# ---- wb_write_queue ----
wb_write_queue, cell sizes after repair:
Scale bar: 20 um.
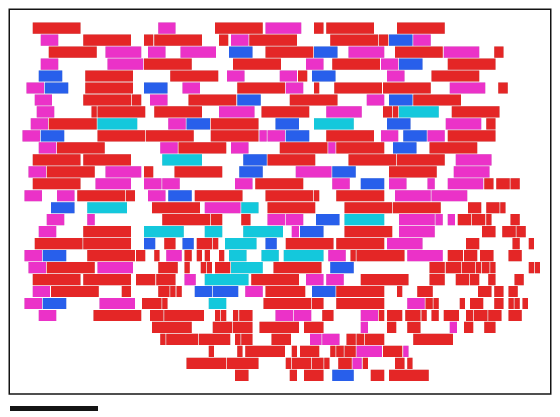

File: config.mk
export PLATFORM = sky130hd
export DESIGN_NAME = wb_write_queue
export DESIGN_NICKNAME = d
export VERILOG_FILES = /design/src/rtl/wb_write_queue.sv
export SDC_FILE = /design/constraint.sdc
export NUM_CORES = 1
export LEC_CHECK = 0
export CAP_MARGIN = 20
export CORE_ASPECT_RATIO = 0.7
export CORE_MARGIN = 2
export CORE_UTILIZATION = 55
export CTS_CLUSTER_SIZE = 16
export DETAILED_ROUTE_END_ITERATION = 10
export DONT_BUFFER_PORTS = 1
export GPL_TIMING_DRIVEN = 0
export PLACE_DENSITY = 0.73
export SYNTH_ARGS = -nofsm -noshare
export SYNTH_HDL_FRONTEND = slang
export SYNTH_SLANG_ARGS = --single-unit
File: constraint.sdc
create_clock -name clk -period 4 [get_ports clk]
set_input_delay 0.8 -clock clk [delete_from_list [all_inputs] [get_ports clk]]
set_output_delay 0.8 -clock clk [all_outputs]
set_load 0.01 [all_outputs]
File: src/rtl/wb_write_queue.sv
// wb_write_queue: register-file writeback queue.
// Merges load (mem) and ALU writeback requests into a circular FIFO and
// drains one entry per cycle into the register file unless rf_stall is high.
// Load writebacks have priority for the last free slot. When both ports
// handshake in the same cycle, the load entry is enqueued first.
// Writes to r0 are accepted and then dropped.
// Optional feature: define WB_BYPASS_EN to add query_data. It returns the
// youngest queued value for query_reg.
module wb_write_queue #(
    parameter int DEPTH = 4
) (
    input  logic        clk,
    input  logic        rst,
    input  logic        mem_valid,
    input  logic [3:0]  mem_reg,
    input  logic [15:0] mem_data,
    output logic        mem_ready,
    input  logic        alu_valid,
    input  logic [3:0]  alu_reg,
    input  logic [15:0] alu_data,
    output logic        alu_ready,
    input  logic        rf_stall,
    output logic        write_reg,
    output logic [3:0]  dst_reg,
    output logic [15:0] dst_data,
    input  logic [3:0]  query_reg,
    output logic        query_hit,
    output logic [3:0]  count,
    output logic        full,
    output logic        empty
`ifdef WB_BYPASS_EN
    ,
    output logic [15:0] query_data
`endif
);

    localparam int PW = (DEPTH > 1) ? $clog2(DEPTH) : 1;
    typedef logic [PW-1:0] ptr_t;

    logic [3:0]  reg_mem  [DEPTH];
    logic [15:0] data_mem [DEPTH];

    ptr_t       head_q, head_d;
    ptr_t       tail_q, tail_d;
    logic [3:0] count_q, count_d;

    logic [3:0] free;
    logic       mem_push;
    logic       alu_push;
    logic       pop;
    ptr_t       alu_wptr;

    // Readiness is based on current occupancy only. A same-cycle pop does not
    // create a free slot.
    assign free      = 4'(DEPTH) - count_q;
    assign empty     = (count_q == 4'd0);
    assign full      = (count_q == 4'(DEPTH));
    assign count     = count_q;
    assign mem_ready = (free >= 4'd1);
    assign alu_ready = (free >= 4'd2) || ((free == 4'd1) && !mem_valid);

    // A handshake to r0 completes normally but does not allocate an entry.
    assign mem_push  = mem_valid && mem_ready && (mem_reg != 4'd0);
    assign alu_push  = alu_valid && alu_ready && (alu_reg != 4'd0);

    assign write_reg = !empty && !rf_stall;
    assign pop       = write_reg;
    assign dst_reg   = empty ? 4'd0  : reg_mem[head_q];
    assign dst_data  = empty ? 16'd0 : data_mem[head_q];

    // The ALU entry goes after the mem entry when both are pushed together.
    assign alu_wptr  = mem_push ? (tail_q + ptr_t'(1)) : tail_q;

    // Next-state pointers and occupancy.
    always_comb begin
        head_d  = pop ? (head_q + ptr_t'(1)) : head_q;
        tail_d  = tail_q + ptr_t'(mem_push) + ptr_t'(alu_push);
        count_d = count_q + 4'(mem_push) + 4'(alu_push) - 4'(pop);
    end

    // Pointer and count registers; reset discards all pending entries.
    always_ff @(posedge clk or negedge rst) begin
        if (!rst) begin
            head_q  <= '0;
            tail_q  <= '0;
            count_q <= '0;
        end else begin
            head_q  <= head_d;
            tail_q  <= tail_d;
            count_q <= count_d;
        end
    end

    // Entry storage; validity is tracked by count, so storage has no reset.
    always_ff @(posedge clk) begin
        if (mem_push) begin
            reg_mem[tail_q]  <= mem_reg;
            data_mem[tail_q] <= mem_data;
        end
        if (alu_push) begin
            reg_mem[alu_wptr]  <= alu_reg;
            data_mem[alu_wptr] <= alu_data;
        end
    end

`ifdef WB_BYPASS_EN
    // Scan entries from oldest to youngest; the last match is the youngest.
    always_comb begin
        query_hit  = 1'b0;
        query_data = 16'd0;
        for (int k = 0; k < DEPTH; k++) begin
            if ((4'(k) < count_q) && (query_reg != 4'd0) &&
                (reg_mem[head_q + ptr_t'(k)] == query_reg)) begin
                query_hit  = 1'b1;
                query_data = data_mem[head_q + ptr_t'(k)];
            end
        end
    end
`else
    // Pending-write detection across all occupied entries.
    always_comb begin
        query_hit = 1'b0;
        for (int k = 0; k < DEPTH; k++) begin
            if ((4'(k) < count_q) && (query_reg != 4'd0) &&
                (reg_mem[head_q + ptr_t'(k)] == query_reg)) begin
                query_hit = 1'b1;
            end
        end
    end
`endif

endmodule

# ---- peri_acc_driver ----
`src/rtl/peri_pkg.sv`:
```
// Shared definitions for the accumulate/count peripheral and its driver:
// the peripheral opcode set and the driver's state encoding.
package peri_pkg;

   localparam logic [2:0] OP_CLEAR  = 3'd0;
   localparam logic [2:0] OP_ACC    = 3'd1;
   localparam logic [2:0] OP_RD_SUM = 3'd2;
   localparam logic [2:0] OP_RD_CNT = 3'd3;
   localparam logic [2:0] OP_NOP    = 3'd4;

   typedef enum logic [2:0] {
      ST_IDLE   = 3'd0,
      ST_CLEAR  = 3'd1,
      ST_ACC    = 3'd2,
      ST_RD_SUM = 3'd3,
      ST_RD_CNT = 3'd4,
      ST_DONE   = 3'd5
   } state_t;

endpackage

```
`src/rtl/peri_acc_driver.sv`:
```
// Initiator-side controller for the accumulate/count peripheral.
// A run clears the peripheral, streams up to len words from a valid/ready
// source into it, reads back sum and count, and flags a count mismatch.
module peri_acc_driver
   import peri_pkg::*;
#(
   parameter int DW = 32,
   parameter int LW = 16
) (
   input  logic          clk,
   input  logic          rst,
   input  logic          start,
   input  logic [LW-1:0] len,
   input  logic          abort,
   input  logic [DW-1:0] in_data,
   input  logic          in_valid,
   output logic          in_ready,
   output logic [2:0]    opcode,
   output logic [DW-1:0] periwrite,
   input  logic [DW-1:0] periread,
   output logic          busy,
   output logic          done,
   output logic [DW-1:0] result_sum,
   output logic [DW-1:0] result_count,
   output logic          count_err,
   output logic          aborted
);

   localparam logic [LW-1:0] ONE_LW  = LW'(1);
   localparam logic [LW-1:0] ZERO_LW = LW'(0);

   state_t        state_q, state_d;
   logic [LW-1:0] remaining_q, remaining_d;
   logic [LW-1:0] sent_q, sent_d;
   logic [DW-1:0] sum_q, sum_d;
   logic [DW-1:0] cnt_q, cnt_d;
   logic          err_q, err_d;
   logic          aborted_q, aborted_d;

   // Next-state, datapath updates and peripheral command decode
   always_comb begin
      state_d     = state_q;
      remaining_d = remaining_q;
      sent_d      = sent_q;
      sum_d       = sum_q;
      cnt_d       = cnt_q;
      err_d       = err_q;
      aborted_d   = aborted_q;
      opcode      = OP_NOP;
      periwrite   = '0;
      in_ready    = 1'b0;
      busy        = 1'b1;
      done        = 1'b0;

      case (state_q)
         ST_IDLE: begin
            busy = 1'b0;
            if (start) begin
               remaining_d = len;
               sent_d      = ZERO_LW;
               err_d       = 1'b0;
               aborted_d   = 1'b0;
               state_d     = ST_CLEAR;
            end else begin
               state_d = ST_IDLE;
            end
         end
         ST_CLEAR: begin
            opcode = OP_CLEAR;
            if (remaining_q != ZERO_LW) begin
               state_d = ST_ACC;
            end else begin
               state_d = ST_RD_SUM;
            end
         end
         ST_ACC: begin
            in_ready  = 1'b1;
            // Peripheral samples the word in the same cycle it is accepted
            periwrite = in_data;
            if (in_valid) begin
               opcode      = OP_ACC;
               remaining_d = remaining_q - ONE_LW;
               sent_d      = sent_q + ONE_LW;
               if (remaining_q == ONE_LW) begin
                  state_d = ST_RD_SUM;
               end else begin
                  state_d = ST_ACC;
               end
            end else begin
               opcode = OP_NOP;
            end
            // A coincident word has already been counted above
            if (abort) begin
               aborted_d = 1'b1;
               state_d   = ST_RD_SUM;
            end else begin
               aborted_d = aborted_q;
            end
         end
         ST_RD_SUM: begin
            opcode  = OP_RD_SUM;
            sum_d   = periread;
            state_d = ST_RD_CNT;
         end
         ST_RD_CNT: begin
            opcode  = OP_RD_CNT;
            cnt_d   = periread;
            err_d   = (periread != DW'(sent_q));
            state_d = ST_DONE;
         end
         ST_DONE: begin
            done    = 1'b1;
            state_d = ST_IDLE;
         end
         default: begin
            state_d = ST_IDLE;
         end
      endcase
   end

   // State and result registers; reset abandons any run without touching the peripheral
   always_ff @(posedge clk) begin
      if (rst) begin
         state_q     <= ST_IDLE;
         remaining_q <= '0;
         sent_q      <= '0;
         sum_q       <= '0;
         cnt_q       <= '0;
         err_q       <= 1'b0;
         aborted_q   <= 1'b0;
      end else begin
         state_q     <= state_d;
         remaining_q <= remaining_d;
         sent_q      <= sent_d;
         sum_q       <= sum_d;
         cnt_q       <= cnt_d;
         err_q       <= err_d;
         aborted_q   <= aborted_d;
      end
   end

   assign result_sum   = sum_q;
   assign result_count = cnt_q;
   assign count_err    = err_q;
   assign aborted      = aborted_q;

endmodule

```
`config.mk`:
```
export PLATFORM = sky130hd
export DESIGN_NAME = peri_acc_driver
export DESIGN_NICKNAME = d
export VERILOG_FILES = /design/src/rtl/peri_pkg.sv /design/src/rtl/peri_acc_driver.sv
export SDC_FILE = /design/constraint.sdc
export NUM_CORES = 1
export LEC_CHECK = 0
export ABC_AREA = 1
export CORE_MARGIN = 2
export CORE_UTILIZATION = 45
export DETAILED_ROUTE_END_ITERATION = 10
export DONT_BUFFER_PORTS = 1
export GPL_TIMING_DRIVEN = 1
export PLACE_DENSITY_LB_ADDON = 0.08
export RECOVER_POWER = 100
export SLEW_MARGIN = 20
export SYNTH_ARGS = -nofsm -noshare
export SYNTH_HDL_FRONTEND = slang
export SYNTH_SLANG_ARGS = --single-unit
```
`constraint.sdc`:
```
create_clock -name clk -period 1.93 [get_ports clk]
set_input_delay 0.579 -clock clk [delete_from_list [all_inputs] [get_ports clk]]
set_output_delay 0.579 -clock clk [all_outputs]
set_load 0.02 [all_outputs]
```
# ---- mfp_7sd_marquee_ctrl ----
### config.mk
export PLATFORM = sky130hd
export DESIGN_NAME = mfp_7sd_marquee_ctrl
export DESIGN_NICKNAME = d
export VERILOG_FILES = /design/src/rtl/mfp_7sd_marquee_ctrl.sv
export SDC_FILE = /design/constraint.sdc
export NUM_CORES = 1
export LEC_CHECK = 0
export CAP_MARGIN = 5
export CORE_ASPECT_RATIO = 0.75
export CORE_MARGIN = 4
export CORE_UTILIZATION = 54
export CTS_CLUSTER_DIAMETER = 30
export DETAILED_ROUTE_END_ITERATION = 16
export PLACE_DENSITY_LB_ADDON = 0.3
export REMOVE_ABC_BUFFERS = 1
export SKIP_CTS_REPAIR_TIMING = 1
export SLEW_MARGIN = 20
export SYNTH_ARGS = -nofsm -noshare
export SYNTH_HDL_FRONTEND = slang
export SYNTH_SLANG_ARGS = --single-unit
export TNS_END_PERCENT = 50
### constraint.sdc
create_clock -name clk -period 12.9 [get_ports clk]
set_input_delay 2.58 -clock clk [delete_from_list [all_inputs] [get_ports clk]]
set_output_delay 2.58 -clock clk [all_outputs]
set_load 0.1 [all_outputs]
### src/rtl/mfp_7sd_marquee_ctrl.sv
// mfp_7sd_marquee_ctrl
// Scrolling-message sequencer for the 8-digit seven-segment driver. A message
// buffer is written by software. A scroll steps an 8-character window across
// the message followed by an 8-blank gap. All digits update together at the
// end of each window fill.
module mfp_7sd_marquee_ctrl #(
  parameter int         MSG_DEPTH  = 32,
  parameter int         ADDR_W     = 5,
  parameter int         STEP_DIV   = 25_000_000,
  parameter logic [4:0] BLANK_CODE = 5'h1F
) (
  input  logic              clk,
  input  logic              reset,
  input  logic              wr_en,
  input  logic [ADDR_W-1:0] wr_addr,
  input  logic [7:0]        wr_data,
  input  logic [ADDR_W:0]   msg_len,
  input  logic              start,
  input  logic              stop,
  output logic [7:0]        EN,
  output logic [63:0]       DIGITS,
  output logic [7:0]        DP,
  output logic              busy,
  output logic              wrap
);

  localparam int PW = ADDR_W + 2;
  localparam int SW = $clog2(STEP_DIV);
  localparam logic [SW-1:0]   STEP_LAST   = SW'(STEP_DIV - 1);
  localparam logic [ADDR_W:0] DEPTH_LEN   = (ADDR_W+1)'(MSG_DEPTH);
  localparam logic [63:0]     BLANK_DIGITS = {8{3'b000, BLANK_CODE}};

  typedef enum logic [1:0] {IDLE, FILL, SHOW} state_t;

  // Buffer entries hold {dp, code}; bits [6:5] of the write data are dropped.
  logic [5:0]        mem [MSG_DEPTH];
  logic [5:0]        rdData_q;
  logic              rdBlank_q;

  state_t            state_q;
  logic [ADDR_W:0]   len_q;
  logic [PW-1:0]     ptr_q;
  logic [3:0]        fillCnt_q;
  logic [SW-1:0]     stepCnt_q;
  logic [5:0]        shadow_q [7];
  logic [7:0]        en_q;
  logic [7:0]        dp_q;
  logic [63:0]       digits_q;
  logic              wrap_q;

  logic              unusedWrBits;
  logic [ADDR_W:0]   lenClamp_d;
  logic              startOk_d;
  logic [PW-1:0]     period_d;
  logic [PW-1:0]     sum_d;
  logic [PW-1:0]     idx_d;
  logic [ADDR_W-1:0] rdAddr_d;
  logic              rdBlank_d;
  logic [PW-1:0]     ptrNext_d;
  logic              ptrWraps_d;
  logic [5:0]        fillData_d;

  assign unusedWrBits = ^wr_data[6:5];

  // Start qualification, length clamp and the modulo window address.
  // ptr+j never exceeds 2*P, so one conditional subtract replaces a divider.
  always_comb begin
    lenClamp_d = (msg_len > DEPTH_LEN) ? DEPTH_LEN : msg_len;
    startOk_d  = start && !stop && (msg_len != '0);
    period_d   = PW'(len_q) + PW'(8);
    sum_d      = ptr_q + PW'(fillCnt_q[2:0]);
    idx_d      = (sum_d >= period_d) ? (sum_d - period_d) : sum_d;
    rdAddr_d   = idx_d[ADDR_W-1:0];
    rdBlank_d  = (idx_d >= PW'(len_q));
    ptrNext_d  = ptr_q + PW'(1);
    ptrWraps_d = (ptrNext_d == period_d);
    fillData_d = rdBlank_q ? {1'b0, BLANK_CODE} : rdData_q;
  end

  // Message RAM with one registered read port; a same-address write and read
  // in one cycle return the old contents. Not cleared by reset.
  always_ff @(posedge clk) begin
    if (wr_en) begin
      mem[wr_addr] <= {wr_data[7], wr_data[4:0]};
    end
    rdData_q  <= mem[rdAddr_d];
    rdBlank_q <= rdBlank_d;
  end

  // Scroll FSM: stop beats start, start (re)launches a fill, FILL gathers
  // eight characters then publishes them at once, SHOW waits for the step.
  always_ff @(posedge clk) begin
    if (reset) begin
      state_q   <= IDLE;
      len_q     <= '0;
      ptr_q     <= '0;
      fillCnt_q <= '0;
      stepCnt_q <= '0;
      en_q      <= '0;
      dp_q      <= '0;
      digits_q  <= BLANK_DIGITS;
      wrap_q    <= 1'b0;
    end else begin
      wrap_q <= 1'b0;
      if (stop) begin
        state_q   <= IDLE;
        ptr_q     <= '0;
        fillCnt_q <= '0;
        stepCnt_q <= '0;
        en_q      <= '0;
        dp_q      <= '0;
        digits_q  <= BLANK_DIGITS;
      end else if (startOk_d) begin
        state_q   <= FILL;
        len_q     <= lenClamp_d;
        ptr_q     <= '0;
        fillCnt_q <= '0;
        stepCnt_q <= '0;
      end else begin
        case (state_q)
          FILL: begin
            stepCnt_q <= stepCnt_q + SW'(1);
            fillCnt_q <= fillCnt_q + 4'd1;
            if (fillCnt_q != 4'd0 && fillCnt_q != 4'd8) begin
              shadow_q[fillCnt_q[2:0] - 3'd1] <= fillData_d;
            end
            if (fillCnt_q == 4'd8) begin
              for (int j = 0; j < 7; j++) begin
                digits_q[8*(7-j) +: 8] <= {3'b000, shadow_q[j][4:0]};
                dp_q[7-j]              <= shadow_q[j][5];
              end
              digits_q[7:0] <= {3'b000, fillData_d[4:0]};
              dp_q[0]       <= fillData_d[5];
              en_q          <= 8'hFF;
              state_q       <= SHOW;
            end
          end
          SHOW: begin
            if (stepCnt_q == STEP_LAST) begin
              stepCnt_q <= '0;
              fillCnt_q <= '0;
              ptr_q     <= ptrWraps_d ? '0 : ptrNext_d;
              wrap_q    <= ptrWraps_d;
              state_q   <= FILL;
            end else begin
              stepCnt_q <= stepCnt_q + SW'(1);
            end
          end
          default: begin
          end
        endcase
      end
    end
  end

  assign EN     = en_q;
  assign DIGITS = digits_q;
  assign DP     = dp_q;
  assign busy   = (state_q != IDLE);
  assign wrap   = wrap_q;

endmodule

# ---- feature_serializer ----
<file path="config.mk">
export PLATFORM = sky130hd
export DESIGN_NAME = feature_serializer
export DESIGN_NICKNAME = d
export VERILOG_FILES = /design/src/rtl/feature_serializer.sv
export SDC_FILE = /design/constraint.sdc
export NUM_CORES = 2
export LEC_CHECK = 0
export ABC_AREA = 0
export CAP_MARGIN = 20
export CORE_UTILIZATION = 35
export CTS_CLUSTER_SIZE = 12
export DETAILED_ROUTE_END_ITERATION = 7
export HOLD_SLACK_MARGIN = 0.05
export SKIP_CTS_REPAIR_TIMING = 1
export SLEW_MARGIN = 15
export SYNTH_ARGS = -nofsm -noshare
export SYNTH_HDL_FRONTEND = slang
export SYNTH_SLANG_ARGS = --single-unit
</file>
<file path="constraint.sdc">
create_clock -name clk -period 4.8 [get_ports clk]
set_input_delay 1.44 -clock clk [delete_from_list [all_inputs] [get_ports clk]]
set_output_delay 1.44 -clock clk [all_outputs]
set_load 0.05 [all_outputs]
</file>
<file path="src/rtl/feature_serializer.sv">
// feature_serializer: buffers one feature frame and streams it serially to a dense layer
module feature_serializer #(
  parameter int VECTOR_SIZE = 169,
  parameter int DATA_W = 16
) (
  input  logic                     clk,
  input  logic                     reset,
  input  logic                     wr_en,
  input  logic [7:0]               wr_addr,
  input  logic signed [DATA_W-1:0] wr_data,
  input  logic                     frame_valid,
  output logic                     ready,
  output logic                     dense_start,
  output logic signed [DATA_W-1:0] feature_out,
  input  logic                     dense_done,
  output logic                     frame_done
);
  typedef enum logic [1:0] {S_LOAD, S_START, S_STREAM, S_WAIT} state_t;
  localparam logic [7:0] LAST = 8'(VECTOR_SIZE - 1);
  state_t state;
  logic [7:0] idx;
  logic signed [DATA_W-1:0] mem [VECTOR_SIZE];
  always_ff @(posedge clk)
    if (state == S_LOAD && wr_en && wr_addr <= LAST) mem[wr_addr] <= wr_data;
  always_ff @(posedge clk or posedge reset)
    if (reset) begin
      state       <= S_LOAD;
      idx         <= '0;
      ready       <= 1'b1;
      dense_start <= 1'b0;
      feature_out <= '0;
      frame_done  <= 1'b0;
    end else begin
      dense_start <= 1'b0;
      frame_done  <= 1'b0;
      case (state)
        S_LOAD: if (frame_valid) begin
          state       <= S_START;
          ready       <= 1'b0;
          dense_start <= 1'b1;
        end
        S_START: begin
          state       <= S_STREAM;
          idx         <= '0;
          feature_out <= mem[0];
        end
        S_STREAM: if (idx == LAST) begin
          state       <= S_WAIT;
          feature_out <= '0;
        end else begin
          idx         <= idx + 8'd1;
          feature_out <= mem[idx + 8'd1];
        end
        S_WAIT: if (dense_done) begin
          state      <= S_LOAD;
          ready      <= 1'b1;
          frame_done <= 1'b1;
          idx        <= '0;
        end
        default: state <= S_LOAD;
      endcase
    end
endmodule
</file>

## Gallery

The clock network.
shot_01.png
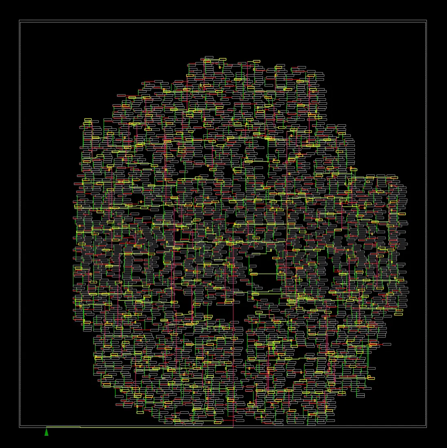
shot_02.png
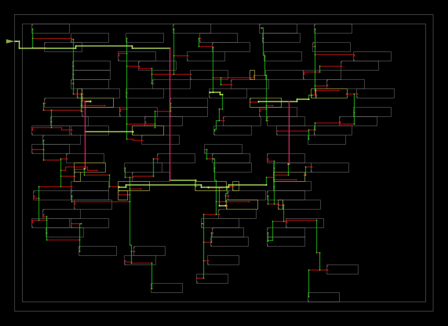
shot_03.png
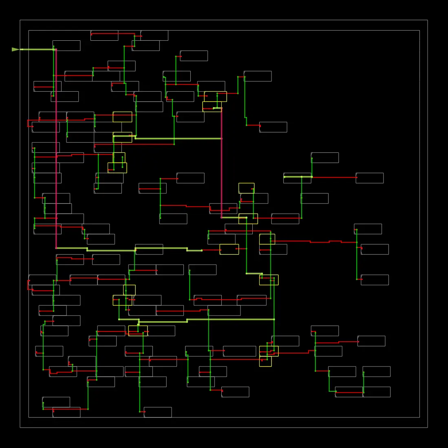
shot_04.png
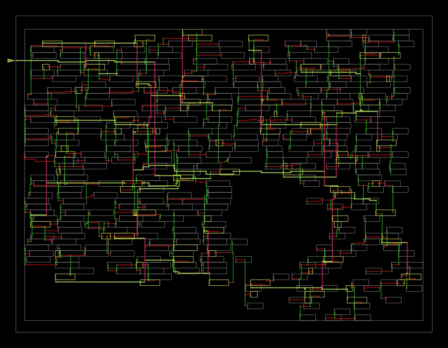
- most clock buffers: shot_01.png
shot_01.png -> feature_serializer
shot_02.png -> wb_write_queue
shot_04.png -> mfp_7sd_marquee_ctrl
shot_03.png -> peri_acc_driver

feature_serializer, clock distribution:
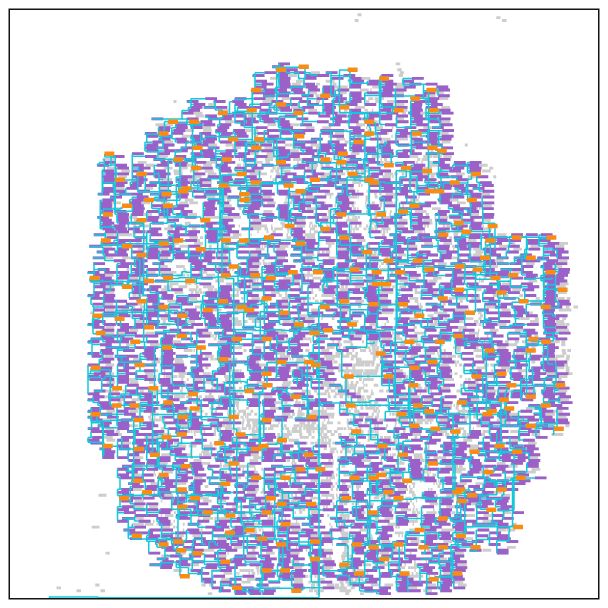
legend:
  orange:
    item: clock-net drivers
    count: 297
  purple:
    item: flip-flops
    count: 2733
  cyan:
    item: clock wires
    length: 31.1 mm
routed clock nets: 298

==> job_summary.md, feature_serializer <==
## PnR job results

| Metric | Value |
|---|---|
| Fin cells | 9518 |
| Hold Crit Start | ready |
| Port Buffer Count | 47 |
| Crit. Startpoint | idx[0] |
| Crit path capture type | flip-flop |
| Ys flop type | edfxtp_1 |
| Clock root buffer | clkbuf_16 |
| Design area | 0.122 mm^2 |
| Post-synth top area cell | edfxtp_1 |
| GRT overflow | 0 |
| Setup Skew | 0.0671 ns |
| Clock tree from TritonCTS | yes |
| Vias/cell | about 5.5 |
| ANT nets after route | 0 |
| Tcrit/Tclk final | between 90 and 100% |
| Htree depth | 5 |
| Hold worst-path end | ready |
| Max Cap Viol | 0 |
| Worst rel slew slack | 17.1% |
| Max IR drop VDD | 0.499 mV |
| DR DRC count | 0 |
| Max Freq | 0.214 GHz |
| TritonCTS Buffers | slightly below 300 |
| Die height | 552 um |
| Nets | 5442 |
| Clock Tree Buf Depth | 4 |
| Core Box Area | 0.301 mm^2 |
| Top cell excl fill/tap | edfxtp_1 |
| Status | finished, final reports clean |
| Sink Count | between 2000 and 3000 |
| Top cells by area, synth | edfxtp_1 77%, mux4_2 15%, nand2_1 1.2%, mux2i_1 1.0%, nor2_1 0.74% |
| Post-synth EDFFs | 2704 |
| Routed WL | 285000 um |
| Mux area share | 15.8% |
| FF-to-FF path depth | 10 |
| Synth Instances | 4927 |
| Share of cells above drive strength 1 | 26.9% |
| Most frequent cell after synthesis | edfxtp_1 |
| Final core occ | 40.7% |
| Library cells used by synthesis | 72 |
-- feature_serializer: routing by layer --
layer	part of all wire [%]	wire, um	global-route usage (%)
met1	40	115000	25.1
met2	47	135000	29.2
met3	8.5	24200	3.94
met4	3.8	10800	6.96
met5	0.016	46	0
-- feature_serializer: final cells by class --
type,instances,share of cell area [%]
Antenna cell,6,0.0123
Clock buffer,373,6.42
Clock inverter,72,0.480
Inverter,10,0.0307
Multi-Input combinational cell,1902,18.4
Sequential cell,2733,67.0
Tap cell,3958,4.05
Timing Repair Buffer,464,3.57
-- feature_serializer: power by group --
| group | internal (W) | switching, W |
|---|---|---|
| Combinational | 0.00546 | 0.00724 |
| Sequential | 0.0263 | 0.000171 |
| Clock | 0.0119 | 0.00870 |
-- feature_serializer: critical path, cell delays in order (launching register included) --
cell and delay [ns]:
dfrtp_4 0.59, ha_1 0.63, nand3_4 0.24, xnor2_4 0.51, buf_12 0.39, mux2i_1 0.19, mux2i_1 0.56, o2bb2ai_1 0.19
a2111oi_0 0.80, buf_4 0.30, a221o_1 0.16
-- feature_serializer: registers in the layout, indices dropped and copies added (netlist names) --
name / count
dense_start: 1
feature_out: 16
frame_done: 1
idx: 8
mem: 2704
ready: 1
state: 2
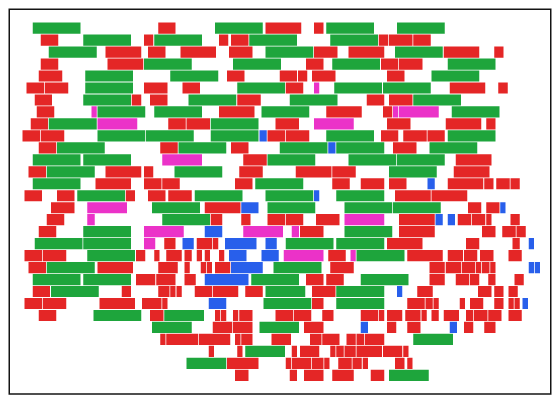
wb_write_queue: cells coloured by class
legend:
  magenta:
    class: clock drivers and dummy loads
    cells: 16
  red:
    class: remaining logic cells
    cells: 247
  green:
    class: registers
    cells: 88
  blue:
    class: remaining buffers and delay cells
    cells: 24

## Picture notes: 'cell sizes after repair' of wb_write_queue
legend:
  cyan:
    size: x6 and larger
    cells: 17
  magenta:
    size: x2
    cells: 94
  red:
    size: x1 and smaller
    cells: 229
  blue:
    size: x3 and x4
    cells: 35
design area: 0.00587 mm^2
P&R area growth vs syn: 8.21%
Buffers excl. clock: 24

==> job_summary.md, wb_write_queue <==
## PnR job results

| Metric | Value |
|---|---|
| Status | finished, final reports clean |
| Tcrit/Tclk final | around 93% |
| Worst setup path end | reg_mem[1][1] |
| Initial antenna violation count | 0 |
| Setup crit start kind | flip-flop |
| Most frequent cell after synthesis | edfxtp_1 |
| Clock root buffer | clkbuf_16 |
| Clock tree from TritonCTS | yes |
| Global-route usage over all layers | 21.9% |
| Most numerous logic cells after layout | 80 x edfxtp_1, 53 x mux2_2, 29 x mux2_4 |
| Comb area share | 44.3% |
| Crit-path max FO | 20 |
| Clock Tree Buf Depth | 2 |
| Worst path required time | 3.95 ns |
| Skew-Pair Late Insertion Delay | 0.33 ns |
| Max Freq | 0.267 GHz |
## wb_write_queue: routing by layer
layer  up-vias  track usage [%]  part of all wire [%]
li1       1375                -                     -
met1      1517             29.8                    45
met2        90             35.0                    48
met3        13             6.02                   6.2
met4         0             5.96                   1.5
met5         -                0                     0
## wb_write_queue: through the flow
stage | instance area [um^2] | hold WS, ns
finish | 5870 | 0.163
detailed placement | 5580 | 0.505
global placement | 5580 | 0.505
global route | 5870 | 0.146
CTS | 5840 | 0.154
floorplan | 5420 | 0.504
## wb_write_queue: power groups by stage
stage	sequential (W)	combinational, W	clock (W)
final	0.00167	0.00241	0.000735
after CTS	0.00167	0.00240	0.000745
after detailed placement	0.00169	0.00238	0
after global routing	0.00171	0.00262	0.000778
after floorplan	0.00162	0.00193	0
after global placement	0.00167	0.00235	0
## wb_write_queue: logic make-up (layout without fill, tap and decap cells)
logic type | count (synthesis) | after routing | share of synthesized area [%]
multiplexers | 117 | 117 | 31.3
flip-flops | 88 | 88 | 48.0
AND/OR/NAND/NOR | 61 | 61 | 6.60
buffers and inverters | 36 | 53 | 4.08
XOR/XNOR | 22 | 22 | 3.69
AND-OR/OR-AND | 18 | 18 | 2.28
adder cells (fa/ha/maj) | 16 | 16 | 4.11
mfp_7sd_marquee_ctrl, clock distribution:
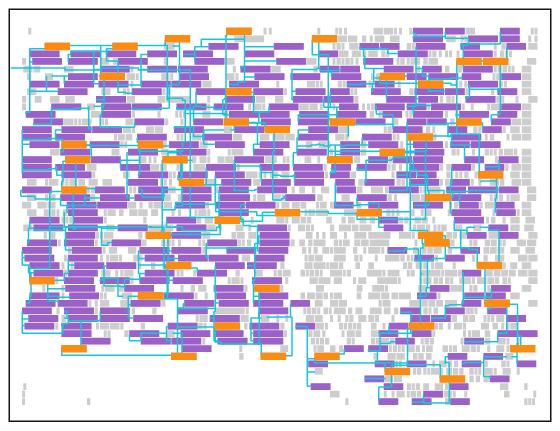
legend:
  orange:
    item: clock-net drivers
    count: 47
  purple:
    item: flip-flops
    count: 335
  cyan:
    item: clock wires
    length: 3890 um
flops lie: all over the die

==> job_summary.md, mfp_7sd_marquee_ctrl <==
## PnR job results

| Metric | Value |
|---|---|
| Sequential share of power | 46.7% |
| Post-synth top area cell | edfxtp_1 |
| Leading cell types by count after synthesis | 257 x nand2_1, 234 x edfxtp_1, 101 x dfxtp_1, 87 x nor2_1, 65 x a21oi_1 |
| Largest cell class by area | flip-flops and latches |
| Share of cells above drive strength 1 | 8.76% |
| RSZ-0062 raised after global routing | no |
| Worst Hold Class | reg -> reg |
| Top reg by flops | mem |
| Die Wd | a little under 200 um |
| Grt met2 use | 31.2% |
| P_sw | 0.000561 W |
| Number of warnings the tools reported | 30 |
| Status | finished, final reports clean |
| Tcrit/Tclk final | 47.2% |
| Setup Skew | around 0.020 ns |
| Largest net degree at the start of global routing | between 90 and 100 |
| Clk power | approximately 0.0012 W |
| Rows | about 50 |
| Seq group | 0.00117 W |
| Clock network fraction of design power | about half |
| Top cell excl fill/tap | nand2_1 |
| Non-clk invs | 24 |
| Routed WL | 29600 um |
| Yosys Instances | 1203 |
| Setup TNS | 0 ns |
| Sw Ratio | 22.5% |
| Int Power | 0.00194 W |
| Crit-path cells | ha_1 > inv_1 > fa_1 > nor2b_1 > o21ai_0 > xnor2_1 > ha_1 > a21oi_1 > o21ai_1 > a21oi_2 > mux2_4 > clkinv_4 > ha_1 > a21o_1 > a21o_1 > a21oi_1 > nor2b_1 > o21ai_0 > o211ai_1 |
| Htree depth | 2 |
| Worst Path Buf+Inv | 2 |
| Die ar. | 0.0287 mm^2 |
| Worst rel slew slack | 29.3% |
| Clock Tree Buf Depth | 3 |
| #MultiIn Comb | 780 |
| CTS clk-pin slew, worst paths | 0.05 ns |
| DRT iter0 DRCs | 860 |
[mfp_7sd_marquee_ctrl: per-layer routing]
layer / wire (um) / up-vias / part of all wire [%]
li1: - / 4413 / -
met1: 13100 / 4448 / 44
met2: 13500 / 354 / 46
met3: 2350 / 72 / 7.9
met4: 719 / 0 / 2.4
met5: 0 / - / 0
[mfp_7sd_marquee_ctrl: worst paths after layout]
check	slack, ns	cells past startpoint	endpoint	from
worst max register to register	6.81	19	rdBlank_q	fillCnt_q[0]
worst min register to register	0.45	2	DP[3]	DP[3]
worst min-delay path	0.45	2	DP[3]	DP[3]
worst max-delay path	6.81	19	rdBlank_q	fillCnt_q[0]
[mfp_7sd_marquee_ctrl: per-stage QoR]
stage | instance area, um^2 | util (%) | instances | hold slack, ns | worst slack [ns]
floorplan | 13600 | - | 1139 | 0.434 | 4.89
global placement | 14900 | 58.9 | 1564 | 0.436 | 6.85
detailed placement | 14900 | 58.9 | 1564 | 0.440 | 6.76
CTS | 16400 | 65.0 | 1651 | 0.453 | 6.76
global route | 16400 | 64.9 | 1651 | 0.468 | 6.27
finish | 16400 | 64.9 | 1651 | 0.450 | 6.81
peri_acc_driver, sequential cells grouped by signal name:
Scale bar: 20 um. Other sequential cells in the stronger grey, the rest of the logic in the fainter grey.
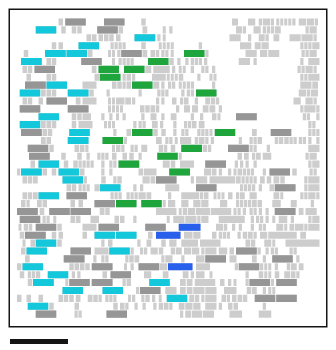
legend:
  blue:
    signal: `state_q`
    placed_flops: 3
  cyan:
    signal: `result_count`
    placed_flops: 32
  green:
    signal: `sent_q`
    placed_flops: 16

peri_acc_driver, cells coloured by class:
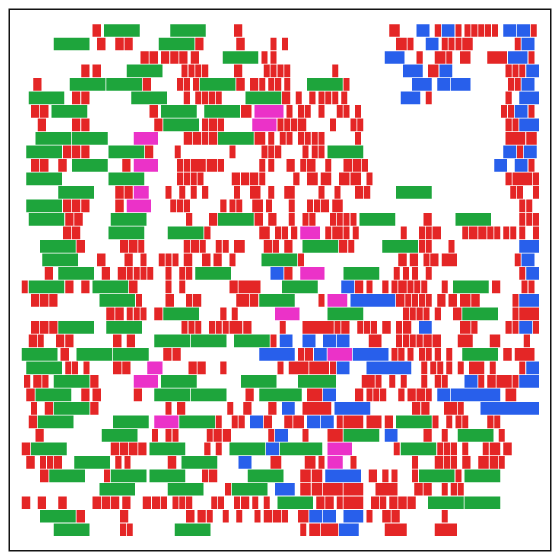
legend:
  green:
    class: registers
    cells: 101
  red:
    class: remaining logic cells
    cells: 620
  blue:
    class: remaining buffers and delay cells
    cells: 63
  magenta:
    class: clock drivers and dummy loads
    cells: 16

==> job_summary.md, peri_acc_driver <==
## PnR job results

| Metric | Value |
|---|---|
| Final setup viols | 34 |
| Worst slack, placed | roughly 0.14 ns |
| Vias/cell | ~5.3 |
| TritonCTS Buffers | 9 |
| Dpl cell area | 0.00535 mm^2 |
| CP max stage cell | dfxtp_2 |
| Int Power | 0.00323 W |
| PnR worst setup slack | -0.100 ns |
| Number of warnings the tools reported | 30 |
| Design area | roughly 0.0059 mm^2 |
| Failing checks | negative setup slack |
| Status | finished, violations left |
| Comb power frac | 24.8% |
| FP Core Util | approximately 46% |
| Sw Ratio | 35.2% |
## peri_acc_driver: layout make-up
type                            instances  area (um^2)
Fill cell                            1039         4850
Clock buffer                           10          138
Timing Repair Buffer                   63          656
Tap cell                              140          175
Clock inverter                          6         65.1
Inverter                              107          422
Multi-Input combinational cell        513         2450
Sequential cell                       101         2030
## peri_acc_driver: registers in the layout (all words and copies together) (netlist names)
register      count
result_count     32
result_sum       32
remaining_q      16
sent_q           16
state_q           3
aborted           1
count_err         1
## peri_acc_driver: layout by cell type, fill, tap and decap left out, types with 4 or more instances in the layout
| cell | n |
|---|---|
| nor3_1 | 11 |
| nor2_1 | 102 |
| buf_12 | 4 |
| xor2_1 | 4 |
| inv_1 | 99 |
| ha_1 | 4 |
| a31oi_1 | 5 |
| o21ai_1 | 7 |
| nand2_2 | 4 |
| clkbuf_8 | 10 |
| nor2_2 | 8 |
| nand2_1 | 150 |
| nor2_4 | 8 |
| a21oi_1 | 82 |
| nand3_1 | 18 |
| buf_4 | 41 |
| o21ai_0 | 81 |
| nand4_1 | 13 |
| buf_6 | 14 |
| dfxtp_1 | 98 |

# ---- bmp_pixel_reader_flat ----
bmp_pixel_reader_flat, the clock network:
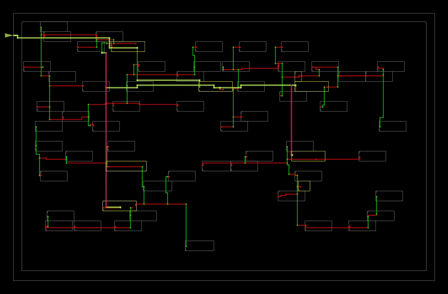

===== src/rtl/bmp_pixel_reader_if.sv =====
// bmp_pixel_reader_if
//   Bundles the two buses of bmp_pixel_reader: the byte-wide frame-memory
//   read port and the outgoing pixel stream.
//
//   Memory port : mem_rd / mem_addr (reader -> memory). mem_rdata
//                 (memory -> reader) is valid exactly one cycle after
//                 mem_rd.
//   Pixel stream: out_valid / out_pix / out_sof / out_eol / out_eof
//                 (reader -> sink). out_ready (sink -> reader).
//
//   Stream handshake: a pixel transfers in any cycle where out_valid and
//   out_ready are both 1 at the rising edge. Once out_valid is raised it
//   stays high, with out_pix and the flags unchanged, until that transfer.
//   out_valid never depends on out_ready.
//
//   master modport: the reader. slave modport: memory plus downstream sink.
interface bmp_pixel_reader_if #(
  parameter int DATA_W   = 8,
  parameter int CHANNELS = 3,
  parameter int ADDR_W   = 16
);
  logic                         mem_rd;
  logic [ADDR_W-1:0]            mem_addr;
  logic [DATA_W-1:0]            mem_rdata;
  logic                         out_valid;
  logic                         out_ready;
  logic [CHANNELS*DATA_W-1:0]   out_pix;
  logic                         out_sof;
  logic                         out_eol;
  logic                         out_eof;

  modport master (
    output mem_rd, mem_addr, out_valid, out_pix, out_sof, out_eol, out_eof,
    input  mem_rdata, out_ready
  );

  modport slave (
    input  mem_rd, mem_addr, out_valid, out_pix, out_sof, out_eol, out_eof,
    output mem_rdata, out_ready
  );
endinterface


===== src/rtl/bmp_pixel_reader.sv =====
// bmp_pixel_reader
//   Walks a BMP-style frame stored as interleaved bytes in a byte-wide
//   memory and emits it as a top-down raster pixel stream. Rows may be
//   stored bottom-up (FLIP) and padded to a 4-byte stride (PAD4); padding
//   bytes are skipped. Each pixel's bytes are routed into channel slots
//   (R lowest, then G, B, A), swapping R/B when memory order is BGR.
//
// Ports
//   HCLK, HRESETn : clock, synchronous active-low reset
//   start         : begin a frame (only looked at while idle)
//   busy          : frame in progress
//   done          : one-cycle pulse after the last pixel transfer
//   dbg_state     : current FSM state (0 idle, 1 read, 2 last, 3 out)
//   bus           : memory read port + pixel stream (see interface)
module bmp_pixel_reader #(
  parameter int WIDTH    = 4,
  parameter int HEIGHT   = 4,
  parameter int DATA_W   = 8,
  parameter int CHANNELS = 3,
  parameter int BGR      = 1,
  parameter int FLIP     = 1,
  parameter int PAD4     = 1,
  parameter int ADDR_W   = 16
) (
  input  logic                HCLK,
  input  logic                HRESETn,
  input  logic                start,
  output logic                busy,
  output logic                done,
  output logic [1:0]          dbg_state,
  bmp_pixel_reader_if.master  bus
);

  localparam int ROW_BYTES = WIDTH * CHANNELS;
  localparam int STRIDE    = (PAD4 != 0) ? ((ROW_BYTES + 3) / 4) * 4 : ROW_BYTES;
  localparam int ROW_W     = (HEIGHT > 1) ? $clog2(HEIGHT) : 1;
  localparam int COL_W     = (WIDTH > 1) ? $clog2(WIDTH) : 1;

  if (CHANNELS != 3 && CHANNELS != 4) begin : g_bad_channels
    $error("bmp_pixel_reader: CHANNELS must be 3 or 4");
  end
  if (WIDTH < 1 || HEIGHT < 1) begin : g_bad_size
    $error("bmp_pixel_reader: WIDTH and HEIGHT must be at least 1");
  end
  if (longint'(HEIGHT) * longint'(STRIDE) > (longint'(1) << ADDR_W)) begin : g_bad_addr
    $error("bmp_pixel_reader: frame does not fit in ADDR_W address space");
  end

  typedef enum logic [1:0] {S_IDLE, S_READ, S_LAST, S_OUT} state_t;

  state_t           state;
  logic [ROW_W-1:0] row;
  logic [COL_W-1:0] col;
  logic [1:0]       k;

  logic last_col, last_row;
  assign last_col  = (col == COL_W'(WIDTH - 1));
  assign last_row  = (row == ROW_W'(HEIGHT - 1));
  assign dbg_state = state;

  // Address of byte 0 of pixel (r, c). Later bytes are consecutive, so
  // the READ state just increments the registered address.
  function automatic logic [ADDR_W-1:0] pix_base(input logic [ROW_W-1:0] r,
                                                 input logic [COL_W-1:0] c);
    logic [ADDR_W-1:0] srow;
    if (FLIP != 0) srow = ADDR_W'(HEIGHT - 1) - ADDR_W'(r);
    else           srow = ADDR_W'(r);
    return srow * ADDR_W'(STRIDE) + ADDR_W'(c) * ADDR_W'(CHANNELS);
  endfunction

  // Output channel slot for memory byte kk; alpha (byte 3) never moves.
  function automatic int slot(input logic [1:0] kk);
    if (BGR != 0 && kk == 2'd0) return 2;
    if (BGR != 0 && kk == 2'd2) return 0;
    return int'(kk);
  endfunction

  always_ff @(posedge HCLK) begin
    if (!HRESETn) begin
      state         <= S_IDLE;
      row           <= '0;
      col           <= '0;
      k             <= '0;
      busy          <= 1'b0;
      done          <= 1'b0;
      bus.mem_rd    <= 1'b0;
      bus.mem_addr  <= '0;
      bus.out_valid <= 1'b0;
      bus.out_pix   <= '0;
      bus.out_sof   <= 1'b0;
      bus.out_eol   <= 1'b0;
      bus.out_eof   <= 1'b0;
    end else begin
      done <= 1'b0;
      case (state)
        S_IDLE: begin
          if (start) begin
            state        <= S_READ;
            busy         <= 1'b1;
            row          <= '0;
            col          <= '0;
            k            <= '0;
            bus.mem_rd   <= 1'b1;
            bus.mem_addr <= pix_base('0, '0);
          end
        end
        S_READ: begin
          // Data for the read issued last cycle arrives now.
          if (k != 2'd0)
            bus.out_pix[slot(k - 2'd1)*DATA_W +: DATA_W] <= bus.mem_rdata;
          if (k == 2'(CHANNELS - 1)) begin
            state        <= S_LAST;
            bus.mem_rd   <= 1'b0;
            bus.mem_addr <= '0;
          end else begin
            k            <= k + 2'd1;
            bus.mem_addr <= bus.mem_addr + 1'b1;
          end
        end
        S_LAST: begin
          bus.out_pix[slot(2'(CHANNELS - 1))*DATA_W +: DATA_W] <= bus.mem_rdata;
          state         <= S_OUT;
          bus.out_valid <= 1'b1;
          bus.out_sof   <= (row == '0) && (col == '0);
          bus.out_eol   <= last_col;
          bus.out_eof   <= last_col && last_row;
        end
        S_OUT: begin
          if (bus.out_ready) begin
            bus.out_valid <= 1'b0;
            bus.out_sof   <= 1'b0;
            bus.out_eol   <= 1'b0;
            bus.out_eof   <= 1'b0;
            k             <= '0;
            if (last_col && last_row) begin
              state <= S_IDLE;
              busy  <= 1'b0;
              done  <= 1'b1;
            end else begin
              state      <= S_READ;
              bus.mem_rd <= 1'b1;
              if (last_col) begin
                row          <= row + 1'b1;
                col          <= '0;
                bus.mem_addr <= pix_base(row + 1'b1, '0);
              end else begin
                col          <= col + 1'b1;
                bus.mem_addr <= pix_base(row, col + 1'b1);
              end
            end
          end
        end
        default: state <= S_IDLE;
      endcase
    end
  end

endmodule


===== src/flat_wrapper.sv =====
// flat-port wrapper written by rule: the top's interface ports become plain ports
module bmp_pixel_reader_flat 
#(
  parameter int WIDTH    = 4,
  parameter int HEIGHT   = 4,
  parameter int DATA_W   = 8,
  parameter int CHANNELS = 3,
  parameter int BGR      = 1,
  parameter int FLIP     = 1,
  parameter int PAD4     = 1,
  parameter int ADDR_W   = 16
)
  (HCLK, HRESETn, start, busy, done, dbg_state, bus_mem_rd, bus_mem_addr, bus_out_valid, bus_out_pix, bus_out_sof, bus_out_eol, bus_out_eof, bus_mem_rdata, bus_out_ready);
  bmp_pixel_reader_if #(.DATA_W(DATA_W), .CHANNELS(CHANNELS), .ADDR_W(ADDR_W)) bus_i ();
  input  logic HCLK;
  input  logic HRESETn;
  input  logic start;
  output logic busy;
  output logic done;
  output logic [1:0] dbg_state;
  output wire logic [$bits(bus_i.mem_rd)-1:0] bus_mem_rd;
  output wire logic [$bits(bus_i.mem_addr)-1:0] bus_mem_addr;
  output wire logic [$bits(bus_i.out_valid)-1:0] bus_out_valid;
  output wire logic [$bits(bus_i.out_pix)-1:0] bus_out_pix;
  output wire logic [$bits(bus_i.out_sof)-1:0] bus_out_sof;
  output wire logic [$bits(bus_i.out_eol)-1:0] bus_out_eol;
  output wire logic [$bits(bus_i.out_eof)-1:0] bus_out_eof;
  input wire logic [$bits(bus_i.mem_rdata)-1:0] bus_mem_rdata;
  input wire logic [$bits(bus_i.out_ready)-1:0] bus_out_ready;
  assign bus_mem_rd = bus_i.mem_rd;
  assign bus_mem_addr = bus_i.mem_addr;
  assign bus_out_valid = bus_i.out_valid;
  assign bus_out_pix = bus_i.out_pix;
  assign bus_out_sof = bus_i.out_sof;
  assign bus_out_eol = bus_i.out_eol;
  assign bus_out_eof = bus_i.out_eof;
  assign bus_i.mem_rdata = bus_mem_rdata;
  assign bus_i.out_ready = bus_out_ready;
  bmp_pixel_reader #(.WIDTH(WIDTH), .HEIGHT(HEIGHT), .DATA_W(DATA_W), .CHANNELS(CHANNELS), .BGR(BGR), .FLIP(FLIP), .PAD4(PAD4), .ADDR_W(ADDR_W)) u_core (.HCLK(HCLK), .HRESETn(HRESETn), .start(start), .busy(busy), .done(done), .dbg_state(dbg_state), .bus(bus_i));
endmodule

===== config.mk =====
export PLATFORM = sky130hd
export DESIGN_NAME = bmp_pixel_reader_flat
export DESIGN_NICKNAME = d
export VERILOG_FILES = /design/src/rtl/bmp_pixel_reader_if.sv /design/src/rtl/bmp_pixel_reader.sv /design/src/flat_wrapper.sv
export SDC_FILE = /design/constraint.sdc
export NUM_CORES = 1
export LEC_CHECK = 0
export ABC_AREA = 1
export CAP_MARGIN = 20
export CORE_AREA = 2 2 113 71
export DETAILED_ROUTE_END_ITERATION = 12
export DIE_AREA = 0 0 115 73
export GPL_TIMING_DRIVEN = 0
export PLACE_DENSITY = 0.67
export SLEW_MARGIN = 20
export SYNTH_ARGS = -nofsm -noshare
export SYNTH_HDL_FRONTEND = slang
export SYNTH_SLANG_ARGS = --single-unit

===== constraint.sdc =====
create_clock -name HCLK -period 2.1 [get_ports HCLK]
set_input_delay 0.21 -clock HCLK [delete_from_list [all_inputs] [get_ports HCLK]]
set_output_delay 0.21 -clock HCLK [all_outputs]
set_load 0.01 [all_outputs]

# ---- jedro_1_regfile_2r1w_flat ----
**config.mk**
```make
export PLATFORM = sky130hd
export DESIGN_NAME = jedro_1_regfile_2r1w_flat
export DESIGN_NICKNAME = d
export VERILOG_FILES = /design/src/rtl/jedro_1_regfile_2r1w_if.sv /design/src/rtl/jedro_1_regfile_2r1w.sv /design/src/flat_wrapper.sv
export SDC_FILE = /design/constraint.sdc
export NUM_CORES = 1
export LEC_CHECK = 0
export CAP_MARGIN = 30
export CORE_MARGIN = 1
export CORE_UTILIZATION = 25
export DETAILED_ROUTE_END_ITERATION = 10
export PLACE_DENSITY_LB_ADDON = 0.12
export SLEW_MARGIN = 20
export SYNTH_ARGS = -nofsm -noshare
export SYNTH_HDL_FRONTEND = slang
export SYNTH_SLANG_ARGS = --single-unit
export TNS_END_PERCENT = 30
```
**constraint.sdc**
```tcl
create_clock -name clk_i -period 5.84 [get_ports clk_i]
set_clock_uncertainty 0.05 [all_clocks]
set_input_delay 1.168 -clock clk_i [delete_from_list [all_inputs] [get_ports clk_i]]
set_output_delay 1.168 -clock clk_i [all_outputs]
set_load 0.005 [all_outputs]
```
**src/rtl/jedro_1_regfile_2r1w_if.sv**
```systemverilog
// jedro_1_regfile_2r1w_if: access bundle for the 2-read/1-write register file.
// Signals (named from the register file's point of view):
//   ready_o              clear sequence finished, file accepts accesses
//   rs1_re_i/addr/data_o read port 1: enable, address, registered data
//   rs2_re_i/addr/data_o read port 2: enable, address, registered data
//   rd_we_i/addr/data_i  write port: enable, address, data
// Modports: master = the core side, slave = the register file.
interface jedro_1_regfile_2r1w_if #(
    parameter int DATA_WIDTH = 32,
    parameter int ADDR_WIDTH = 5
);
    logic                  ready_o;
    logic                  rs1_re_i;
    logic [ADDR_WIDTH-1:0] rs1_addr_i;
    logic [DATA_WIDTH-1:0] rs1_data_o;
    logic                  rs2_re_i;
    logic [ADDR_WIDTH-1:0] rs2_addr_i;
    logic [DATA_WIDTH-1:0] rs2_data_o;
    logic                  rd_we_i;
    logic [ADDR_WIDTH-1:0] rd_addr_i;
    logic [DATA_WIDTH-1:0] rd_data_i;

    modport master (
        input  ready_o, rs1_data_o, rs2_data_o,
        output rs1_re_i, rs1_addr_i, rs2_re_i, rs2_addr_i, rd_we_i, rd_addr_i, rd_data_i
    );

    modport slave (
        output ready_o, rs1_data_o, rs2_data_o,
        input  rs1_re_i, rs1_addr_i, rs2_re_i, rs2_addr_i, rd_we_i, rd_addr_i, rd_data_i
    );
endinterface

```
**src/rtl/jedro_1_regfile_2r1w.sv**
```systemverilog
// jedro_1_regfile_2r1w: integer register file with two registered read ports,
// one write port, hardwired x0, optional write-to-read bypass and a post-reset
// clear engine that zeroes x1..xN-1 before raising ready_o.
// Ports:
//   clk_i   clock, rising edge
//   rstn_i  synchronous active-low reset
//   rf      slave modport of jedro_1_regfile_2r1w_if (ready, 2 read ports, 1 write port)
module jedro_1_regfile_2r1w #(
    parameter int DATA_WIDTH = 32,
    parameter int ADDR_WIDTH = 5,
    parameter bit BYPASS     = 1'b1
) (
    input  logic                   clk_i,
    input  logic                   rstn_i,
    jedro_1_regfile_2r1w_if.slave  rf
);
    localparam int NUM_REGS = 2 ** ADDR_WIDTH;

    typedef enum logic {CLEAR, READY} state_t;

    state_t                state_q, state_d;
    logic [ADDR_WIDTH-1:0] clr_cnt_q, clr_cnt_d;
    logic                  ready_q;
    logic [DATA_WIDTH-1:0] rs1_q, rs2_q;
    logic [DATA_WIDTH-1:0] rs1_res, rs2_res;
    logic [DATA_WIDTH-1:0] mem [NUM_REGS];
    logic                  clr_en, wr_en;

    // Storage is left alone while reset is held; x0 is never written.
    assign clr_en = rstn_i && state_q == CLEAR;
    assign wr_en  = rstn_i && state_q == READY && rf.rd_we_i && rf.rd_addr_i != '0;

    always_ff @(posedge clk_i) begin
        if (!rstn_i) begin
            state_q   <= CLEAR;
            clr_cnt_q <= ADDR_WIDTH'(1);
            ready_q   <= 1'b0;
        end else begin
            state_q   <= state_d;
            clr_cnt_q <= clr_cnt_d;
            ready_q   <= state_d == READY;
        end
    end

    // The counter stops on its maximum value so it never wraps back to x0.
    always_comb begin
        state_d   = state_q;
        clr_cnt_d = clr_cnt_q;
        if (state_q == CLEAR) begin
            if (clr_cnt_q == '1) begin
                state_d = READY;
            end else begin
                clr_cnt_d = clr_cnt_q + ADDR_WIDTH'(1);
            end
        end
    end

    always_ff @(posedge clk_i) begin
        if (clr_en) begin
            mem[clr_cnt_q] <= '0;
        end else if (wr_en) begin
            mem[rf.rd_addr_i] <= rf.rd_data_i;
        end
    end

    // Read result; wr_en already excludes x0 and the CLEAR state.
    function automatic logic [DATA_WIDTH-1:0] rd_val(input logic [ADDR_WIDTH-1:0] a);
        if (state_q != READY || a == '0) return '0;
        if (BYPASS && wr_en && rf.rd_addr_i == a) return rf.rd_data_i;
        return mem[a];
    endfunction

    always_comb begin
        rs1_res = rd_val(rf.rs1_addr_i);
        rs2_res = rd_val(rf.rs2_addr_i);
    end

    always_ff @(posedge clk_i) begin
        if (!rstn_i) begin
            rs1_q <= '0;
            rs2_q <= '0;
        end else begin
            if (rf.rs1_re_i) rs1_q <= rs1_res;
            if (rf.rs2_re_i) rs2_q <= rs2_res;
        end
    end

    assign rf.ready_o    = ready_q;
    assign rf.rs1_data_o = rs1_q;
    assign rf.rs2_data_o = rs2_q;
endmodule

```
**src/flat_wrapper.sv**
```systemverilog
// flat-port wrapper written by rule: the top's interface ports become plain ports
module jedro_1_regfile_2r1w_flat 
#(
    parameter int DATA_WIDTH = 32,
    parameter int ADDR_WIDTH = 5,
    parameter bit BYPASS     = 1'b1
)
  (clk_i, rstn_i, rf_ready_o, rf_rs1_data_o, rf_rs2_data_o, rf_rs1_re_i, rf_rs1_addr_i, rf_rs2_re_i, rf_rs2_addr_i, rf_rd_we_i, rf_rd_addr_i, rf_rd_data_i);
  jedro_1_regfile_2r1w_if #(.DATA_WIDTH(DATA_WIDTH), .ADDR_WIDTH(ADDR_WIDTH)) rf_i ();
  input  logic clk_i;
  input  logic rstn_i;
  output wire logic [$bits(rf_i.ready_o)-1:0] rf_ready_o;
  output wire logic [$bits(rf_i.rs1_data_o)-1:0] rf_rs1_data_o;
  output wire logic [$bits(rf_i.rs2_data_o)-1:0] rf_rs2_data_o;
  input wire logic [$bits(rf_i.rs1_re_i)-1:0] rf_rs1_re_i;
  input wire logic [$bits(rf_i.rs1_addr_i)-1:0] rf_rs1_addr_i;
  input wire logic [$bits(rf_i.rs2_re_i)-1:0] rf_rs2_re_i;
  input wire logic [$bits(rf_i.rs2_addr_i)-1:0] rf_rs2_addr_i;
  input wire logic [$bits(rf_i.rd_we_i)-1:0] rf_rd_we_i;
  input wire logic [$bits(rf_i.rd_addr_i)-1:0] rf_rd_addr_i;
  input wire logic [$bits(rf_i.rd_data_i)-1:0] rf_rd_data_i;
  assign rf_ready_o = rf_i.ready_o;
  assign rf_rs1_data_o = rf_i.rs1_data_o;
  assign rf_rs2_data_o = rf_i.rs2_data_o;
  assign rf_i.rs1_re_i = rf_rs1_re_i;
  assign rf_i.rs1_addr_i = rf_rs1_addr_i;
  assign rf_i.rs2_re_i = rf_rs2_re_i;
  assign rf_i.rs2_addr_i = rf_rs2_addr_i;
  assign rf_i.rd_we_i = rf_rd_we_i;
  assign rf_i.rd_addr_i = rf_rd_addr_i;
  assign rf_i.rd_data_i = rf_rd_data_i;
  jedro_1_regfile_2r1w #(.DATA_WIDTH(DATA_WIDTH), .ADDR_WIDTH(ADDR_WIDTH), .BYPASS(BYPASS)) u_core (.clk_i(clk_i), .rstn_i(rstn_i), .rf(rf_i));
endmodule
```
# ---- ifetch_unit_flat ----
File: src/rtl/ifetch_if.sv
// Bundle between the fetch unit, the instruction memory read port and decode.
// Optional build macro: FETCH_MISALIGN_TRAP_EN adds the out_misalign signal.
//
// Handshake: an entry moves from fetch to decode on a rising clk edge where
// out_valid and out_ready are both high. While out_valid is high and
// out_ready is low, out_pc/out_instr (and out_misalign) hold their values.
// out_valid never depends combinationally on out_ready. The memory side has
// no handshake: imem_instr is the word at imem_pc in the same cycle.
interface ifetch_if;
  logic [31:0] imem_pc;
  logic [31:0] imem_instr;
  logic        redirect_valid;
  logic [31:0] redirect_pc;
  logic        out_valid;
  logic        out_ready;
  logic [31:0] out_pc;
  logic [31:0] out_instr;
`ifdef FETCH_MISALIGN_TRAP_EN
  logic        out_misalign;
`endif

  // Fetch unit side
  modport master (
    input  imem_instr, redirect_valid, redirect_pc, out_ready,
`ifdef FETCH_MISALIGN_TRAP_EN
    output out_misalign,
`endif
    output imem_pc, out_valid, out_pc, out_instr
  );

  // Memory / decode / branch-unit side
  modport slave (
    output imem_instr, redirect_valid, redirect_pc, out_ready,
`ifdef FETCH_MISALIGN_TRAP_EN
    input  out_misalign,
`endif
    input  imem_pc, out_valid, out_pc, out_instr
  );
endinterface

File: src/rtl/ifetch_unit.sv
// Instruction fetch front end: owns the fetch PC, reads the combinational
// instruction memory and queues {pc, instr} pairs for decode in a small FIFO.
// Redirects flush the FIFO and restart fetch at the new (wrapped) address.
// Optional build macro: FETCH_MISALIGN_TRAP_EN -- a misaligned redirect target
// produces one marker entry and then halts fetch until the next redirect.
module ifetch_unit #(
  parameter logic [31:0] RESET_PC  = 32'h0000_0000,
  parameter int          DEPTH     = 2,
  parameter int          MEM_BYTES = 4096
) (
  input  logic      clk,
  input  logic      rst_n,
  ifetch_if.master  fetch_bus
);

  localparam int          PW        = $clog2(DEPTH);
  localparam logic [PW:0] DEPTH_C   = (PW + 1)'(DEPTH);
  localparam logic [31:0] ADDR_MASK = 32'(MEM_BYTES - 1);

  logic [31:0]   fetch_pc_q, fetch_pc_d;
  logic [PW:0]   count_q, count_d;
  logic [PW-1:0] head_q, head_d, tail_q, tail_d;
  logic [31:0]   pc_mem_q    [DEPTH];
  logic [31:0]   instr_mem_q [DEPTH];
  logic          push, pop;
  logic [31:0]   pc_plus4;
  logic [31:0]   redirect_target;
  logic [31:0]   push_instr;
  logic          halt;
  logic          fetch_misaligned;

  assign pc_plus4 = fetch_pc_q + 32'd4;

`ifdef FETCH_MISALIGN_TRAP_EN
  logic halt_q;
  logic mis_mem_q [DEPTH];

  // Misaligned targets are kept so they can be reported as a marker entry.
  assign redirect_target  = fetch_bus.redirect_pc & ADDR_MASK;
  assign fetch_misaligned = (fetch_pc_q[1:0] != 2'b00);
  assign push_instr       = fetch_misaligned ? 32'h0 : fetch_bus.imem_instr;
  assign halt             = halt_q;
  assign fetch_bus.out_misalign = mis_mem_q[head_q];

  // Halt after the marker entry is queued; only a redirect clears it.
  always_ff @(posedge clk or negedge rst_n) begin
    if (!rst_n) begin
      halt_q <= 1'b0;
    end else if (fetch_bus.redirect_valid) begin
      halt_q <= 1'b0;
    end else if (push && fetch_misaligned) begin
      halt_q <= 1'b1;
    end
  end

  // Misalign flag storage, written alongside the pc/instr entry.
  always_ff @(posedge clk or negedge rst_n) begin
    if (!rst_n) begin
      for (int i = 0; i < DEPTH; i++) mis_mem_q[i] <= 1'b0;
    end else if (push) begin
      mis_mem_q[tail_q] <= fetch_misaligned;
    end
  end
`else
  // Without the trap, targets are word-aligned by dropping the low bits.
  assign redirect_target  = fetch_bus.redirect_pc & ADDR_MASK & ~32'd3;
  assign fetch_misaligned = 1'b0;
  assign push_instr       = fetch_bus.imem_instr;
  assign halt             = 1'b0;
`endif

  assign fetch_bus.imem_pc   = fetch_pc_q;
  assign fetch_bus.out_valid = (count_q != '0);
  assign fetch_bus.out_pc    = pc_mem_q[head_q];
  assign fetch_bus.out_instr = instr_mem_q[head_q];

  // Next-state: redirect beats everything; otherwise push/pop the FIFO.
  always_comb begin
    pop        = (count_q != '0) && fetch_bus.out_ready;
    push       = ((count_q < DEPTH_C) || pop) && !halt && !fetch_bus.redirect_valid;
    count_d    = count_q;
    head_d     = head_q;
    tail_d     = tail_q;
    fetch_pc_d = fetch_pc_q;
    if (fetch_bus.redirect_valid) begin
      count_d    = '0;
      head_d     = '0;
      tail_d     = '0;
      fetch_pc_d = redirect_target;
    end else begin
      if (push) begin
        tail_d = tail_q + PW'(1);
        if (!fetch_misaligned) fetch_pc_d = pc_plus4 & ADDR_MASK;
      end
      if (pop) head_d = head_q + PW'(1);
      count_d = count_q + (PW + 1)'(push) - (PW + 1)'(pop);
    end
  end

  // Control registers: fetch PC, occupancy and FIFO pointers.
  always_ff @(posedge clk or negedge rst_n) begin
    if (!rst_n) begin
      fetch_pc_q <= RESET_PC;
      count_q    <= '0;
      head_q     <= '0;
      tail_q     <= '0;
    end else begin
      fetch_pc_q <= fetch_pc_d;
      count_q    <= count_d;
      head_q     <= head_d;
      tail_q     <= tail_d;
    end
  end

  // Entry storage; cleared on reset so the head reads as zero.
  always_ff @(posedge clk or negedge rst_n) begin
    if (!rst_n) begin
      for (int i = 0; i < DEPTH; i++) begin
        pc_mem_q[i]    <= '0;
        instr_mem_q[i] <= '0;
      end
    end else if (push) begin
      pc_mem_q[tail_q]    <= fetch_pc_q;
      instr_mem_q[tail_q] <= push_instr;
    end
  end

endmodule

File: src/flat_wrapper.sv
// flat-port wrapper written by rule: the top's interface ports become plain ports
module ifetch_unit_flat 
#(
  parameter logic [31:0] RESET_PC  = 32'h0000_0000,
  parameter int          DEPTH     = 2,
  parameter int          MEM_BYTES = 4096
)
  (clk, rst_n, fetch_bus_imem_instr, fetch_bus_redirect_valid, fetch_bus_redirect_pc, fetch_bus_out_ready, fetch_bus_imem_pc, fetch_bus_out_valid, fetch_bus_out_pc, fetch_bus_out_instr);
  ifetch_if fetch_bus_i ();
  input  logic clk;
  input  logic rst_n;
  input wire logic [$bits(fetch_bus_i.imem_instr)-1:0] fetch_bus_imem_instr;
  input wire logic [$bits(fetch_bus_i.redirect_valid)-1:0] fetch_bus_redirect_valid;
  input wire logic [$bits(fetch_bus_i.redirect_pc)-1:0] fetch_bus_redirect_pc;
  input wire logic [$bits(fetch_bus_i.out_ready)-1:0] fetch_bus_out_ready;
  output wire logic [$bits(fetch_bus_i.imem_pc)-1:0] fetch_bus_imem_pc;
  output wire logic [$bits(fetch_bus_i.out_valid)-1:0] fetch_bus_out_valid;
  output wire logic [$bits(fetch_bus_i.out_pc)-1:0] fetch_bus_out_pc;
  output wire logic [$bits(fetch_bus_i.out_instr)-1:0] fetch_bus_out_instr;
  assign fetch_bus_i.imem_instr = fetch_bus_imem_instr;
  assign fetch_bus_i.redirect_valid = fetch_bus_redirect_valid;
  assign fetch_bus_i.redirect_pc = fetch_bus_redirect_pc;
  assign fetch_bus_i.out_ready = fetch_bus_out_ready;
  assign fetch_bus_imem_pc = fetch_bus_i.imem_pc;
  assign fetch_bus_out_valid = fetch_bus_i.out_valid;
  assign fetch_bus_out_pc = fetch_bus_i.out_pc;
  assign fetch_bus_out_instr = fetch_bus_i.out_instr;
  ifetch_unit #(.RESET_PC(RESET_PC), .DEPTH(DEPTH), .MEM_BYTES(MEM_BYTES)) u_core (.clk(clk), .rst_n(rst_n), .fetch_bus(fetch_bus_i));
endmodule
File: config.mk
export PLATFORM = sky130hd
export DESIGN_NAME = ifetch_unit_flat
export DESIGN_NICKNAME = d
export VERILOG_FILES = /design/src/rtl/ifetch_if.sv /design/src/rtl/ifetch_unit.sv /design/src/flat_wrapper.sv
export SDC_FILE = /design/constraint.sdc
export NUM_CORES = 1
export LEC_CHECK = 0
export CORE_MARGIN = 3
export CORE_UTILIZATION = 45
export DETAILED_ROUTE_END_ITERATION = 8
export PLACE_DENSITY_LB_ADDON = 0.15
export SYNTH_ARGS = -nofsm -noshare
export SYNTH_HDL_FRONTEND = slang
export SYNTH_SLANG_ARGS = --single-unit
File: constraint.sdc
create_clock -name clk -period 4.2 [get_ports clk]
set_input_delay 0.42 -clock clk [delete_from_list [all_inputs] [get_ports clk]]
set_output_delay 0.42 -clock clk [all_outputs]
set_load 0.01 [all_outputs]
# ---- fft_frame_arbiter ----
--- src/rtl/fft_frame_arbiter.sv ---
// Two-requester frame arbiter in front of a streaming FFT core: grants whole
// frames round-robin, issues the per-frame direction config and tags core output with its owner.
module fft_frame_arbiter #(
    parameter int DIN_W        = 32,
    parameter int DOUT_W       = 32,
    parameter int USER_W       = 24,
    parameter int MAX_INFLIGHT = 2
) (
    input  logic              i_aclk,
    input  logic              i_rst,

    input  logic              i_s0_tvalid,
    input  logic [DIN_W-1:0]  i_s0_tdata,
    input  logic              i_s0_tlast,
    output logic              o_s0_tready,
    input  logic              i_s0_inv,

    input  logic              i_s1_tvalid,
    input  logic [DIN_W-1:0]  i_s1_tdata,
    input  logic              i_s1_tlast,
    output logic              o_s1_tready,
    input  logic              i_s1_inv,

    output logic              o_xn_tvalid,
    output logic [DIN_W-1:0]  o_xn_tdata,
    output logic              o_xn_tlast,
    input  logic              i_xn_tready,

    output logic              o_cfg_tvalid,
    output logic              o_cfg_tdata,

    input  logic              i_xk_tvalid,
    input  logic [DOUT_W-1:0] i_xk_tdata,
    input  logic              i_xk_tlast,
    input  logic [USER_W-1:0] i_xk_tuser,

    output logic              o_m_tvalid,
    output logic [DOUT_W-1:0] o_m_tdata,
    output logic              o_m_tlast,
    output logic [USER_W-1:0] o_m_tuser,
    output logic              o_m_tid,

    input  logic [2:0]        i_alm,
    input  logic              i_err_clr,

    output logic              o_err_alm,
    output logic              o_err_orphan,
    output logic              o_busy,
    output logic [2:0]        o_inflight
);

    localparam logic [1:0] ST_IDLE   = 2'd0;
    localparam logic [1:0] ST_CFG    = 2'd1;
    localparam logic [1:0] ST_STREAM = 2'd2;

    localparam logic [2:0] MAX_CNT  = 3'(MAX_INFLIGHT);
    localparam logic [1:0] PTR_LAST = 2'(MAX_INFLIGHT - 1);

    logic [1:0] state;
    logic       rr_ptr;
    logic       grant_idx;
    logic       inv_q;
    logic [2:0] inflight;

    logic [3:0] tag_mem;
    logic [1:0] wr_ptr;
    logic [1:0] rd_ptr;

    logic any_req;
    logic can_grant;
    logic next_grant;
    logic in_stream;
    logic fifo_empty;
    logic frame_done;
    logic tag_push;
    logic tag_pop;
    logic orphan_hit;
    logic alm_hit;

    assign any_req    = i_s0_tvalid | i_s1_tvalid;
    assign in_stream  = (state == ST_STREAM);
    assign fifo_empty = (inflight == 3'd0);
    assign can_grant  = (state == ST_IDLE) && (inflight < MAX_CNT) && any_req;
    // Pointer side wins when it is requesting, otherwise the other side.
    assign next_grant = rr_ptr ? i_s1_tvalid : ~i_s0_tvalid;

    // NOTE: every output of this block gets a default first so no latch is inferred.
    always_comb begin
        o_xn_tvalid = 1'b0;
        o_xn_tdata  = '0;
        o_xn_tlast  = 1'b0;
        o_s0_tready = 1'b0;
        o_s1_tready = 1'b0;
        if (in_stream) begin
            if (grant_idx) begin
                o_xn_tvalid = i_s1_tvalid;
                o_xn_tdata  = i_s1_tdata;
                o_xn_tlast  = i_s1_tlast;
                o_s1_tready = i_xn_tready;
            end else begin
                o_xn_tvalid = i_s0_tvalid;
                o_xn_tdata  = i_s0_tdata;
                o_xn_tlast  = i_s0_tlast;
                o_s0_tready = i_xn_tready;
            end
        end
    end

    assign frame_done = o_xn_tvalid & i_xn_tready & o_xn_tlast;
    assign tag_push   = frame_done;
    assign tag_pop    = i_xk_tvalid & i_xk_tlast & ~fifo_empty;
    assign orphan_hit = i_xk_tvalid & fifo_empty;
    assign alm_hit    = |i_alm;

    // NOTE: sequential state is written with non-blocking assignments only.
    always_ff @(posedge i_aclk) begin
        if (i_rst) begin
            state     <= ST_IDLE;
            rr_ptr    <= 1'b0;
            grant_idx <= 1'b0;
            inv_q     <= 1'b0;
        end else begin
            case (state)
                ST_IDLE: begin
                    if (can_grant) begin
                        grant_idx <= next_grant;
                        inv_q     <= next_grant ? i_s1_inv : i_s0_inv;
                        state     <= ST_CFG;
                    end
                end
                ST_CFG: begin
                    state <= ST_STREAM;
                end
                ST_STREAM: begin
                    if (frame_done) begin
                        rr_ptr <= ~grant_idx;
                        state  <= ST_IDLE;
                    end
                end
                default: begin
                    state <= ST_IDLE;
                end
            endcase
        end
    end

    // NOTE: tag storage has no reset; entries are only read between the pointers.
    always_ff @(posedge i_aclk) begin
        if (tag_push) begin
            tag_mem[wr_ptr] <= grant_idx;
        end
    end

    always_ff @(posedge i_aclk) begin
        if (i_rst) begin
            wr_ptr   <= 2'd0;
            rd_ptr   <= 2'd0;
            inflight <= 3'd0;
        end else begin
            if (tag_push) begin
                wr_ptr <= (wr_ptr == PTR_LAST) ? 2'd0 : wr_ptr + 2'd1;
            end
            if (tag_pop) begin
                rd_ptr <= (rd_ptr == PTR_LAST) ? 2'd0 : rd_ptr + 2'd1;
            end
            case ({tag_push, tag_pop})
                2'b10:   inflight <= inflight + 3'd1;
                2'b01:   inflight <= inflight - 3'd1;
                default: inflight <= inflight;
            endcase
        end
    end

    // Output beat and its owner tag are captured together so the tid stays
    // aligned with the tlast beat that pops the FIFO.
    always_ff @(posedge i_aclk) begin
        if (i_rst) begin
            o_m_tvalid <= 1'b0;
            o_m_tdata  <= '0;
            o_m_tlast  <= 1'b0;
            o_m_tuser  <= '0;
            o_m_tid    <= 1'b0;
        end else begin
            o_m_tvalid <= i_xk_tvalid;
            o_m_tdata  <= i_xk_tdata;
            o_m_tlast  <= i_xk_tlast;
            o_m_tuser  <= i_xk_tuser;
            o_m_tid    <= fifo_empty ? 1'b0 : tag_mem[rd_ptr];
        end
    end

    // Set events take priority over a coincident clear.
    always_ff @(posedge i_aclk) begin
        if (i_rst) begin
            o_err_alm    <= 1'b0;
            o_err_orphan <= 1'b0;
        end else begin
            if (alm_hit) begin
                o_err_alm <= 1'b1;
            end else if (i_err_clr) begin
                o_err_alm <= 1'b0;
            end
            if (orphan_hit) begin
                o_err_orphan <= 1'b1;
            end else if (i_err_clr) begin
                o_err_orphan <= 1'b0;
            end
        end
    end

    assign o_cfg_tvalid = (state == ST_CFG);
    assign o_cfg_tdata  = (state == ST_CFG) & inv_q;
    assign o_busy       = (state != ST_IDLE) || !fifo_empty;
    assign o_inflight   = inflight;

endmodule

--- config.mk ---
export PLATFORM = sky130hd
export DESIGN_NAME = fft_frame_arbiter
export DESIGN_NICKNAME = d
export VERILOG_FILES = /design/src/rtl/fft_frame_arbiter.sv
export SDC_FILE = /design/constraint.sdc
export NUM_CORES = 1
export LEC_CHECK = 0
export CAP_MARGIN = 20
export CELL_PAD_IN_SITES_DETAIL_PLACEMENT = 1
export CELL_PAD_IN_SITES_GLOBAL_PLACEMENT = 2
export CORE_MARGIN = 2
export CORE_UTILIZATION = 17
export CTS_BUF_LIST = sky130_fd_sc_hd__clkbuf_4
export DETAILED_ROUTE_END_ITERATION = 6
export MAX_ROUTING_LAYER = met4
export PLACE_DENSITY = 0.89
export SLEW_MARGIN = 15
export SYNTH_ARGS = -nofsm -noshare
export SYNTH_HDL_FRONTEND = slang
export SYNTH_SLANG_ARGS = --single-unit
--- constraint.sdc ---
create_clock -name i_aclk -period 3.29 [get_ports i_aclk]
set_input_delay 0.658 -clock i_aclk [delete_from_list [all_inputs] [get_ports i_aclk]]
set_output_delay 0.658 -clock i_aclk [all_outputs]
set_load 0.02 [all_outputs]
ifetch_unit_flat, cell sizes after repair:
Scale bar: 20 um.
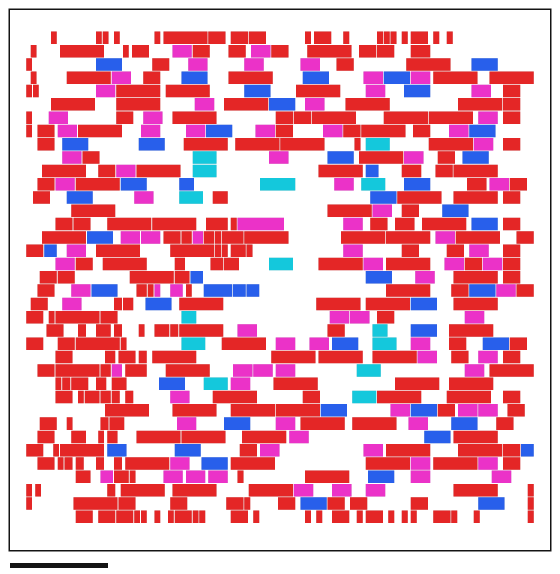
legend:
  blue:
    size: x3 and x4
    cells: 49
  magenta:
    size: x2
    cells: 88
  cyan:
    size: x6 and larger
    cells: 14
  red:
    size: x1 and smaller
    cells: 301

==> job_summary.md, ifetch_unit_flat <==
## PnR job results

| Metric | Value |
|---|---|
| First-pass GRT wire length | approximately 16000 um |
| Crit-path max FO | approximately 43 |
| Clock buffers | 12 |
| Ports | 165 |
| Vias in the first global route | 3006 |
| Logic area | about 0.0021 mm^2 |
| Comb power frac | 43.7% |
| Clock root buffer | clkbuf_8 |
| Top cells by area, synth | dfrtp_1 50%, mux2_2 19%, mux2_4 12%, buf_4 6.7%, buf_6 1.8% |
| Crit. Startpoint | u_core.head_q |
| Slew Viols, Final | 0 |
| Worst setup path end | fetch_bus_out_pc[3] |
| CTS resizes | 0 |
| Most frequent cell after synthesis | dfrtp_1 |
| Critical Path AT | ~2.4 ns |
| Worst slack, placed | around 1.4 ns |
| Clock network fraction of design power | 15.0% |
| DP Wirelength | 6130 um |
| Final Wtd Congestion | 0.726 |
| Well Taps | approximately 140 |
| Status | finished, final reports clean |
| Ys flop type | dfrtp_1 |
| Global-route usage over all layers | 15.5% |
| Register share after synthesis | 50.0% |
| Post-synth EDFFs | 0 |
| Post-CTS Hold Buffers | 0 |
| Layout clock area frac | under 10% |
| ANT nets after route | 0 |
| WHS | 0.127 ns |
| PnR worst setup slack | 1.42 ns |
| Post-CTS Setup Inserts | 0 |
| Largest net degree at the start of global routing | approximately 63 |
| Core Box Area | 0.0105 mm^2 |
| Share of cells above drive strength 1 | 33.4% |
| Setup CP Type | reg -> out |
| Largest cell class by area | flip-flops and latches |
| Synth Instances | 352 |
| Setup crit start kind | flip-flop |
| Die Wd | ~110 um |
| Worst-margin pin slew | 1.07 ns |
## ifetch_unit_flat: per-layer routing
| layer | up-vias | track usage (%) | wire length (um) |
|---|---|---|---|
| li1 | 1310 | - | - |
| met1 | 1400 | 22.5 | 4430 |
| met2 | 84 | 23.3 | 4190 |
| met3 | 11 | 3.23 | 467 |
| met4 | 0 | 4.68 | 119 |
| met5 | - | 0 | 0 |
## ifetch_unit_flat: logic make-up (layout without fill, tap and decap cells)
| kind of cell | Yosys count | in the layout | synth area share [%] |
|---|---|---|---|
| fa+ha+maj | 3 | 3 | 0.765 |
| simple gates | 35 | 35 | 3.95 |
| mux | 127 | 127 | 32.2 |
| buf+inv | 65 | 122 | 9.74 |
| other cells | 1 | 44 | 0.0764 |
| compound gates | 11 | 11 | 1.15 |
| flops | 98 | 98 | 50.0 |
| xor+xnor | 12 | 12 | 2.14 |
## ifetch_unit_flat: worst max-delay path: stages (launching register included)
cell             delay (ns)
dfrtp_2                1.07
mux2_2                 0.42
clkdlybuf4s50_1        0.50
fft_frame_arbiter, the clock network:
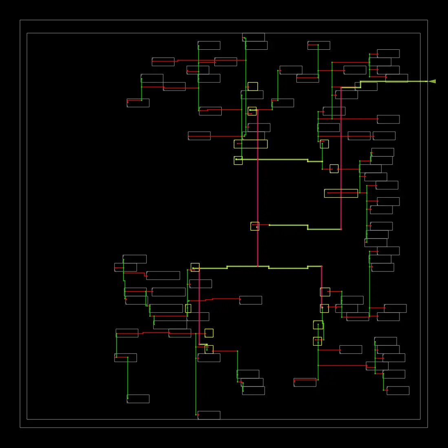
Skew-Pair Late Insertion Delay: 0.42 ns
Sink Count: 77
Clk power: 0.000659 W
flop count: 77
TritonCTS Buffers: 9

fft_frame_arbiter, cells coloured by class:
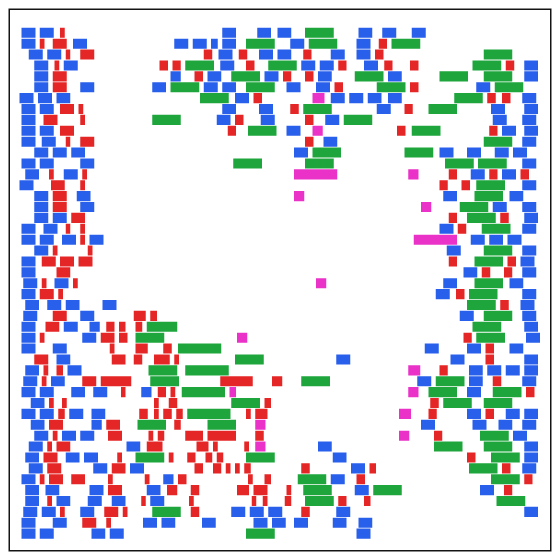
legend:
  magenta:
    class: clock drivers and dummy loads
    cells: 16
  red:
    class: remaining logic cells
    cells: 192
  blue:
    class: remaining buffers and delay cells
    cells: 242
  green:
    class: registers
    cells: 77
final core occ: 34.2%
fraction of area in registers: 27.8%
Rows: 47

==> job_summary.md, fft_frame_arbiter <==
## PnR job results

| Metric | Value |
|---|---|
| CP Depth | 4 |
| Die Wd | approximately 130 um |
| PnR worst setup slack | 0.344 ns |
| Fin cells | 747 |
| Status | finished, final reports clean |
| Die ar. | 0.0182 mm^2 |
| Worst setup path end | o_xn_tdata[3] |
| Hold Path Depth | 2 |
| P&R area growth vs syn | 95.4% |
| # fillers | roughly 1900 |
| Largest cell class by area | buffers |
| Grt met1 use | 11.6% |
| Max IR drop VDD | 0.132 mV |
| Final setup viols | 0 |
| Non-clk invs | 7 |
| Top logic family | simple AND/OR/NAND/NOR gates |
| Yosys simple share | ~24% |
| Setup CP Type | reg -> out |
| Vias in the first global route | about 3200 |
| Port Buffer Count | 237 |
| Crit-path cells | buf_4 > mux2i_1 > nor2_1 > clkdlybuf4s50_1 |
| Setup Skew | ~0.0044 ns |
| Critical Path AT | 2.29 ns |
| Vias/cell | 3.87 |
| Die height | 135 um |
fft_frame_arbiter: worst min-delay path: stages (launching register included):
cell and delay (ns):
dfxtp_1 0.35, nand2b_1 0.07, a21oi_1 0.04
fft_frame_arbiter: kinds of logic (layout without fill, tap and decap cells):
family | count (synthesis) | after routing
flip-flops | 77 | 77
AND-OR/OR-AND | 14 | 14
buffers and inverters | 23 | 265
adder cells (fa/ha/maj) | 2 | 2
multiplexers | 37 | 37
XOR/XNOR | 3 | 3
AND/OR/NAND/NOR | 129 | 129
fft_frame_arbiter: synth_stat cells, types with 2 or more instances:
master    count  share of area [%]
dfxtp_1      73                 50
nor2b_1      62                 13
nor2_1       43                5.5
mux2i_1      34                 12
a21oi_1       8                1.4
clkbuf_1      8                1.0
inv_1         7               0.90
nor3_1        6                1.0
nand2b_1      5                1.1
buf_2         4               0.69
edfxtp_1      4                4.1
buf_1         3               0.39
a311oi_1      2               0.60
and2_1        2               0.43
and3_1        2               0.43
mux2_2        2               0.77
nand2_1       2               0.26
or2_2         2               0.43
xor2_1        2               0.60
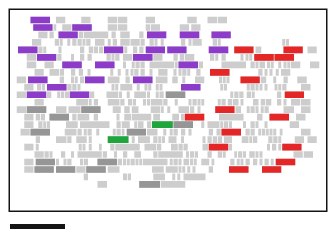
bmp_pixel_reader_flat: sequential cells grouped by signal name
Scale bar: 20 um. Other sequential cells in the stronger grey, the rest of the logic in the fainter grey.
legend:
  purple:
    signal: `u_core.bus.out_pix`
    placed_flops: 24
  green:
    signal: `u_core.col`
    placed_flops: 2
  red:
    signal: `u_core.bus.mem_addr`
    placed_flops: 16
not coloured: 13

Notes on 'the clock network' of bmp_pixel_reader_flat above:
Sink Count: 55
Setup Skew: 0.00712 ns
clock buffers: 5

==> job_summary.md, bmp_pixel_reader_flat <==
## PnR job results

| Metric | Value |
|---|---|
| Top cell excl fill/tap | nand2_1 |
| Crit. Startpoint | u_core.col[1] |
| Sw Ratio | about two fifths |
| Status | finished, final reports clean |
| Largest net degree at the start of global routing | 18 |
| NonClk Buf Share | 18.0% |
| Clock tree from TritonCTS | yes |
| CTS clk-pin slew, worst paths | 0.07 ns |
| YS chip area | 0.00287 mm^2 |
| Most frequent cell after synthesis | nand2_1 |
| DP Wirelength | 5800 um |
| Rows | 25 |
| Worst path required time | 2.33 ns |
| TritonCTS Buffers | 5 |
| LEAKAGE | 1.53 nW |
| DR DRC count | 0 |
| Sequential share of power | between 30% and 40% |
| ANT cells | 0 |
| Crit-path max FO | 3 |
| Max incr delay on CP | 0.37 ns |
| ANT nets after route | 0 |
| Top reg by flops | u_core.bus.out_pix |
| Setup CP Type | reg -> reg |
| Final Wtd Congestion | 0.825 |
| Setup crit start kind | flip-flop |
| Global-route usage over all layers | about 19% |
| Critical Path AT | 2.29 ns |
| P&R area growth vs syn | 34.5% |
| Int Power | approximately 0.0024 W |
| Max FFs per register | 24 |
| Synth async-reset ratio | 0% |
| GRT overflow | 0 |
| Top cells by area, synth | dfxtp_1 38%, a21oi_1 10%, ha_1 9.6%, nand2_1 8.8%, o21ai_0 6.8% |
| Routed WL | 7740 um |
| Slew Viols, Final | 0 |
| Ports | 61 |
| Max Cap Viol | 0 |
| Htree depth | 2 |
| Worst slack, placed | -0.151 ns |
| Reg2reg setup slack | approximately 0.039 ns |
| Die height | 73 um |
| Dominant cell area share | 38.3% |
| Worst setup path end | u_core.bus.mem_addr[4] |
[bmp_pixel_reader_flat: metrics by stage]
step,hold slack [ns],std cells
floorplan,0.355,394
finish,0.450,561
global placement,0.443,548
CTS,0.453,558
detailed placement,0.442,548
global route,0.498,561
[bmp_pixel_reader_flat: power groups by stage]
stage	Sequential [W]	Clock [W]	Combinational (W)
finish	0.00132	0.000971	0.00160
global route	0.00135	0.00103	0.00176
CTS	0.00132	0.000979	0.00154
detailed placement	0.00134	0	0.00150
global placement	0.00134	0	0.00147
floorplan	0.00137	0	0.000915
[bmp_pixel_reader_flat: kinds of logic (layout without fill, tap and decap cells)]
kind of cell	count (synthesis)	after routing	share of synthesized area, %
AND/OR/NAND/NOR	149	149	23.2
AND-OR/OR-AND	105	105	19.0
buffers and inverters	61	134	8.84
flip-flops	55	55	38.3
adder cells (fa/ha/maj)	23	23	10.3
XOR/XNOR	1	1	0.305
[bmp_pixel_reader_flat: layer usage]
layer	vias up	share of wire [%]	track usage [%]	routed length, um
li1	1427	-	-	-
met1	1325	53	28.7	4080
met2	108	40	25.4	3060
met3	5	6.9	4.32	530
met4	0	0.79	4.82	61
met5	-	0	0	0
jedro_1_regfile_2r1w_flat, sequential cells grouped by signal name:
Scale bar: 100 um. Other sequential cells in the stronger grey, the rest of the logic in the fainter grey.
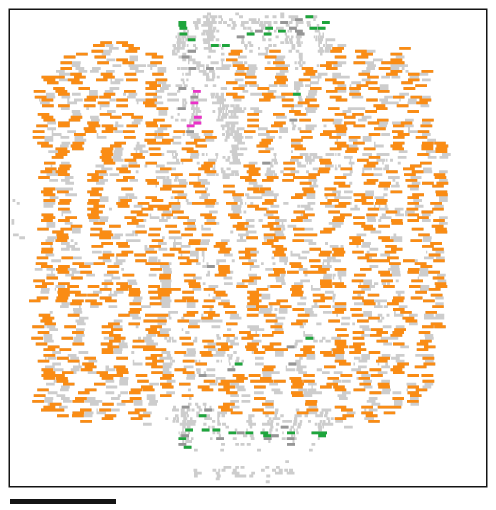
legend:
  magenta:
    signal: `u_core.clr_cnt_q`
    placed_flops: 5
    where: top centre
  orange:
    signal: `u_core.mem`
    placed_flops: 1024
  green:
    signal: `u_core.rf.rs1_data_o`
    placed_flops: 32
not coloured: 33
register area: 0.0322 mm^2
Seq group: 0.00857 W
final core occ: 30.1%

==> job_summary.md, jedro_1_regfile_2r1w_flat <==
## PnR job results

| Metric | Value |
|---|---|
| Sink Count | 1094 |
| Die height | 451 um |
| Dpl cell area | 0.0559 mm^2 |
| RSZ-0062 raised after global routing | no |
| Die Wd | 451 um |
| Comb power frac | between 7 and 8% |
| Vias in the first global route | about 31000 |
| Status | finished, final reports clean |
| Htree depth | 4 |
| Top cells by area, synth | edfxtp_1 61%, mux4_2 26%, dfxtp_1 2.8%, a22oi_1 2.0%, a41o_1 1.3% |
| Worst Hold Class | reg -> reg |
| Library cells used by synthesis | 37 |
| Critical Path AT | 4.38 ns |
| ANT nets after route | 0 |
| Int Power | 0.0138 W |
| Tcrit/Tclk final | 69.1% |
| Die ar. | a little over 0.2 mm^2 |
| Top cell excl fill/tap | edfxtp_1 |
| Clock Tree Buf Depth | 3 |
| DR DRC count | 0 |
| Crit path max-delay family | buffers and inverters |
| Post-CTS Setup Inserts | 0 |
| NonClk Buf Share | under 10% |
| Comb power | 0.00138 W |
| First-pass detailed-route iteration total | 5 |
| Crit-path max FO | between 100 and 150 |
| LEAKAGE | ~17 nW |
| P&R area growth vs syn | 19.5% |
| Uppermost layer routed | met4 |
| YS chip area | about 0.050 mm^2 |
| Port Buffer Count | 116 |
| Comb area share | between 20% and 30% |
| Synth Register Bits | 1094 |
| Global routing usage on met3 | 2.49% |
-- jedro_1_regfile_2r1w_flat: registers in the layout, indices dropped and copies added (netlist names) --
| register | cells |
|---|---|
| u_core.rf.rs1_data_o | 32 |
| u_core.clr_cnt_q | 5 |
| u_core.rf.rs2_data_o | 32 |
| u_core.rf.ready_o | 1 |
| u_core.mem | 1024 |
-- jedro_1_regfile_2r1w_flat: kinds of logic after synthesis --
logic type               after synthesis  synth area share (%)
AND-OR/OR-AND                        347                  5.27
XOR/XNOR                              13                 0.226
multiplexers                         574                  25.6
buffers and inverters                230                  2.12
flip-flops                          1094                  63.7
AND/OR/NAND/NOR                      306                  2.96
adder cells (fa/ha/maj)                2                0.0496
-- jedro_1_regfile_2r1w_flat: synth_stat cells (all sizes together) --
library cell and count:
a21boi 2, a21oi 6, a221oi 64, a22oi 132, a31oi 10, a41o 64
a41oi 2, and2 36, and3 1, buf 92, clkbuf 133, dfxtp 70
edfxtp 1024, ha 2, inv 5, mux4 574, nand2 74, nand2b 1
nand3 1, nand4 1, nor2 106, nor2b 70, nor3 4, nor3b 3
nor4 4, nor4b 3, nor4bb 1, o21ai 66, o311a 1, or3 1
xnor2 5, xor2 8

==> notes/layouts.md <==
Pictures saved along the way, in no particular order.

Clock distribution.
(a)
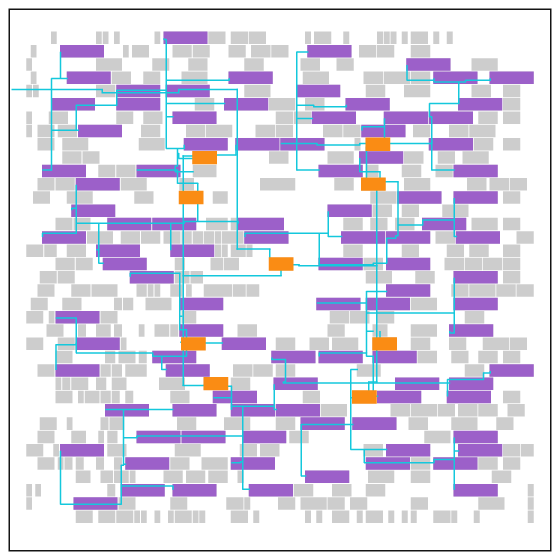
(b)
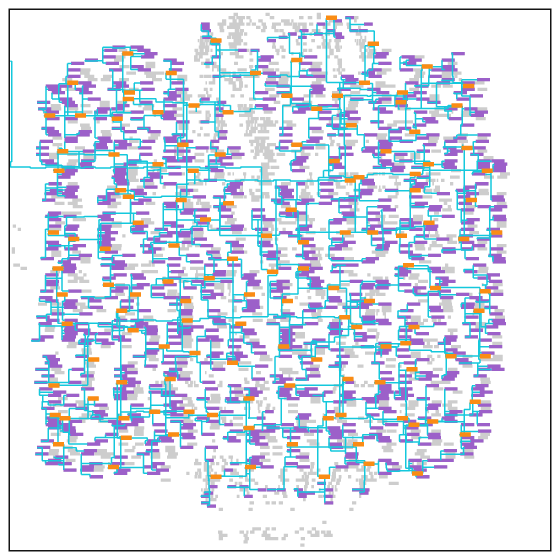
(c)
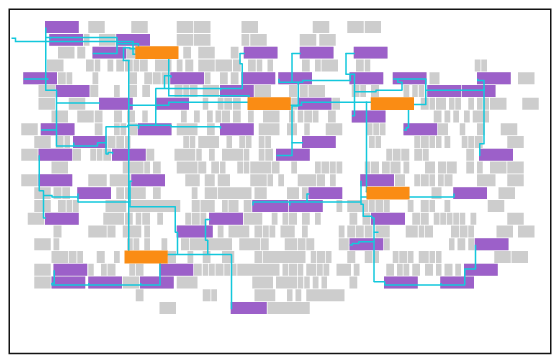
(d)
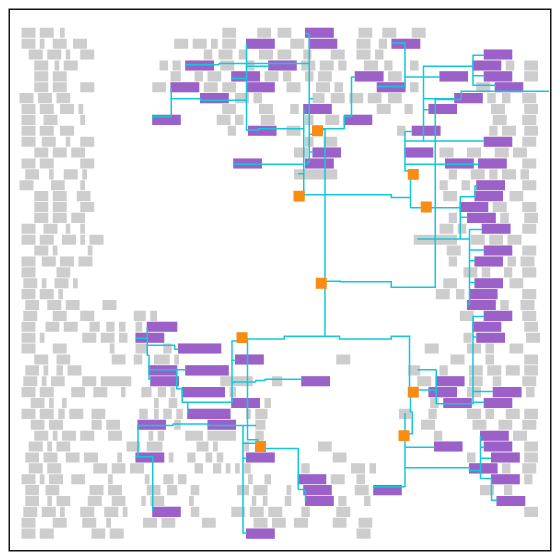
The one with the most sequential cells is (b).
(b) comes from jedro_1_regfile_2r1w_flat.
(a) comes from ifetch_unit_flat.
(d) comes from fft_frame_arbiter.
(c) comes from bmp_pixel_reader_flat.


# ---- branch_resolver ----
branch_resolver, cell sizes after repair:
Scale bar: 50 um.
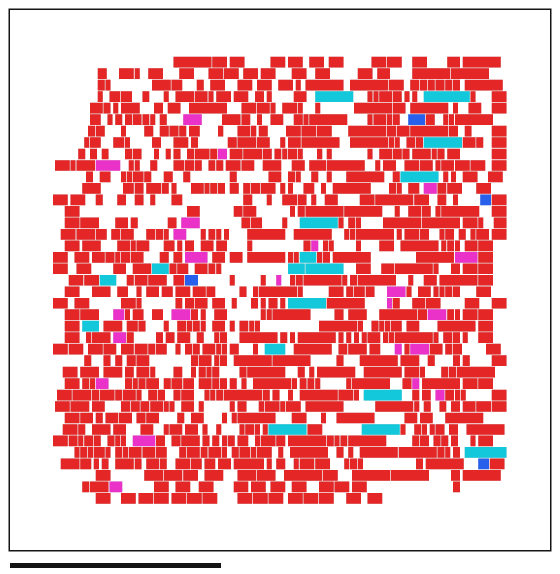

**src/rtl/branch_resolver.sv**
```systemverilog
// Branch resolution unit: decides taken/not-taken from comparator flags, computes next PC,
// flags mispredictions with a timed flush window and keeps saturating statistics.
module branch_resolver #(
    parameter int XLEN         = 32,
    parameter int FLUSH_CYCLES = 2,
    parameter int CNT_W        = 16
) (
    input  logic             clk,
    input  logic             rst_n,
    input  logic             br_valid,
    output logic             br_ready,
    input  logic [2:0]       br_funct3,
    input  logic [XLEN-1:0]  br_pc,
    input  logic [XLEN-1:0]  br_imm,
    input  logic             br_pred_taken,
    output logic             BrUn,
    input  logic             BrEq,
    input  logic             BrLT,
    output logic             res_valid,
    output logic             res_taken,
    output logic [XLEN-1:0]  res_target,
    output logic             res_mispredict,
    output logic             res_illegal,
    output logic             flush,
    input  logic             cnt_clr,
    output logic [CNT_W-1:0] br_count,
    output logic [CNT_W-1:0] mis_count
);

    // state   | meaning
    // IDLE    | no branch resolved last cycle, ready for a request
    // RESOLVE | a branch was resolved last cycle, ready for back-to-back requests
    // FLUSH   | mispredict recovery, younger stages killed, requests stalled
    localparam logic [1:0] IDLE    = 2'd0;
    localparam logic [1:0] RESOLVE = 2'd1;
    localparam logic [1:0] FLUSH   = 2'd2;

    localparam logic [2:0]       FLUSH_LOAD = 3'(FLUSH_CYCLES - 1);
    localparam logic [CNT_W-1:0] CNT_MAX    = '1;

    logic [1:0]      state;
    logic [2:0]      flushCnt;
    logic            accept;
    logic            isLegal;
    logic            brTaken;
    logic            isMis;
    logic [XLEN-1:0] nextPc;

    assign BrUn     = br_funct3[1];
    assign br_ready = rst_n && (state != FLUSH);
    assign accept   = br_valid && br_ready;
    assign isLegal  = (br_funct3[2:1] != 2'b01);

    always_comb begin
        brTaken = 1'b0;
        case (br_funct3)
            3'b000:         brTaken = BrEq;
            3'b001:         brTaken = !BrEq;
            3'b100, 3'b110: brTaken = BrLT;
            3'b101, 3'b111: brTaken = !BrLT;
            default:        brTaken = 1'b0;
        endcase
    end

    assign isMis  = isLegal && (brTaken != br_pred_taken);
    assign nextPc = brTaken ? (br_pc + br_imm) : (br_pc + XLEN'(4));

    always_ff @(posedge clk or negedge rst_n) begin
        if (!rst_n) begin
            state          <= IDLE;
            flushCnt       <= '0;
            flush          <= 1'b0;
            res_valid      <= 1'b0;
            res_taken      <= 1'b0;
            res_target     <= '0;
            res_mispredict <= 1'b0;
            res_illegal    <= 1'b0;
        end else begin
            res_valid <= accept;
            if (accept) begin
                res_taken      <= brTaken;
                res_target     <= nextPc;
                res_mispredict <= isMis;
                res_illegal    <= !isLegal;
            end
            case (state)
                IDLE, RESOLVE: begin
                    if (accept && isMis) begin
                        state    <= FLUSH;
                        flush    <= 1'b1;
                        flushCnt <= FLUSH_LOAD;
                    end else if (accept) begin
                        state <= RESOLVE;
                    end else begin
                        state <= IDLE;
                    end
                end
                FLUSH: begin
                    // terminal count ends the window; the held request is taken next cycle
                    if (flushCnt == 3'd0) begin
                        state <= IDLE;
                        flush <= 1'b0;
                    end else begin
                        flushCnt <= flushCnt - 3'd1;
                    end
                end
                default: begin
                    state <= IDLE;
                    flush <= 1'b0;
                end
            endcase
        end
    end

    always_ff @(posedge clk or negedge rst_n) begin
        if (!rst_n) begin
            br_count  <= '0;
            mis_count <= '0;
        end else if (cnt_clr) begin
            br_count  <= '0;
            mis_count <= '0;
        end else if (accept && isLegal) begin
            if (br_count != CNT_MAX) br_count <= br_count + 1'b1;
            if (isMis && (mis_count != CNT_MAX)) mis_count <= mis_count + 1'b1;
        end
    end

endmodule

```
**config.mk**
```make
export PLATFORM = sky130hd
export DESIGN_NAME = branch_resolver
export DESIGN_NICKNAME = d
export VERILOG_FILES = /design/src/rtl/branch_resolver.sv
export SDC_FILE = /design/constraint.sdc
export NUM_CORES = 1
export LEC_CHECK = 0
export ABC_CLOCK_PERIOD_IN_PS = 5300
export CORE_MARGIN = 10
export CORE_UTILIZATION = 50
export DETAILED_ROUTE_END_ITERATION = 8
export GPL_TIMING_DRIVEN = 0
export HOLD_SLACK_MARGIN = 0.05
export PLACE_DENSITY = 0.78
export SETUP_SLACK_MARGIN = 0.5
export SLEW_MARGIN = 20
export SYNTH_ARGS = -nofsm -noshare
export SYNTH_HDL_FRONTEND = slang
export SYNTH_SLANG_ARGS = --single-unit
```
**constraint.sdc**
```tcl
create_clock -name clk -period 5.3 [get_ports clk]
set_input_delay 1.325 -clock clk [delete_from_list [all_inputs] [get_ports clk]]
set_output_delay 1.325 -clock clk [all_outputs]
set_load 0.005 [all_outputs]
```
# ---- victim_fill_ctrl ----
===== src/rtl/victim_fill_ctrl.sv =====
// victim_fill_ctrl: inserts L1 evictions into the victim cache.
// It looks the line up in the tag store and picks a destination way.
// A dirty displaced victim is written back to memory before the new line
// is installed. A dirty inserted line gets its dirty bit set afterwards.
// Optional feature macro: VC_FLUSH_EN adds flush_req/flush_done. A flush
// walks every way: it writes back valid+dirty lines and invalidates each way.
//
// Handshakes (ins_*, wb_*): a transfer happens on a rising clk edge where
// valid && ready are both high. A producer that raises valid keeps it high,
// and keeps its payload stable, until that transfer. Only reset may drop it.
// ready may depend combinationally on state but never on the same-cycle valid.
module victim_fill_ctrl #(
  parameter int TAG_WIDTH  = 4,
  parameter int NUM_WAYS   = 4,
  parameter int DATA_WIDTH = 32
) (
  input  logic                            clk,
  input  logic                            rst,
  input  logic                            ins_valid,
  output logic                            ins_ready,
  input  logic [TAG_WIDTH-1:0]            ins_tag,
  input  logic [DATA_WIDTH-1:0]           ins_data,
  input  logic                            ins_dirty,
  output logic                            ts_lookup_en,
  output logic                            ts_write_en,
  output logic                            ts_read_en,
  output logic                            ts_valid_clear,
  output logic                            ts_dirty_set,
  output logic                            ts_dirty_clear,
  output logic [TAG_WIDTH-1:0]            ts_tag,
  output logic [$clog2(NUM_WAYS)-1:0]     ts_way,
  input  logic                            ts_hit,
  input  logic [$clog2(NUM_WAYS)-1:0]     ts_hit_way,
  input  logic [NUM_WAYS-1:0]             ts_valid_vector,
  input  logic [NUM_WAYS-1:0]             ts_dirty_vector,
  input  logic                            ts_valid_read,
  input  logic                            ts_dirty_read,
  output logic [$clog2(NUM_WAYS)-1:0]     dat_way,
  output logic                            dat_we,
  output logic [TAG_WIDTH+DATA_WIDTH-1:0] dat_wdata,
  input  logic [TAG_WIDTH+DATA_WIDTH-1:0] dat_rdata,
  output logic                            wb_valid,
  input  logic                            wb_ready,
  output logic [TAG_WIDTH-1:0]            wb_tag,
  output logic [DATA_WIDTH-1:0]           wb_data,
`ifdef VC_FLUSH_EN
  input  logic                            flush_req,
  output logic                            flush_done,
`endif
  output logic                            busy
);

  localparam int WAY_W = $clog2(NUM_WAYS);
  localparam logic [WAY_W-1:0] LAST_WAY = WAY_W'(NUM_WAYS - 1);

  typedef enum logic [3:0] {
    S_IDLE,
    S_LOOKUP,
    S_WB,
    S_FILL,
    S_DIRTY
`ifdef VC_FLUSH_EN
    , S_F_CHK,
    S_F_WB,
    S_F_INV
`endif
  } state_t;

  state_t                  state_q, state_d;
  logic [WAY_W-1:0]        rr_ptr_q;
  logic [TAG_WIDTH-1:0]    cap_tag_q;
  logic [DATA_WIDTH-1:0]   cap_data_q;
  logic                    cap_dirty_q;
  logic [WAY_W-1:0]        way_q;
  logic                    final_dirty_q;
  logic [TAG_WIDTH-1:0]    wb_tag_q;
  logic [DATA_WIDTH-1:0]   wb_data_q;

  // Lookup-cycle decisions
  logic                    inv_found;
  logic [WAY_W-1:0]        inv_way;
  logic [WAY_W-1:0]        lk_way;
  logic                    lk_evict;
  logic                    lk_wb;
  logic                    lk_final_dirty;
  logic                    accept;

`ifdef VC_FLUSH_EN
  logic [WAY_W-1:0]        idx_q;
  logic                    flush_done_q;
  assign flush_done = flush_done_q;
`else
  logic                    unused_rd;
  assign unused_rd = ts_valid_read ^ ts_dirty_read;
`endif

  assign busy    = (state_q != S_IDLE);
  assign wb_tag  = wb_tag_q;
  assign wb_data = wb_data_q;
  assign accept  = (state_q == S_IDLE) && ins_valid && ins_ready;

  // Pick the destination way: the hit way, else the lowest invalid way, else round robin
  always_comb begin
    inv_found = 1'b0;
    inv_way   = '0;
    for (int i = NUM_WAYS - 1; i >= 0; i--) begin
      if (!ts_valid_vector[i]) begin
        inv_found = 1'b1;
        inv_way   = WAY_W'(i);
      end
    end
    lk_evict       = !ts_hit && !inv_found;
    lk_way         = ts_hit ? ts_hit_way : (inv_found ? inv_way : rr_ptr_q);
    lk_wb          = lk_evict && ts_dirty_vector[rr_ptr_q];
    lk_final_dirty = cap_dirty_q | (ts_hit & ts_dirty_vector[ts_hit_way]);
  end

  // Next-state and command outputs; everything idles at zero outside its owning state
  always_comb begin
    state_d        = state_q;
    ins_ready      = 1'b0;
    ts_lookup_en   = 1'b0;
    ts_write_en    = 1'b0;
    ts_read_en     = 1'b0;
    ts_valid_clear = 1'b0;
    ts_dirty_set   = 1'b0;
    ts_dirty_clear = 1'b0;
    ts_tag         = '0;
    ts_way         = '0;
    dat_way        = '0;
    dat_we         = 1'b0;
    dat_wdata      = '0;
    wb_valid       = 1'b0;
    case (state_q)
      S_IDLE: begin
`ifdef VC_FLUSH_EN
        ins_ready = !rst && !flush_req;
        if (flush_req && !rst) begin
          state_d = S_F_CHK;
        end else if (ins_valid && ins_ready) begin
          state_d = S_LOOKUP;
        end
`else
        ins_ready = !rst;
        if (ins_valid && ins_ready) begin
          state_d = S_LOOKUP;
        end
`endif
      end
      S_LOOKUP: begin
        ts_lookup_en = 1'b1;
        ts_tag       = cap_tag_q;
        dat_way      = lk_way;
        state_d      = lk_wb ? S_WB : S_FILL;
      end
      S_WB: begin
        wb_valid = 1'b1;
        if (wb_ready) state_d = S_FILL;
      end
      S_FILL: begin
        ts_write_en = 1'b1;
        ts_way      = way_q;
        ts_tag      = cap_tag_q;
        dat_we      = 1'b1;
        dat_way     = way_q;
        dat_wdata   = {cap_tag_q, cap_data_q};
        state_d     = final_dirty_q ? S_DIRTY : S_IDLE;
      end
      S_DIRTY: begin
        // The tag store lets a write win over dirty_set, so the dirty bit goes in its own cycle
        ts_dirty_set = 1'b1;
        ts_way       = way_q;
        state_d      = S_IDLE;
      end
`ifdef VC_FLUSH_EN
      S_F_CHK: begin
        ts_read_en = 1'b1;
        ts_way     = idx_q;
        dat_way    = idx_q;
        state_d    = (ts_valid_read && ts_dirty_read) ? S_F_WB : S_F_INV;
      end
      S_F_WB: begin
        wb_valid = 1'b1;
        if (wb_ready) state_d = S_F_INV;
      end
      S_F_INV: begin
        ts_valid_clear = 1'b1;
        ts_way         = idx_q;
        state_d        = (idx_q == LAST_WAY) ? S_IDLE : S_F_CHK;
      end
`endif
      default: state_d = S_IDLE;
    endcase
  end

  // State, capture, replacement pointer and writeback payload registers
  always_ff @(posedge clk or posedge rst) begin
    if (rst) begin
      state_q       <= S_IDLE;
      rr_ptr_q      <= '0;
      cap_tag_q     <= '0;
      cap_data_q    <= '0;
      cap_dirty_q   <= 1'b0;
      way_q         <= '0;
      final_dirty_q <= 1'b0;
      wb_tag_q      <= '0;
      wb_data_q     <= '0;
`ifdef VC_FLUSH_EN
      idx_q         <= '0;
      flush_done_q  <= 1'b0;
`endif
    end else begin
      state_q <= state_d;
      if (accept && state_d == S_LOOKUP) begin
        cap_tag_q   <= ins_tag;
        cap_data_q  <= ins_data;
        cap_dirty_q <= ins_dirty;
      end
      if (state_q == S_LOOKUP) begin
        way_q         <= lk_way;
        final_dirty_q <= lk_final_dirty;
        wb_tag_q      <= dat_rdata[TAG_WIDTH+DATA_WIDTH-1 -: TAG_WIDTH];
        wb_data_q     <= dat_rdata[DATA_WIDTH-1:0];
        if (lk_evict) begin
          rr_ptr_q <= (rr_ptr_q == LAST_WAY) ? '0 : rr_ptr_q + 1'b1;
        end
      end
`ifdef VC_FLUSH_EN
      flush_done_q <= 1'b0;
      if (state_q == S_IDLE && state_d == S_F_CHK) begin
        idx_q <= '0;
      end
      if (state_q == S_F_CHK) begin
        wb_tag_q  <= dat_rdata[TAG_WIDTH+DATA_WIDTH-1 -: TAG_WIDTH];
        wb_data_q <= dat_rdata[DATA_WIDTH-1:0];
      end
      if (state_q == S_F_INV) begin
        if (idx_q == LAST_WAY) begin
          flush_done_q <= 1'b1;
          rr_ptr_q     <= '0;
        end else begin
          idx_q <= idx_q + 1'b1;
        end
      end
`endif
    end
  end

endmodule


===== config.mk =====
export PLATFORM = sky130hd
export DESIGN_NAME = victim_fill_ctrl
export DESIGN_NICKNAME = d
export VERILOG_FILES = /design/src/rtl/victim_fill_ctrl.sv
export SDC_FILE = /design/constraint.sdc
export NUM_CORES = 1
export LEC_CHECK = 0
export CAP_MARGIN = 10
export CORE_MARGIN = 1.5
export CORE_UTILIZATION = 41
export CTS_CLUSTER_SIZE = 12
export DETAILED_ROUTE_END_ITERATION = 7
export GPL_ROUTABILITY_DRIVEN = 1
export GPL_TIMING_DRIVEN = 0
export HOLD_SLACK_MARGIN = 0.06
export PLACE_DENSITY = 0.8
export SYNTH_ARGS = -nofsm -noshare
export SYNTH_HDL_FRONTEND = slang
export SYNTH_SLANG_ARGS = --single-unit

===== constraint.sdc =====
create_clock -name clk -period 2.8 [get_ports clk]
set_input_delay 0.28 -clock clk [delete_from_list [all_inputs] [get_ports clk]]
set_output_delay 0.28 -clock clk [all_outputs]
set_load 0.1 [all_outputs]

# ---- mac_result_accumulator ----
### src/rtl/mac_result_accumulator.sv
// -----------------------------------------------------------------------------
// mac_result_accumulator
//
// Purpose:
//   Downstream stage of the MAC ALU. Each 2*NBITS-bit result the ALU produces
//   is added into a wider saturating accumulator. After BURST_LEN accepted
//   samples the total is presented on a valid/ready output and held until the
//   consumer takes it. The block lives in the always-on domain, so a partial
//   sum survives the ALU going to sleep or losing supply.
//
// Parameters:
//   NBITS      ALU operand width; in_data is 2*NBITS bits wide
//   ACC_W      accumulator / out_data width, at least 2*NBITS+1
//   BURST_LEN  accepted samples per accumulated result, at least 1
//
// Ports:
//   clk         in   rising-edge clock
//   rst         in   asynchronous active-high reset
//   alu_active  in   1 = upstream ALU powered and awake
//   in_valid    in   in_data holds a valid ALU result
//   in_data     in   ALU result, unsigned
//   in_ready    out  sample can be taken this cycle (combinational)
//   acc_clear   in   synchronous clear of sum, count, flags and pending result
//   out_valid   out  out_data holds a completed burst sum
//   out_data    out  burst sum
//   out_ready   in   consumer takes out_data
//   out_sat     out  current / presented burst saturated
//   count       out  samples accepted in the current burst
//   iso_err     out  (only with MAC_ACC_ISO_CHECK_EN) sticky flag: in_valid
//                    was seen while alu_active was low
//
// Build option:
//   MAC_ACC_ISO_CHECK_EN  when defined, adds the iso_err port and its logic.
// -----------------------------------------------------------------------------
module mac_result_accumulator #(
    parameter int NBITS     = 8,
    parameter int ACC_W     = 24,
    parameter int BURST_LEN = 4
) (
    input  logic                             clk,
    input  logic                             rst,
    input  logic                             alu_active,
    input  logic                             in_valid,
    input  logic [2*NBITS-1:0]               in_data,
    output logic                             in_ready,
    input  logic                             acc_clear,
    output logic                             out_valid,
    output logic [ACC_W-1:0]                 out_data,
    input  logic                             out_ready,
    output logic                             out_sat,
    output logic [$clog2(BURST_LEN+1)-1:0]   count
`ifdef MAC_ACC_ISO_CHECK_EN
    ,
    output logic                             iso_err
`endif
);

    localparam int CNT_W = $clog2(BURST_LEN + 1);

    // Count value that closes a burst.
    localparam logic [CNT_W-1:0] CNT_LAST = CNT_W'(BURST_LEN);

    // Zero bits needed to widen in_data to the carry-extended sum width.
    localparam int PAD_W = ACC_W + 1 - 2 * NBITS;

    localparam logic [1:0] ST_IDLE  = 2'd0;  // awake, no samples yet
    localparam logic [1:0] ST_ACCUM = 2'd1;  // awake, burst in progress
    localparam logic [1:0] ST_HOLD  = 2'd2;  // result presented, waiting for consumer
    localparam logic [1:0] ST_SLEEP = 2'd3;  // ALU asleep, partial sum parked

    logic [1:0]       state_q,     state_d;
    logic [ACC_W-1:0] acc_q,       acc_d;
    logic [CNT_W-1:0] cnt_q,       cnt_d;
    logic             out_valid_q, out_valid_d;
    logic [ACC_W-1:0] out_data_q,  out_data_d;
    logic             out_sat_q,   out_sat_d;

    logic             in_ready_w;
    logic             accept_w;
    logic [ACC_W:0]   sum_wide_w;
    logic             sum_ovf_w;
    logic [ACC_W-1:0] sum_clamped_w;
    logic [CNT_W-1:0] cnt_inc_w;
    logic             burst_done_w;

    // -------------------------------------------------------------------------
    // Handshake
    // -------------------------------------------------------------------------
    // A sample is only taken while the ALU is awake, no result is waiting and
    // no clear is requested. In SLEEP in_ready stays low during the wake cycle
    // itself, so the first sample after a wake lands one cycle later.
    assign in_ready_w = alu_active
                      & ((state_q == ST_IDLE) | (state_q == ST_ACCUM))
                      & ~acc_clear;
    assign accept_w   = in_valid & in_ready_w;

    // -------------------------------------------------------------------------
    // Saturating add
    // -------------------------------------------------------------------------
    // One extra bit catches the carry; any carry means the true sum exceeded
    // the all-ones value and the result pins there.
    assign sum_wide_w    = {1'b0, acc_q} + {{PAD_W{1'b0}}, in_data};
    assign sum_ovf_w     = sum_wide_w[ACC_W];
    assign sum_clamped_w = sum_ovf_w ? {ACC_W{1'b1}} : sum_wide_w[ACC_W-1:0];

    // cnt_q never exceeds BURST_LEN-1 when an accept is possible, so the
    // increment cannot wrap.
    assign cnt_inc_w    = cnt_q + 1'b1;
    assign burst_done_w = (cnt_inc_w == CNT_LAST);

    // -------------------------------------------------------------------------
    // Next-state logic
    // -------------------------------------------------------------------------
    always_comb begin
        state_d     = state_q;
        acc_d       = acc_q;
        cnt_d       = cnt_q;
        out_valid_d = out_valid_q;
        out_data_d  = out_data_q;
        out_sat_d   = out_sat_q;

        if (acc_clear) begin
            // Clear wins over everything, including a pending result.
            acc_d       = '0;
            cnt_d       = '0;
            out_valid_d = 1'b0;
            out_data_d  = '0;
            out_sat_d   = 1'b0;
            state_d     = alu_active ? ST_IDLE : ST_SLEEP;
        end else begin
            case (state_q)
                ST_IDLE, ST_ACCUM: begin
                    if (!alu_active) begin
                        // Park the partial sum; nothing is accepted this cycle
                        // because in_ready is already low.
                        state_d = ST_SLEEP;
                    end else if (accept_w) begin
                        acc_d = sum_clamped_w;
                        cnt_d = cnt_inc_w;
                        if (sum_ovf_w) begin
                            out_sat_d = 1'b1;
                        end
                        if (burst_done_w) begin
                            state_d     = ST_HOLD;
                            out_valid_d = 1'b1;
                            out_data_d  = sum_clamped_w;
                        end else begin
                            state_d = ST_ACCUM;
                        end
                    end
                end

                ST_HOLD: begin
                    // alu_active is deliberately ignored here: the consumer can
                    // drain the result while the ALU sleeps.
                    if (out_ready) begin
                        acc_d       = '0;
                        cnt_d       = '0;
                        out_sat_d   = 1'b0;
                        out_valid_d = 1'b0;
                        state_d     = alu_active ? ST_IDLE : ST_SLEEP;
                    end
                end

                ST_SLEEP: begin
                    if (alu_active) begin
                        state_d = (cnt_q == '0) ? ST_IDLE : ST_ACCUM;
                    end
                end

                default: begin
                    state_d = ST_IDLE;
                end
            endcase
        end
    end

    // -------------------------------------------------------------------------
    // State registers
    // -------------------------------------------------------------------------
    always_ff @(posedge clk or posedge rst) begin
        if (rst) begin
            state_q     <= ST_IDLE;
            acc_q       <= '0;
            cnt_q       <= '0;
            out_valid_q <= 1'b0;
            out_data_q  <= '0;
            out_sat_q   <= 1'b0;
        end else begin
            state_q     <= state_d;
            acc_q       <= acc_d;
            cnt_q       <= cnt_d;
            out_valid_q <= out_valid_d;
            out_data_q  <= out_data_d;
            out_sat_q   <= out_sat_d;
        end
    end

    // -------------------------------------------------------------------------
    // Optional isolation monitor
    // -------------------------------------------------------------------------
`ifdef MAC_ACC_ISO_CHECK_EN
    logic iso_err_q, iso_err_d;

    // A valid strobe from a powered-down ALU points at broken isolation.
    // The sample itself is dropped by the handshake logic above.
    always_comb begin
        iso_err_d = iso_err_q;
        if (acc_clear) begin
            iso_err_d = 1'b0;
        end else if (in_valid && !alu_active) begin
            iso_err_d = 1'b1;
        end
    end

    always_ff @(posedge clk or posedge rst) begin
        if (rst) begin
            iso_err_q <= 1'b0;
        end else begin
            iso_err_q <= iso_err_d;
        end
    end

    assign iso_err = iso_err_q;
`endif

    // -------------------------------------------------------------------------
    // Outputs
    // -------------------------------------------------------------------------
    assign in_ready  = in_ready_w;
    assign out_valid = out_valid_q;
    assign out_data  = out_data_q;
    assign out_sat   = out_sat_q;
    assign count     = cnt_q;

endmodule

### config.mk
export PLATFORM = sky130hd
export DESIGN_NAME = mac_result_accumulator
export DESIGN_NICKNAME = d
export VERILOG_FILES = /design/src/rtl/mac_result_accumulator.sv
export SDC_FILE = /design/constraint.sdc
export NUM_CORES = 1
export LEC_CHECK = 0
export ABC_CLOCK_PERIOD_IN_PS = 4200
export CAP_MARGIN = 5
export CORE_MARGIN = 8
export CORE_UTILIZATION = 37
export CTS_BUF_LIST = sky130_fd_sc_hd__clkbuf_8
export DETAILED_ROUTE_END_ITERATION = 8
export GPL_TIMING_DRIVEN = 0
export PLACE_DENSITY_LB_ADDON = 0.12
export SLEW_MARGIN = 0
export SYNTH_ARGS = -nofsm -noshare
export SYNTH_HDL_FRONTEND = slang
export SYNTH_SLANG_ARGS = --single-unit
### constraint.sdc
create_clock -name clk -period 4.2 [get_ports clk]
set_input_delay 1.05 -clock clk [delete_from_list [all_inputs] [get_ports clk]]
set_output_delay 1.05 -clock clk [all_outputs]
set_load 0.01 [all_outputs]

==> gallery <==
Clock distribution.
Plate I
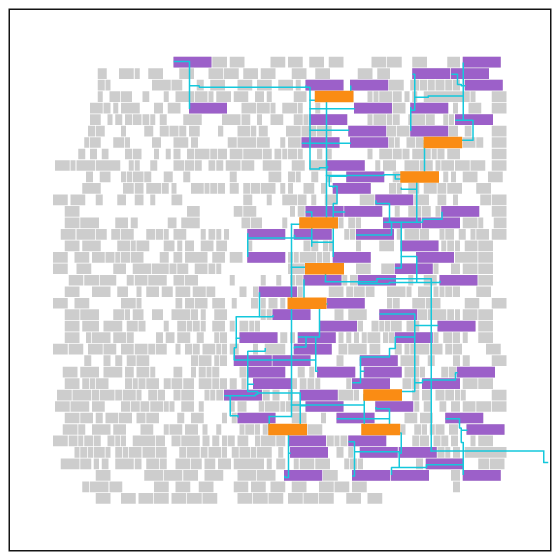
Plate II
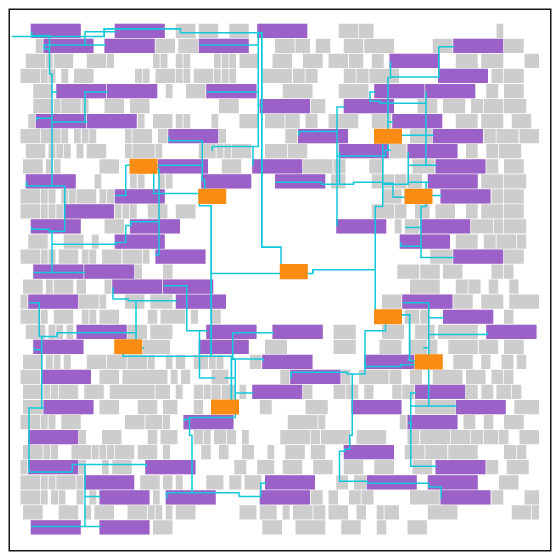
Plate III
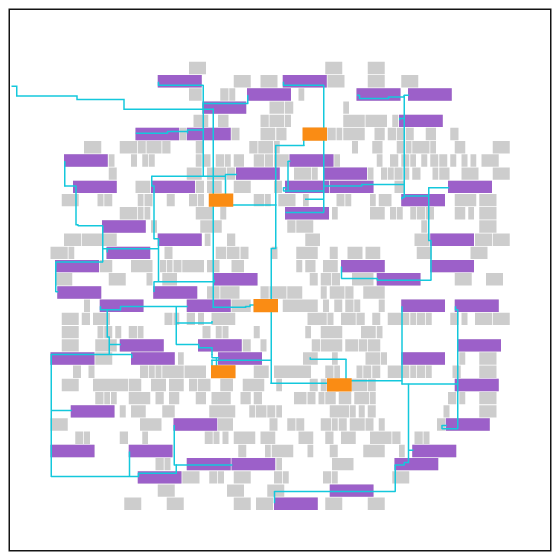
- fewest sequential cells: Plate III
For branch_resolver, see Plate I.
For mac_result_accumulator, see Plate III.
For victim_fill_ctrl, see Plate II.

Key to Plate II:
legend:
  cyan:
    item: clock wires
    length: 1080 um
  orange:
    item: clock-net drivers
    count: 9
  purple:
    item: flip-flops
    count: 82
routed clock nets: 10

mac_result_accumulator, the clock network:
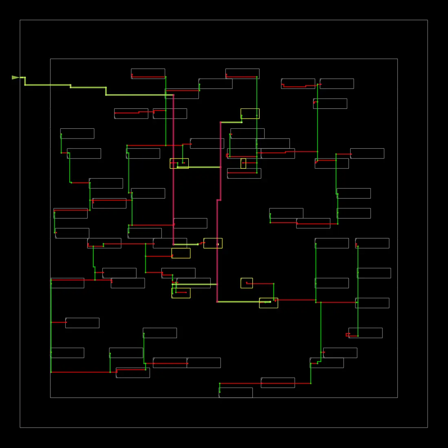
Clk power: 0.000322 W
clock buffers: 6
TritonCTS Buffers: 5
Skew-Pair Late Insertion Delay: 0.32 ns

==> job_summary.md, mac_result_accumulator <==
## PnR job results

| Metric | Value |
|---|---|
| Syn Area/Cell | 8.95 um^2 |
| CP Depth | 4 |
| Synth async-reset ratio | 100% |
| Setup Skew | 0.0113 ns |
| Final Hold Fails | 0 |
| Max Cap Viol | 0 |
| FF-to-FF path depth | 10 |
| RSZ-0062 raised after global routing | no |
| P_sw | 0.000356 W |
| Sw Ratio | 31.3% |
| Global routing usage on met3 | under 10% |
| Adder Share, Synth | under 10% |
| Hold Path Depth | 1 |
| Crit-path max FO | 9 |
| Crit-path cells | clkdlybuf4s50_1 > nand2b_1 > nor2_1 > clkdlybuf4s50_1 |
| Sequential share of power | 49.2% |
| Post-CTS Setup Inserts | 0 |
| DRT iter0 DRCs | 96 |
| Global-route usage over all layers | 14.7% |
| Crit. Startpoint | alu_active |
| Htree depth | 2 |
| Reg2reg start | acc_q[0] |
| Worst path required time | 3.15 ns |
| Status | finished, final reports clean |
| Rows | 34 |
| Port Buffer Count | 51 |
| Number of warnings the tools reported | 27 |
| Routed WL | around 9000 um |
| Top logic family | AND-OR/OR-AND gates |
| CTS resizes | 0 |
| Seq group | between 0.0005 and 0.0006 W |
## mac_result_accumulator: cell type report
type	count	area (um^2)
Sequential cell	55	1380
Clock inverter	2	12.5
Tap cell	108	135
Clock buffer	6	82.6
Inverter	16	60.1
Fill cell	877	4650
Multi-Input combinational cell	288	1840
Timing Repair Buffer	52	531
Buffer	16	75.1
## mac_result_accumulator: registers in the layout (all words and copies together), names as in the netlist
| signal | flops |
|---|---|
| acc_q | 24 |
| out_data | 24 |
| count | 3 |
| state_q | 2 |
| out_sat | 1 |
| out_valid | 1 |
## mac_result_accumulator: through the flow
step | utilization, % | hold slack (ns) | cell area (um^2)
floorplan | - | 0.454 | 3360
global placement | 45.7 | 0.462 | 4000
detailed placement | 45.9 | 0.471 | 4020
CTS | 47.0 | 0.497 | 4120
global route | 47.0 | 0.510 | 4120
finish | 47.0 | 0.490 | 4120
## mac_result_accumulator: kinds of logic (layout without fill, tap and decap cells)
| logic type | count (synthesis) | in the layout |
|---|---|---|
| AOI/OAI and AO/OA | 138 | 138 |
| and+or+nand+nor | 112 | 112 |
| DFF | 55 | 55 |
| buffers and inverters | 32 | 92 |
| adders and majority gates | 20 | 20 |
| xor gates and xnor gates | 16 | 16 |
| muxes | 2 | 2 |
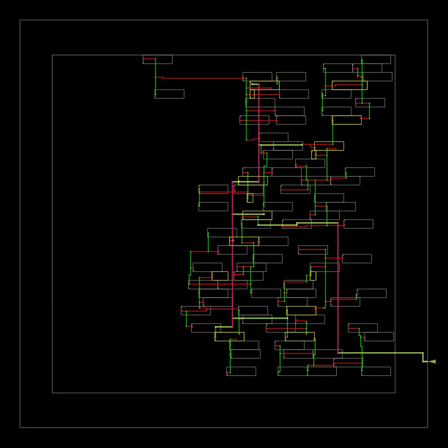
branch_resolver: the clock network
Setup Skew: 0.00603 ns
clock buffers: 12
Skew-Pair Late Insertion Delay: 0.33 ns
TritonCTS Buffers: 9
Clk power: 0.000589 W

Notes on 'cell sizes after repair' of branch_resolver above:
legend:
  red:
    size: x1 and smaller
    cells: 823
  blue:
    size: x3 and x4
    cells: 4
  magenta:
    size: x2
    cells: 23
  cyan:
    size: x6 and larger
    cells: 17
PnR worst setup slack: 0.854 ns
Buffers excl. clock: 170

==> job_summary.md, branch_resolver <==
## PnR job results

| Metric | Value |
|---|---|
| Status | finished, final reports clean |
| Die height | 128 um |
| WL met2 | ~8600 um |
| Cell Area, Synth | 0.00583 mm^2 |
| Comb area share | 48.7% |
| FF-to-FF path depth | 8 |
| Max incr delay on CP | 0.62 ns |
| Global routing usage on met3 | 5.09% |
| Dpl cell area | roughly 0.0075 mm^2 |
| Pwr per Cell Area | 293 mW/mm^2 |
| Slew Viols, Final | 0 |
| Crit path max-delay family | simple AND/OR/NAND/NOR gates |
| Most Used Layer, Global Route | met2 |
| #MultiIn Comb | 591 |
| Non-clk invs | 17 |
[branch_resolver: worst reg2reg max path, stage by stage (launching register included)]
cell	delay [ns]
dfrtp_1	0.46
inv_2	0.08
o211ai_2	0.51
inv_2	0.22
nand2_1	0.30
nor3_1	0.08
and3_1	0.19
a41o_1	0.21
a211oi_2	0.18
[branch_resolver: synth_stat cells (4+ instances only)]
cell type and count:
nand2_1 92, and2_1 10, o21ai_0 45, a21o_1 14
nor3_1 12, o21ai_1 8, xnor2_1 37, a31oi_1 15
nand4_1 19, clkbuf_1 18, inv_1 15, nor2b_1 4
dfrtp_1 74, and3_1 16, nor2_1 68, and4_1 8
ha_1 36, a21oi_2 4, xor2_1 35, o21a_1 5
nand3_1 31, buf_6 5, a211oi_1 4, or3_1 13
a21oi_1 50, o211ai_1 6
[branch_resolver: through the flow]
step           hold WS, ns  cells  setup TNS (ns)  utilization, %
6_report             0.484   1010               0            67.9
5_1_grt              0.507   1010               0            67.9
3_5_place_dp         0.471    995               0            65.4
3_3_place_gp         0.460    994          -80.54            65.1
2_1_floorplan        0.449    708               0               -
4_1_cts              0.484   1010               0            67.9
victim_fill_ctrl, cells coloured by class:
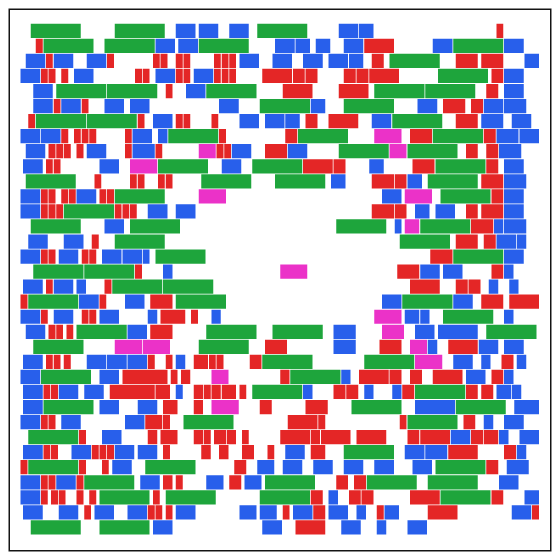
legend:
  green:
    class: registers
    cells: 82
  red:
    class: remaining logic cells
    cells: 241
  blue:
    class: remaining buffers and delay cells
    cells: 198
  magenta:
    class: clock drivers and dummy loads
    cells: 16

victim_fill_ctrl, the clock network:
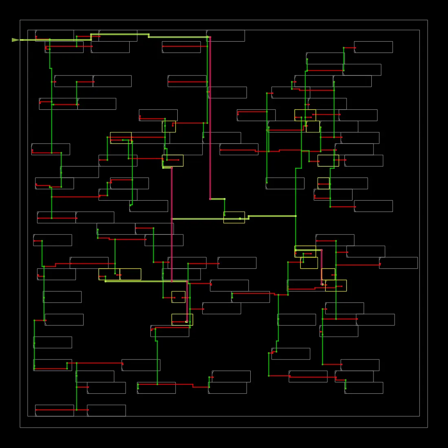
clock buffers: 10
Skew-Pair Late Insertion Delay: 0.36 ns
flop count: 82
Clk power: 0.000841 W
TritonCTS Buffers: 9

==> job_summary.md, victim_fill_ctrl <==
## PnR job results

| Metric | Value |
|---|---|
| #MultiIn Comb | approximately 240 |
| Top cell excl fill/tap | clkdlybuf4s50_1 |
| Fraction of area in registers | 35.9% |
| ANT nets after route | 0 |
| Max IR drop VDD | 1.00 mV |
| Max Freq | 0.373 GHz |
| Clock Tree Buf Depth | 2 |
| Non-clk invs | 5 |
| CP max stage cell | clkdlybuf4s50_1 |
| Synth async-reset ratio | 100% |
| Uppermost layer routed | met4 |
| DRT iter0 DRCs | 51 |
| Routed WL | 9630 um |
| Status | finished, final reports clean |
| Synth Register Bits | 82 |
| Syn Area/Cell | ~11 um^2 |
| DR WL met3 | approximately 960 um |
==> victim_fill_ctrl: cell families (layout without fill, tap and decap cells) <==
logic type      Yosys count  in the layout  share of synthesized area (%)
compound gates           12             12                           1.88
simple gates            178            178                           22.6
buf+inv                  27            219                           4.06
mux                      41             41                           15.1
fa+ha+maj                 1              1                          0.341
other cells               1              4                          0.102
flops                    82             82                           55.9
==> victim_fill_ctrl: power groups by stage <==
stage / clock network [W] / logic (W) / registers, W
2_1_floorplan: 0 / 0.000921 / 0.00381
3_3_place_gp: 0 / 0.00363 / 0.00196
3_5_place_dp: 0 / 0.00368 / 0.00199
4_1_cts: 0.000876 / 0.00368 / 0.00197
5_1_grt: 0.000918 / 0.00381 / 0.00203
6_report: 0.000841 / 0.00365 / 0.00197
==> victim_fill_ctrl: metrics by stage <==
| step | setup TNS, ns | worst slack, ns |
|---|---|---|
| 4_1_cts | 0 | 0.000721 |
| 5_1_grt | 0 | 0.00118 |
| 3_3_place_gp | -39.25 | -1.06 |
| 2_1_floorplan | 0 | 0.0690 |
| 3_5_place_dp | -2.37 | -0.219 |
| 6_report | 0 | 0.116 |


## Gallery

Sequential cells grouped by signal name.
picture 1
Scale bar: 50 um. Other sequential cells in the stronger grey, the rest of the logic in the fainter grey.
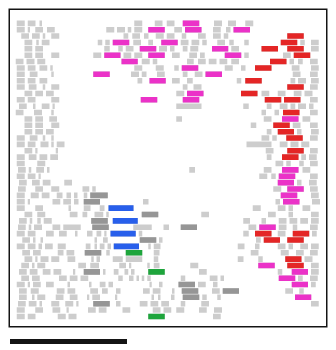
picture 2
Scale bar: 200 um. Other sequential cells in the stronger grey, the rest of the logic in the fainter grey.
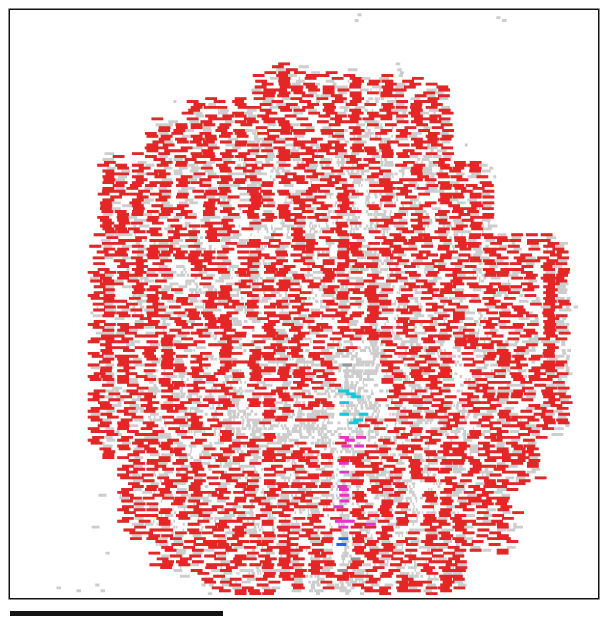
picture 3
Scale bar: 50 um. Other sequential cells in the stronger grey, the rest of the logic in the fainter grey.
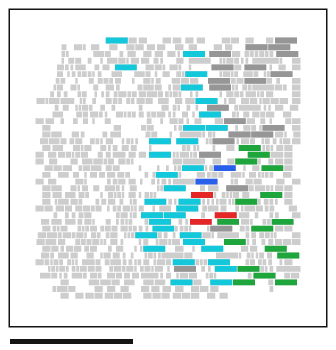
picture 4
Scale bar: 50 um. Other sequential cells in the stronger grey, the rest of the logic in the fainter grey.
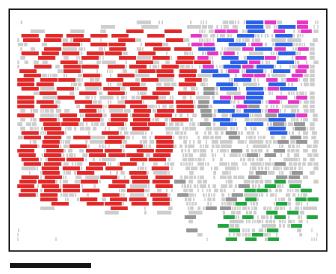
picture 5
Scale bar: 20 um. Other sequential cells in the stronger grey, the rest of the logic in the fainter grey.
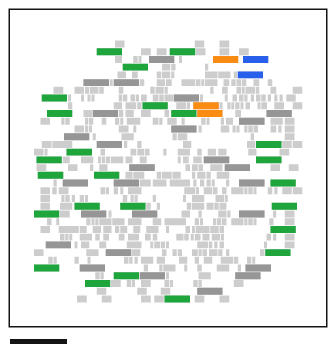
picture 6
Scale bar: 20 um. Other sequential cells in the stronger grey, the rest of the logic in the fainter grey.
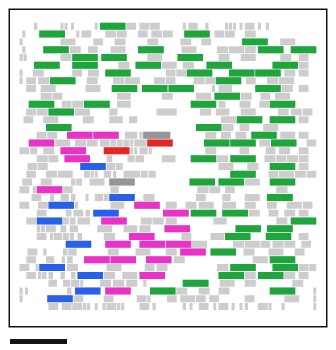
Of these, largest die: picture 2
Of these, fewest sequential cells: picture 5
Picture 1 comes from fft_frame_arbiter.
Picture 6 comes from ifetch_unit_flat.
Picture 3 comes from branch_resolver.
Picture 2 comes from feature_serializer.
Picture 5 comes from mac_result_accumulator.
Picture 4 comes from mfp_7sd_marquee_ctrl.


## Gallery

Cell sizes after repair.
panel A
Scale bar: 20 um.
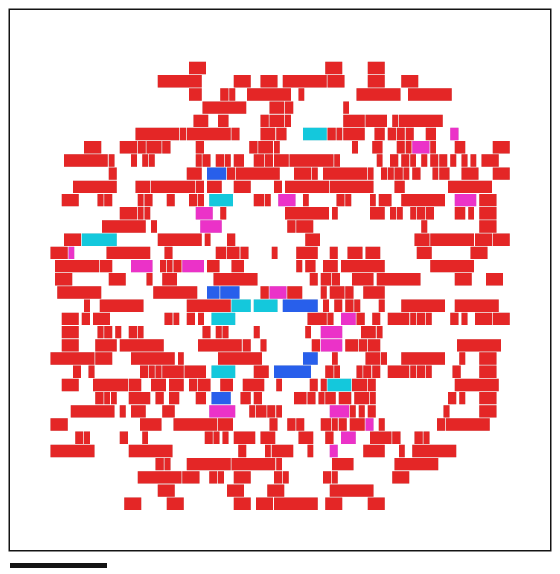
panel B
Scale bar: 50 um.
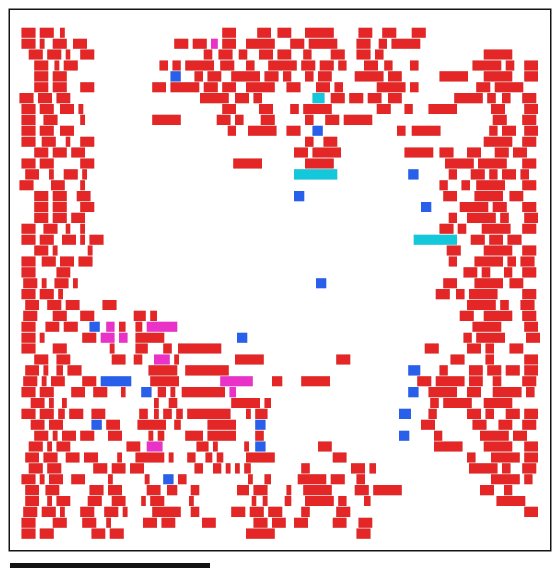
panel C
Scale bar: 50 um.
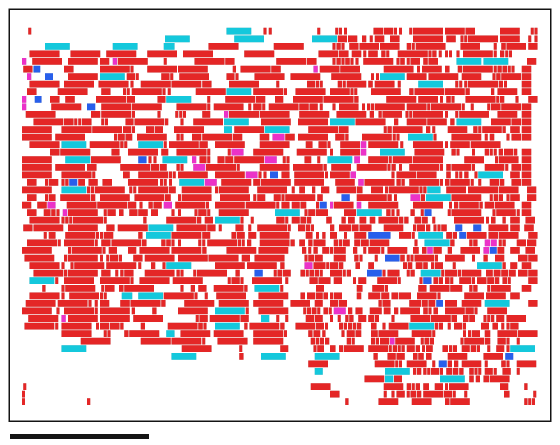
panel D
Scale bar: 20 um.
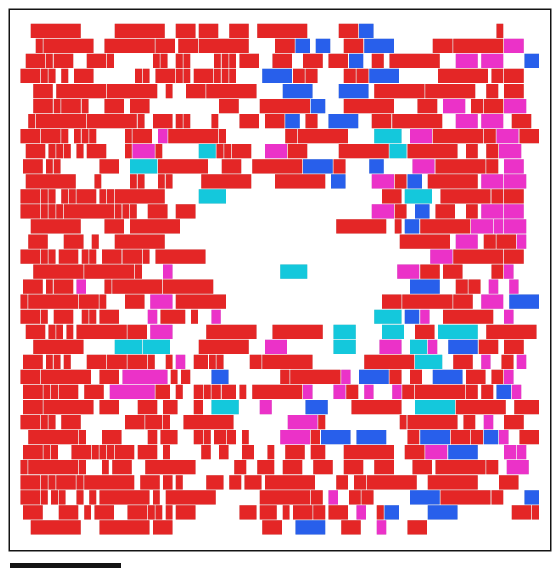
panel E
Scale bar: 20 um.
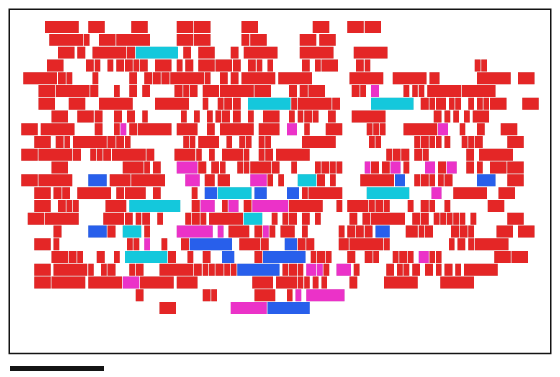
panel F
Scale bar: 20 um.
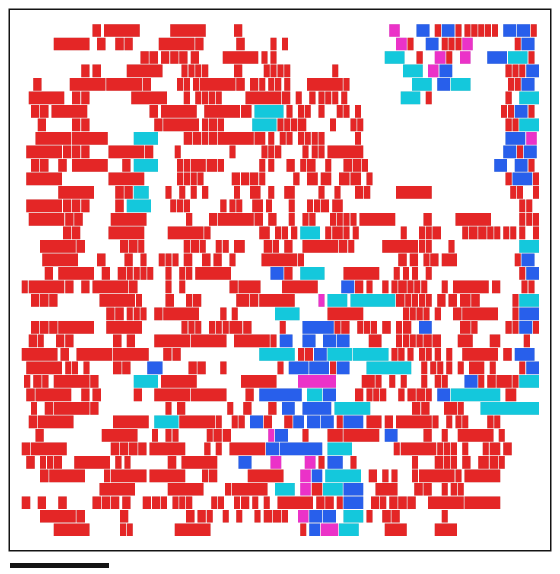
Panel A is mac_result_accumulator.
Panel D is victim_fill_ctrl.
Panel F is peri_acc_driver.
Panel B is fft_frame_arbiter.
Panel E is bmp_pixel_reader_flat.
Panel C is mfp_7sd_marquee_ctrl.

Power and IR drop assume default switching activity.
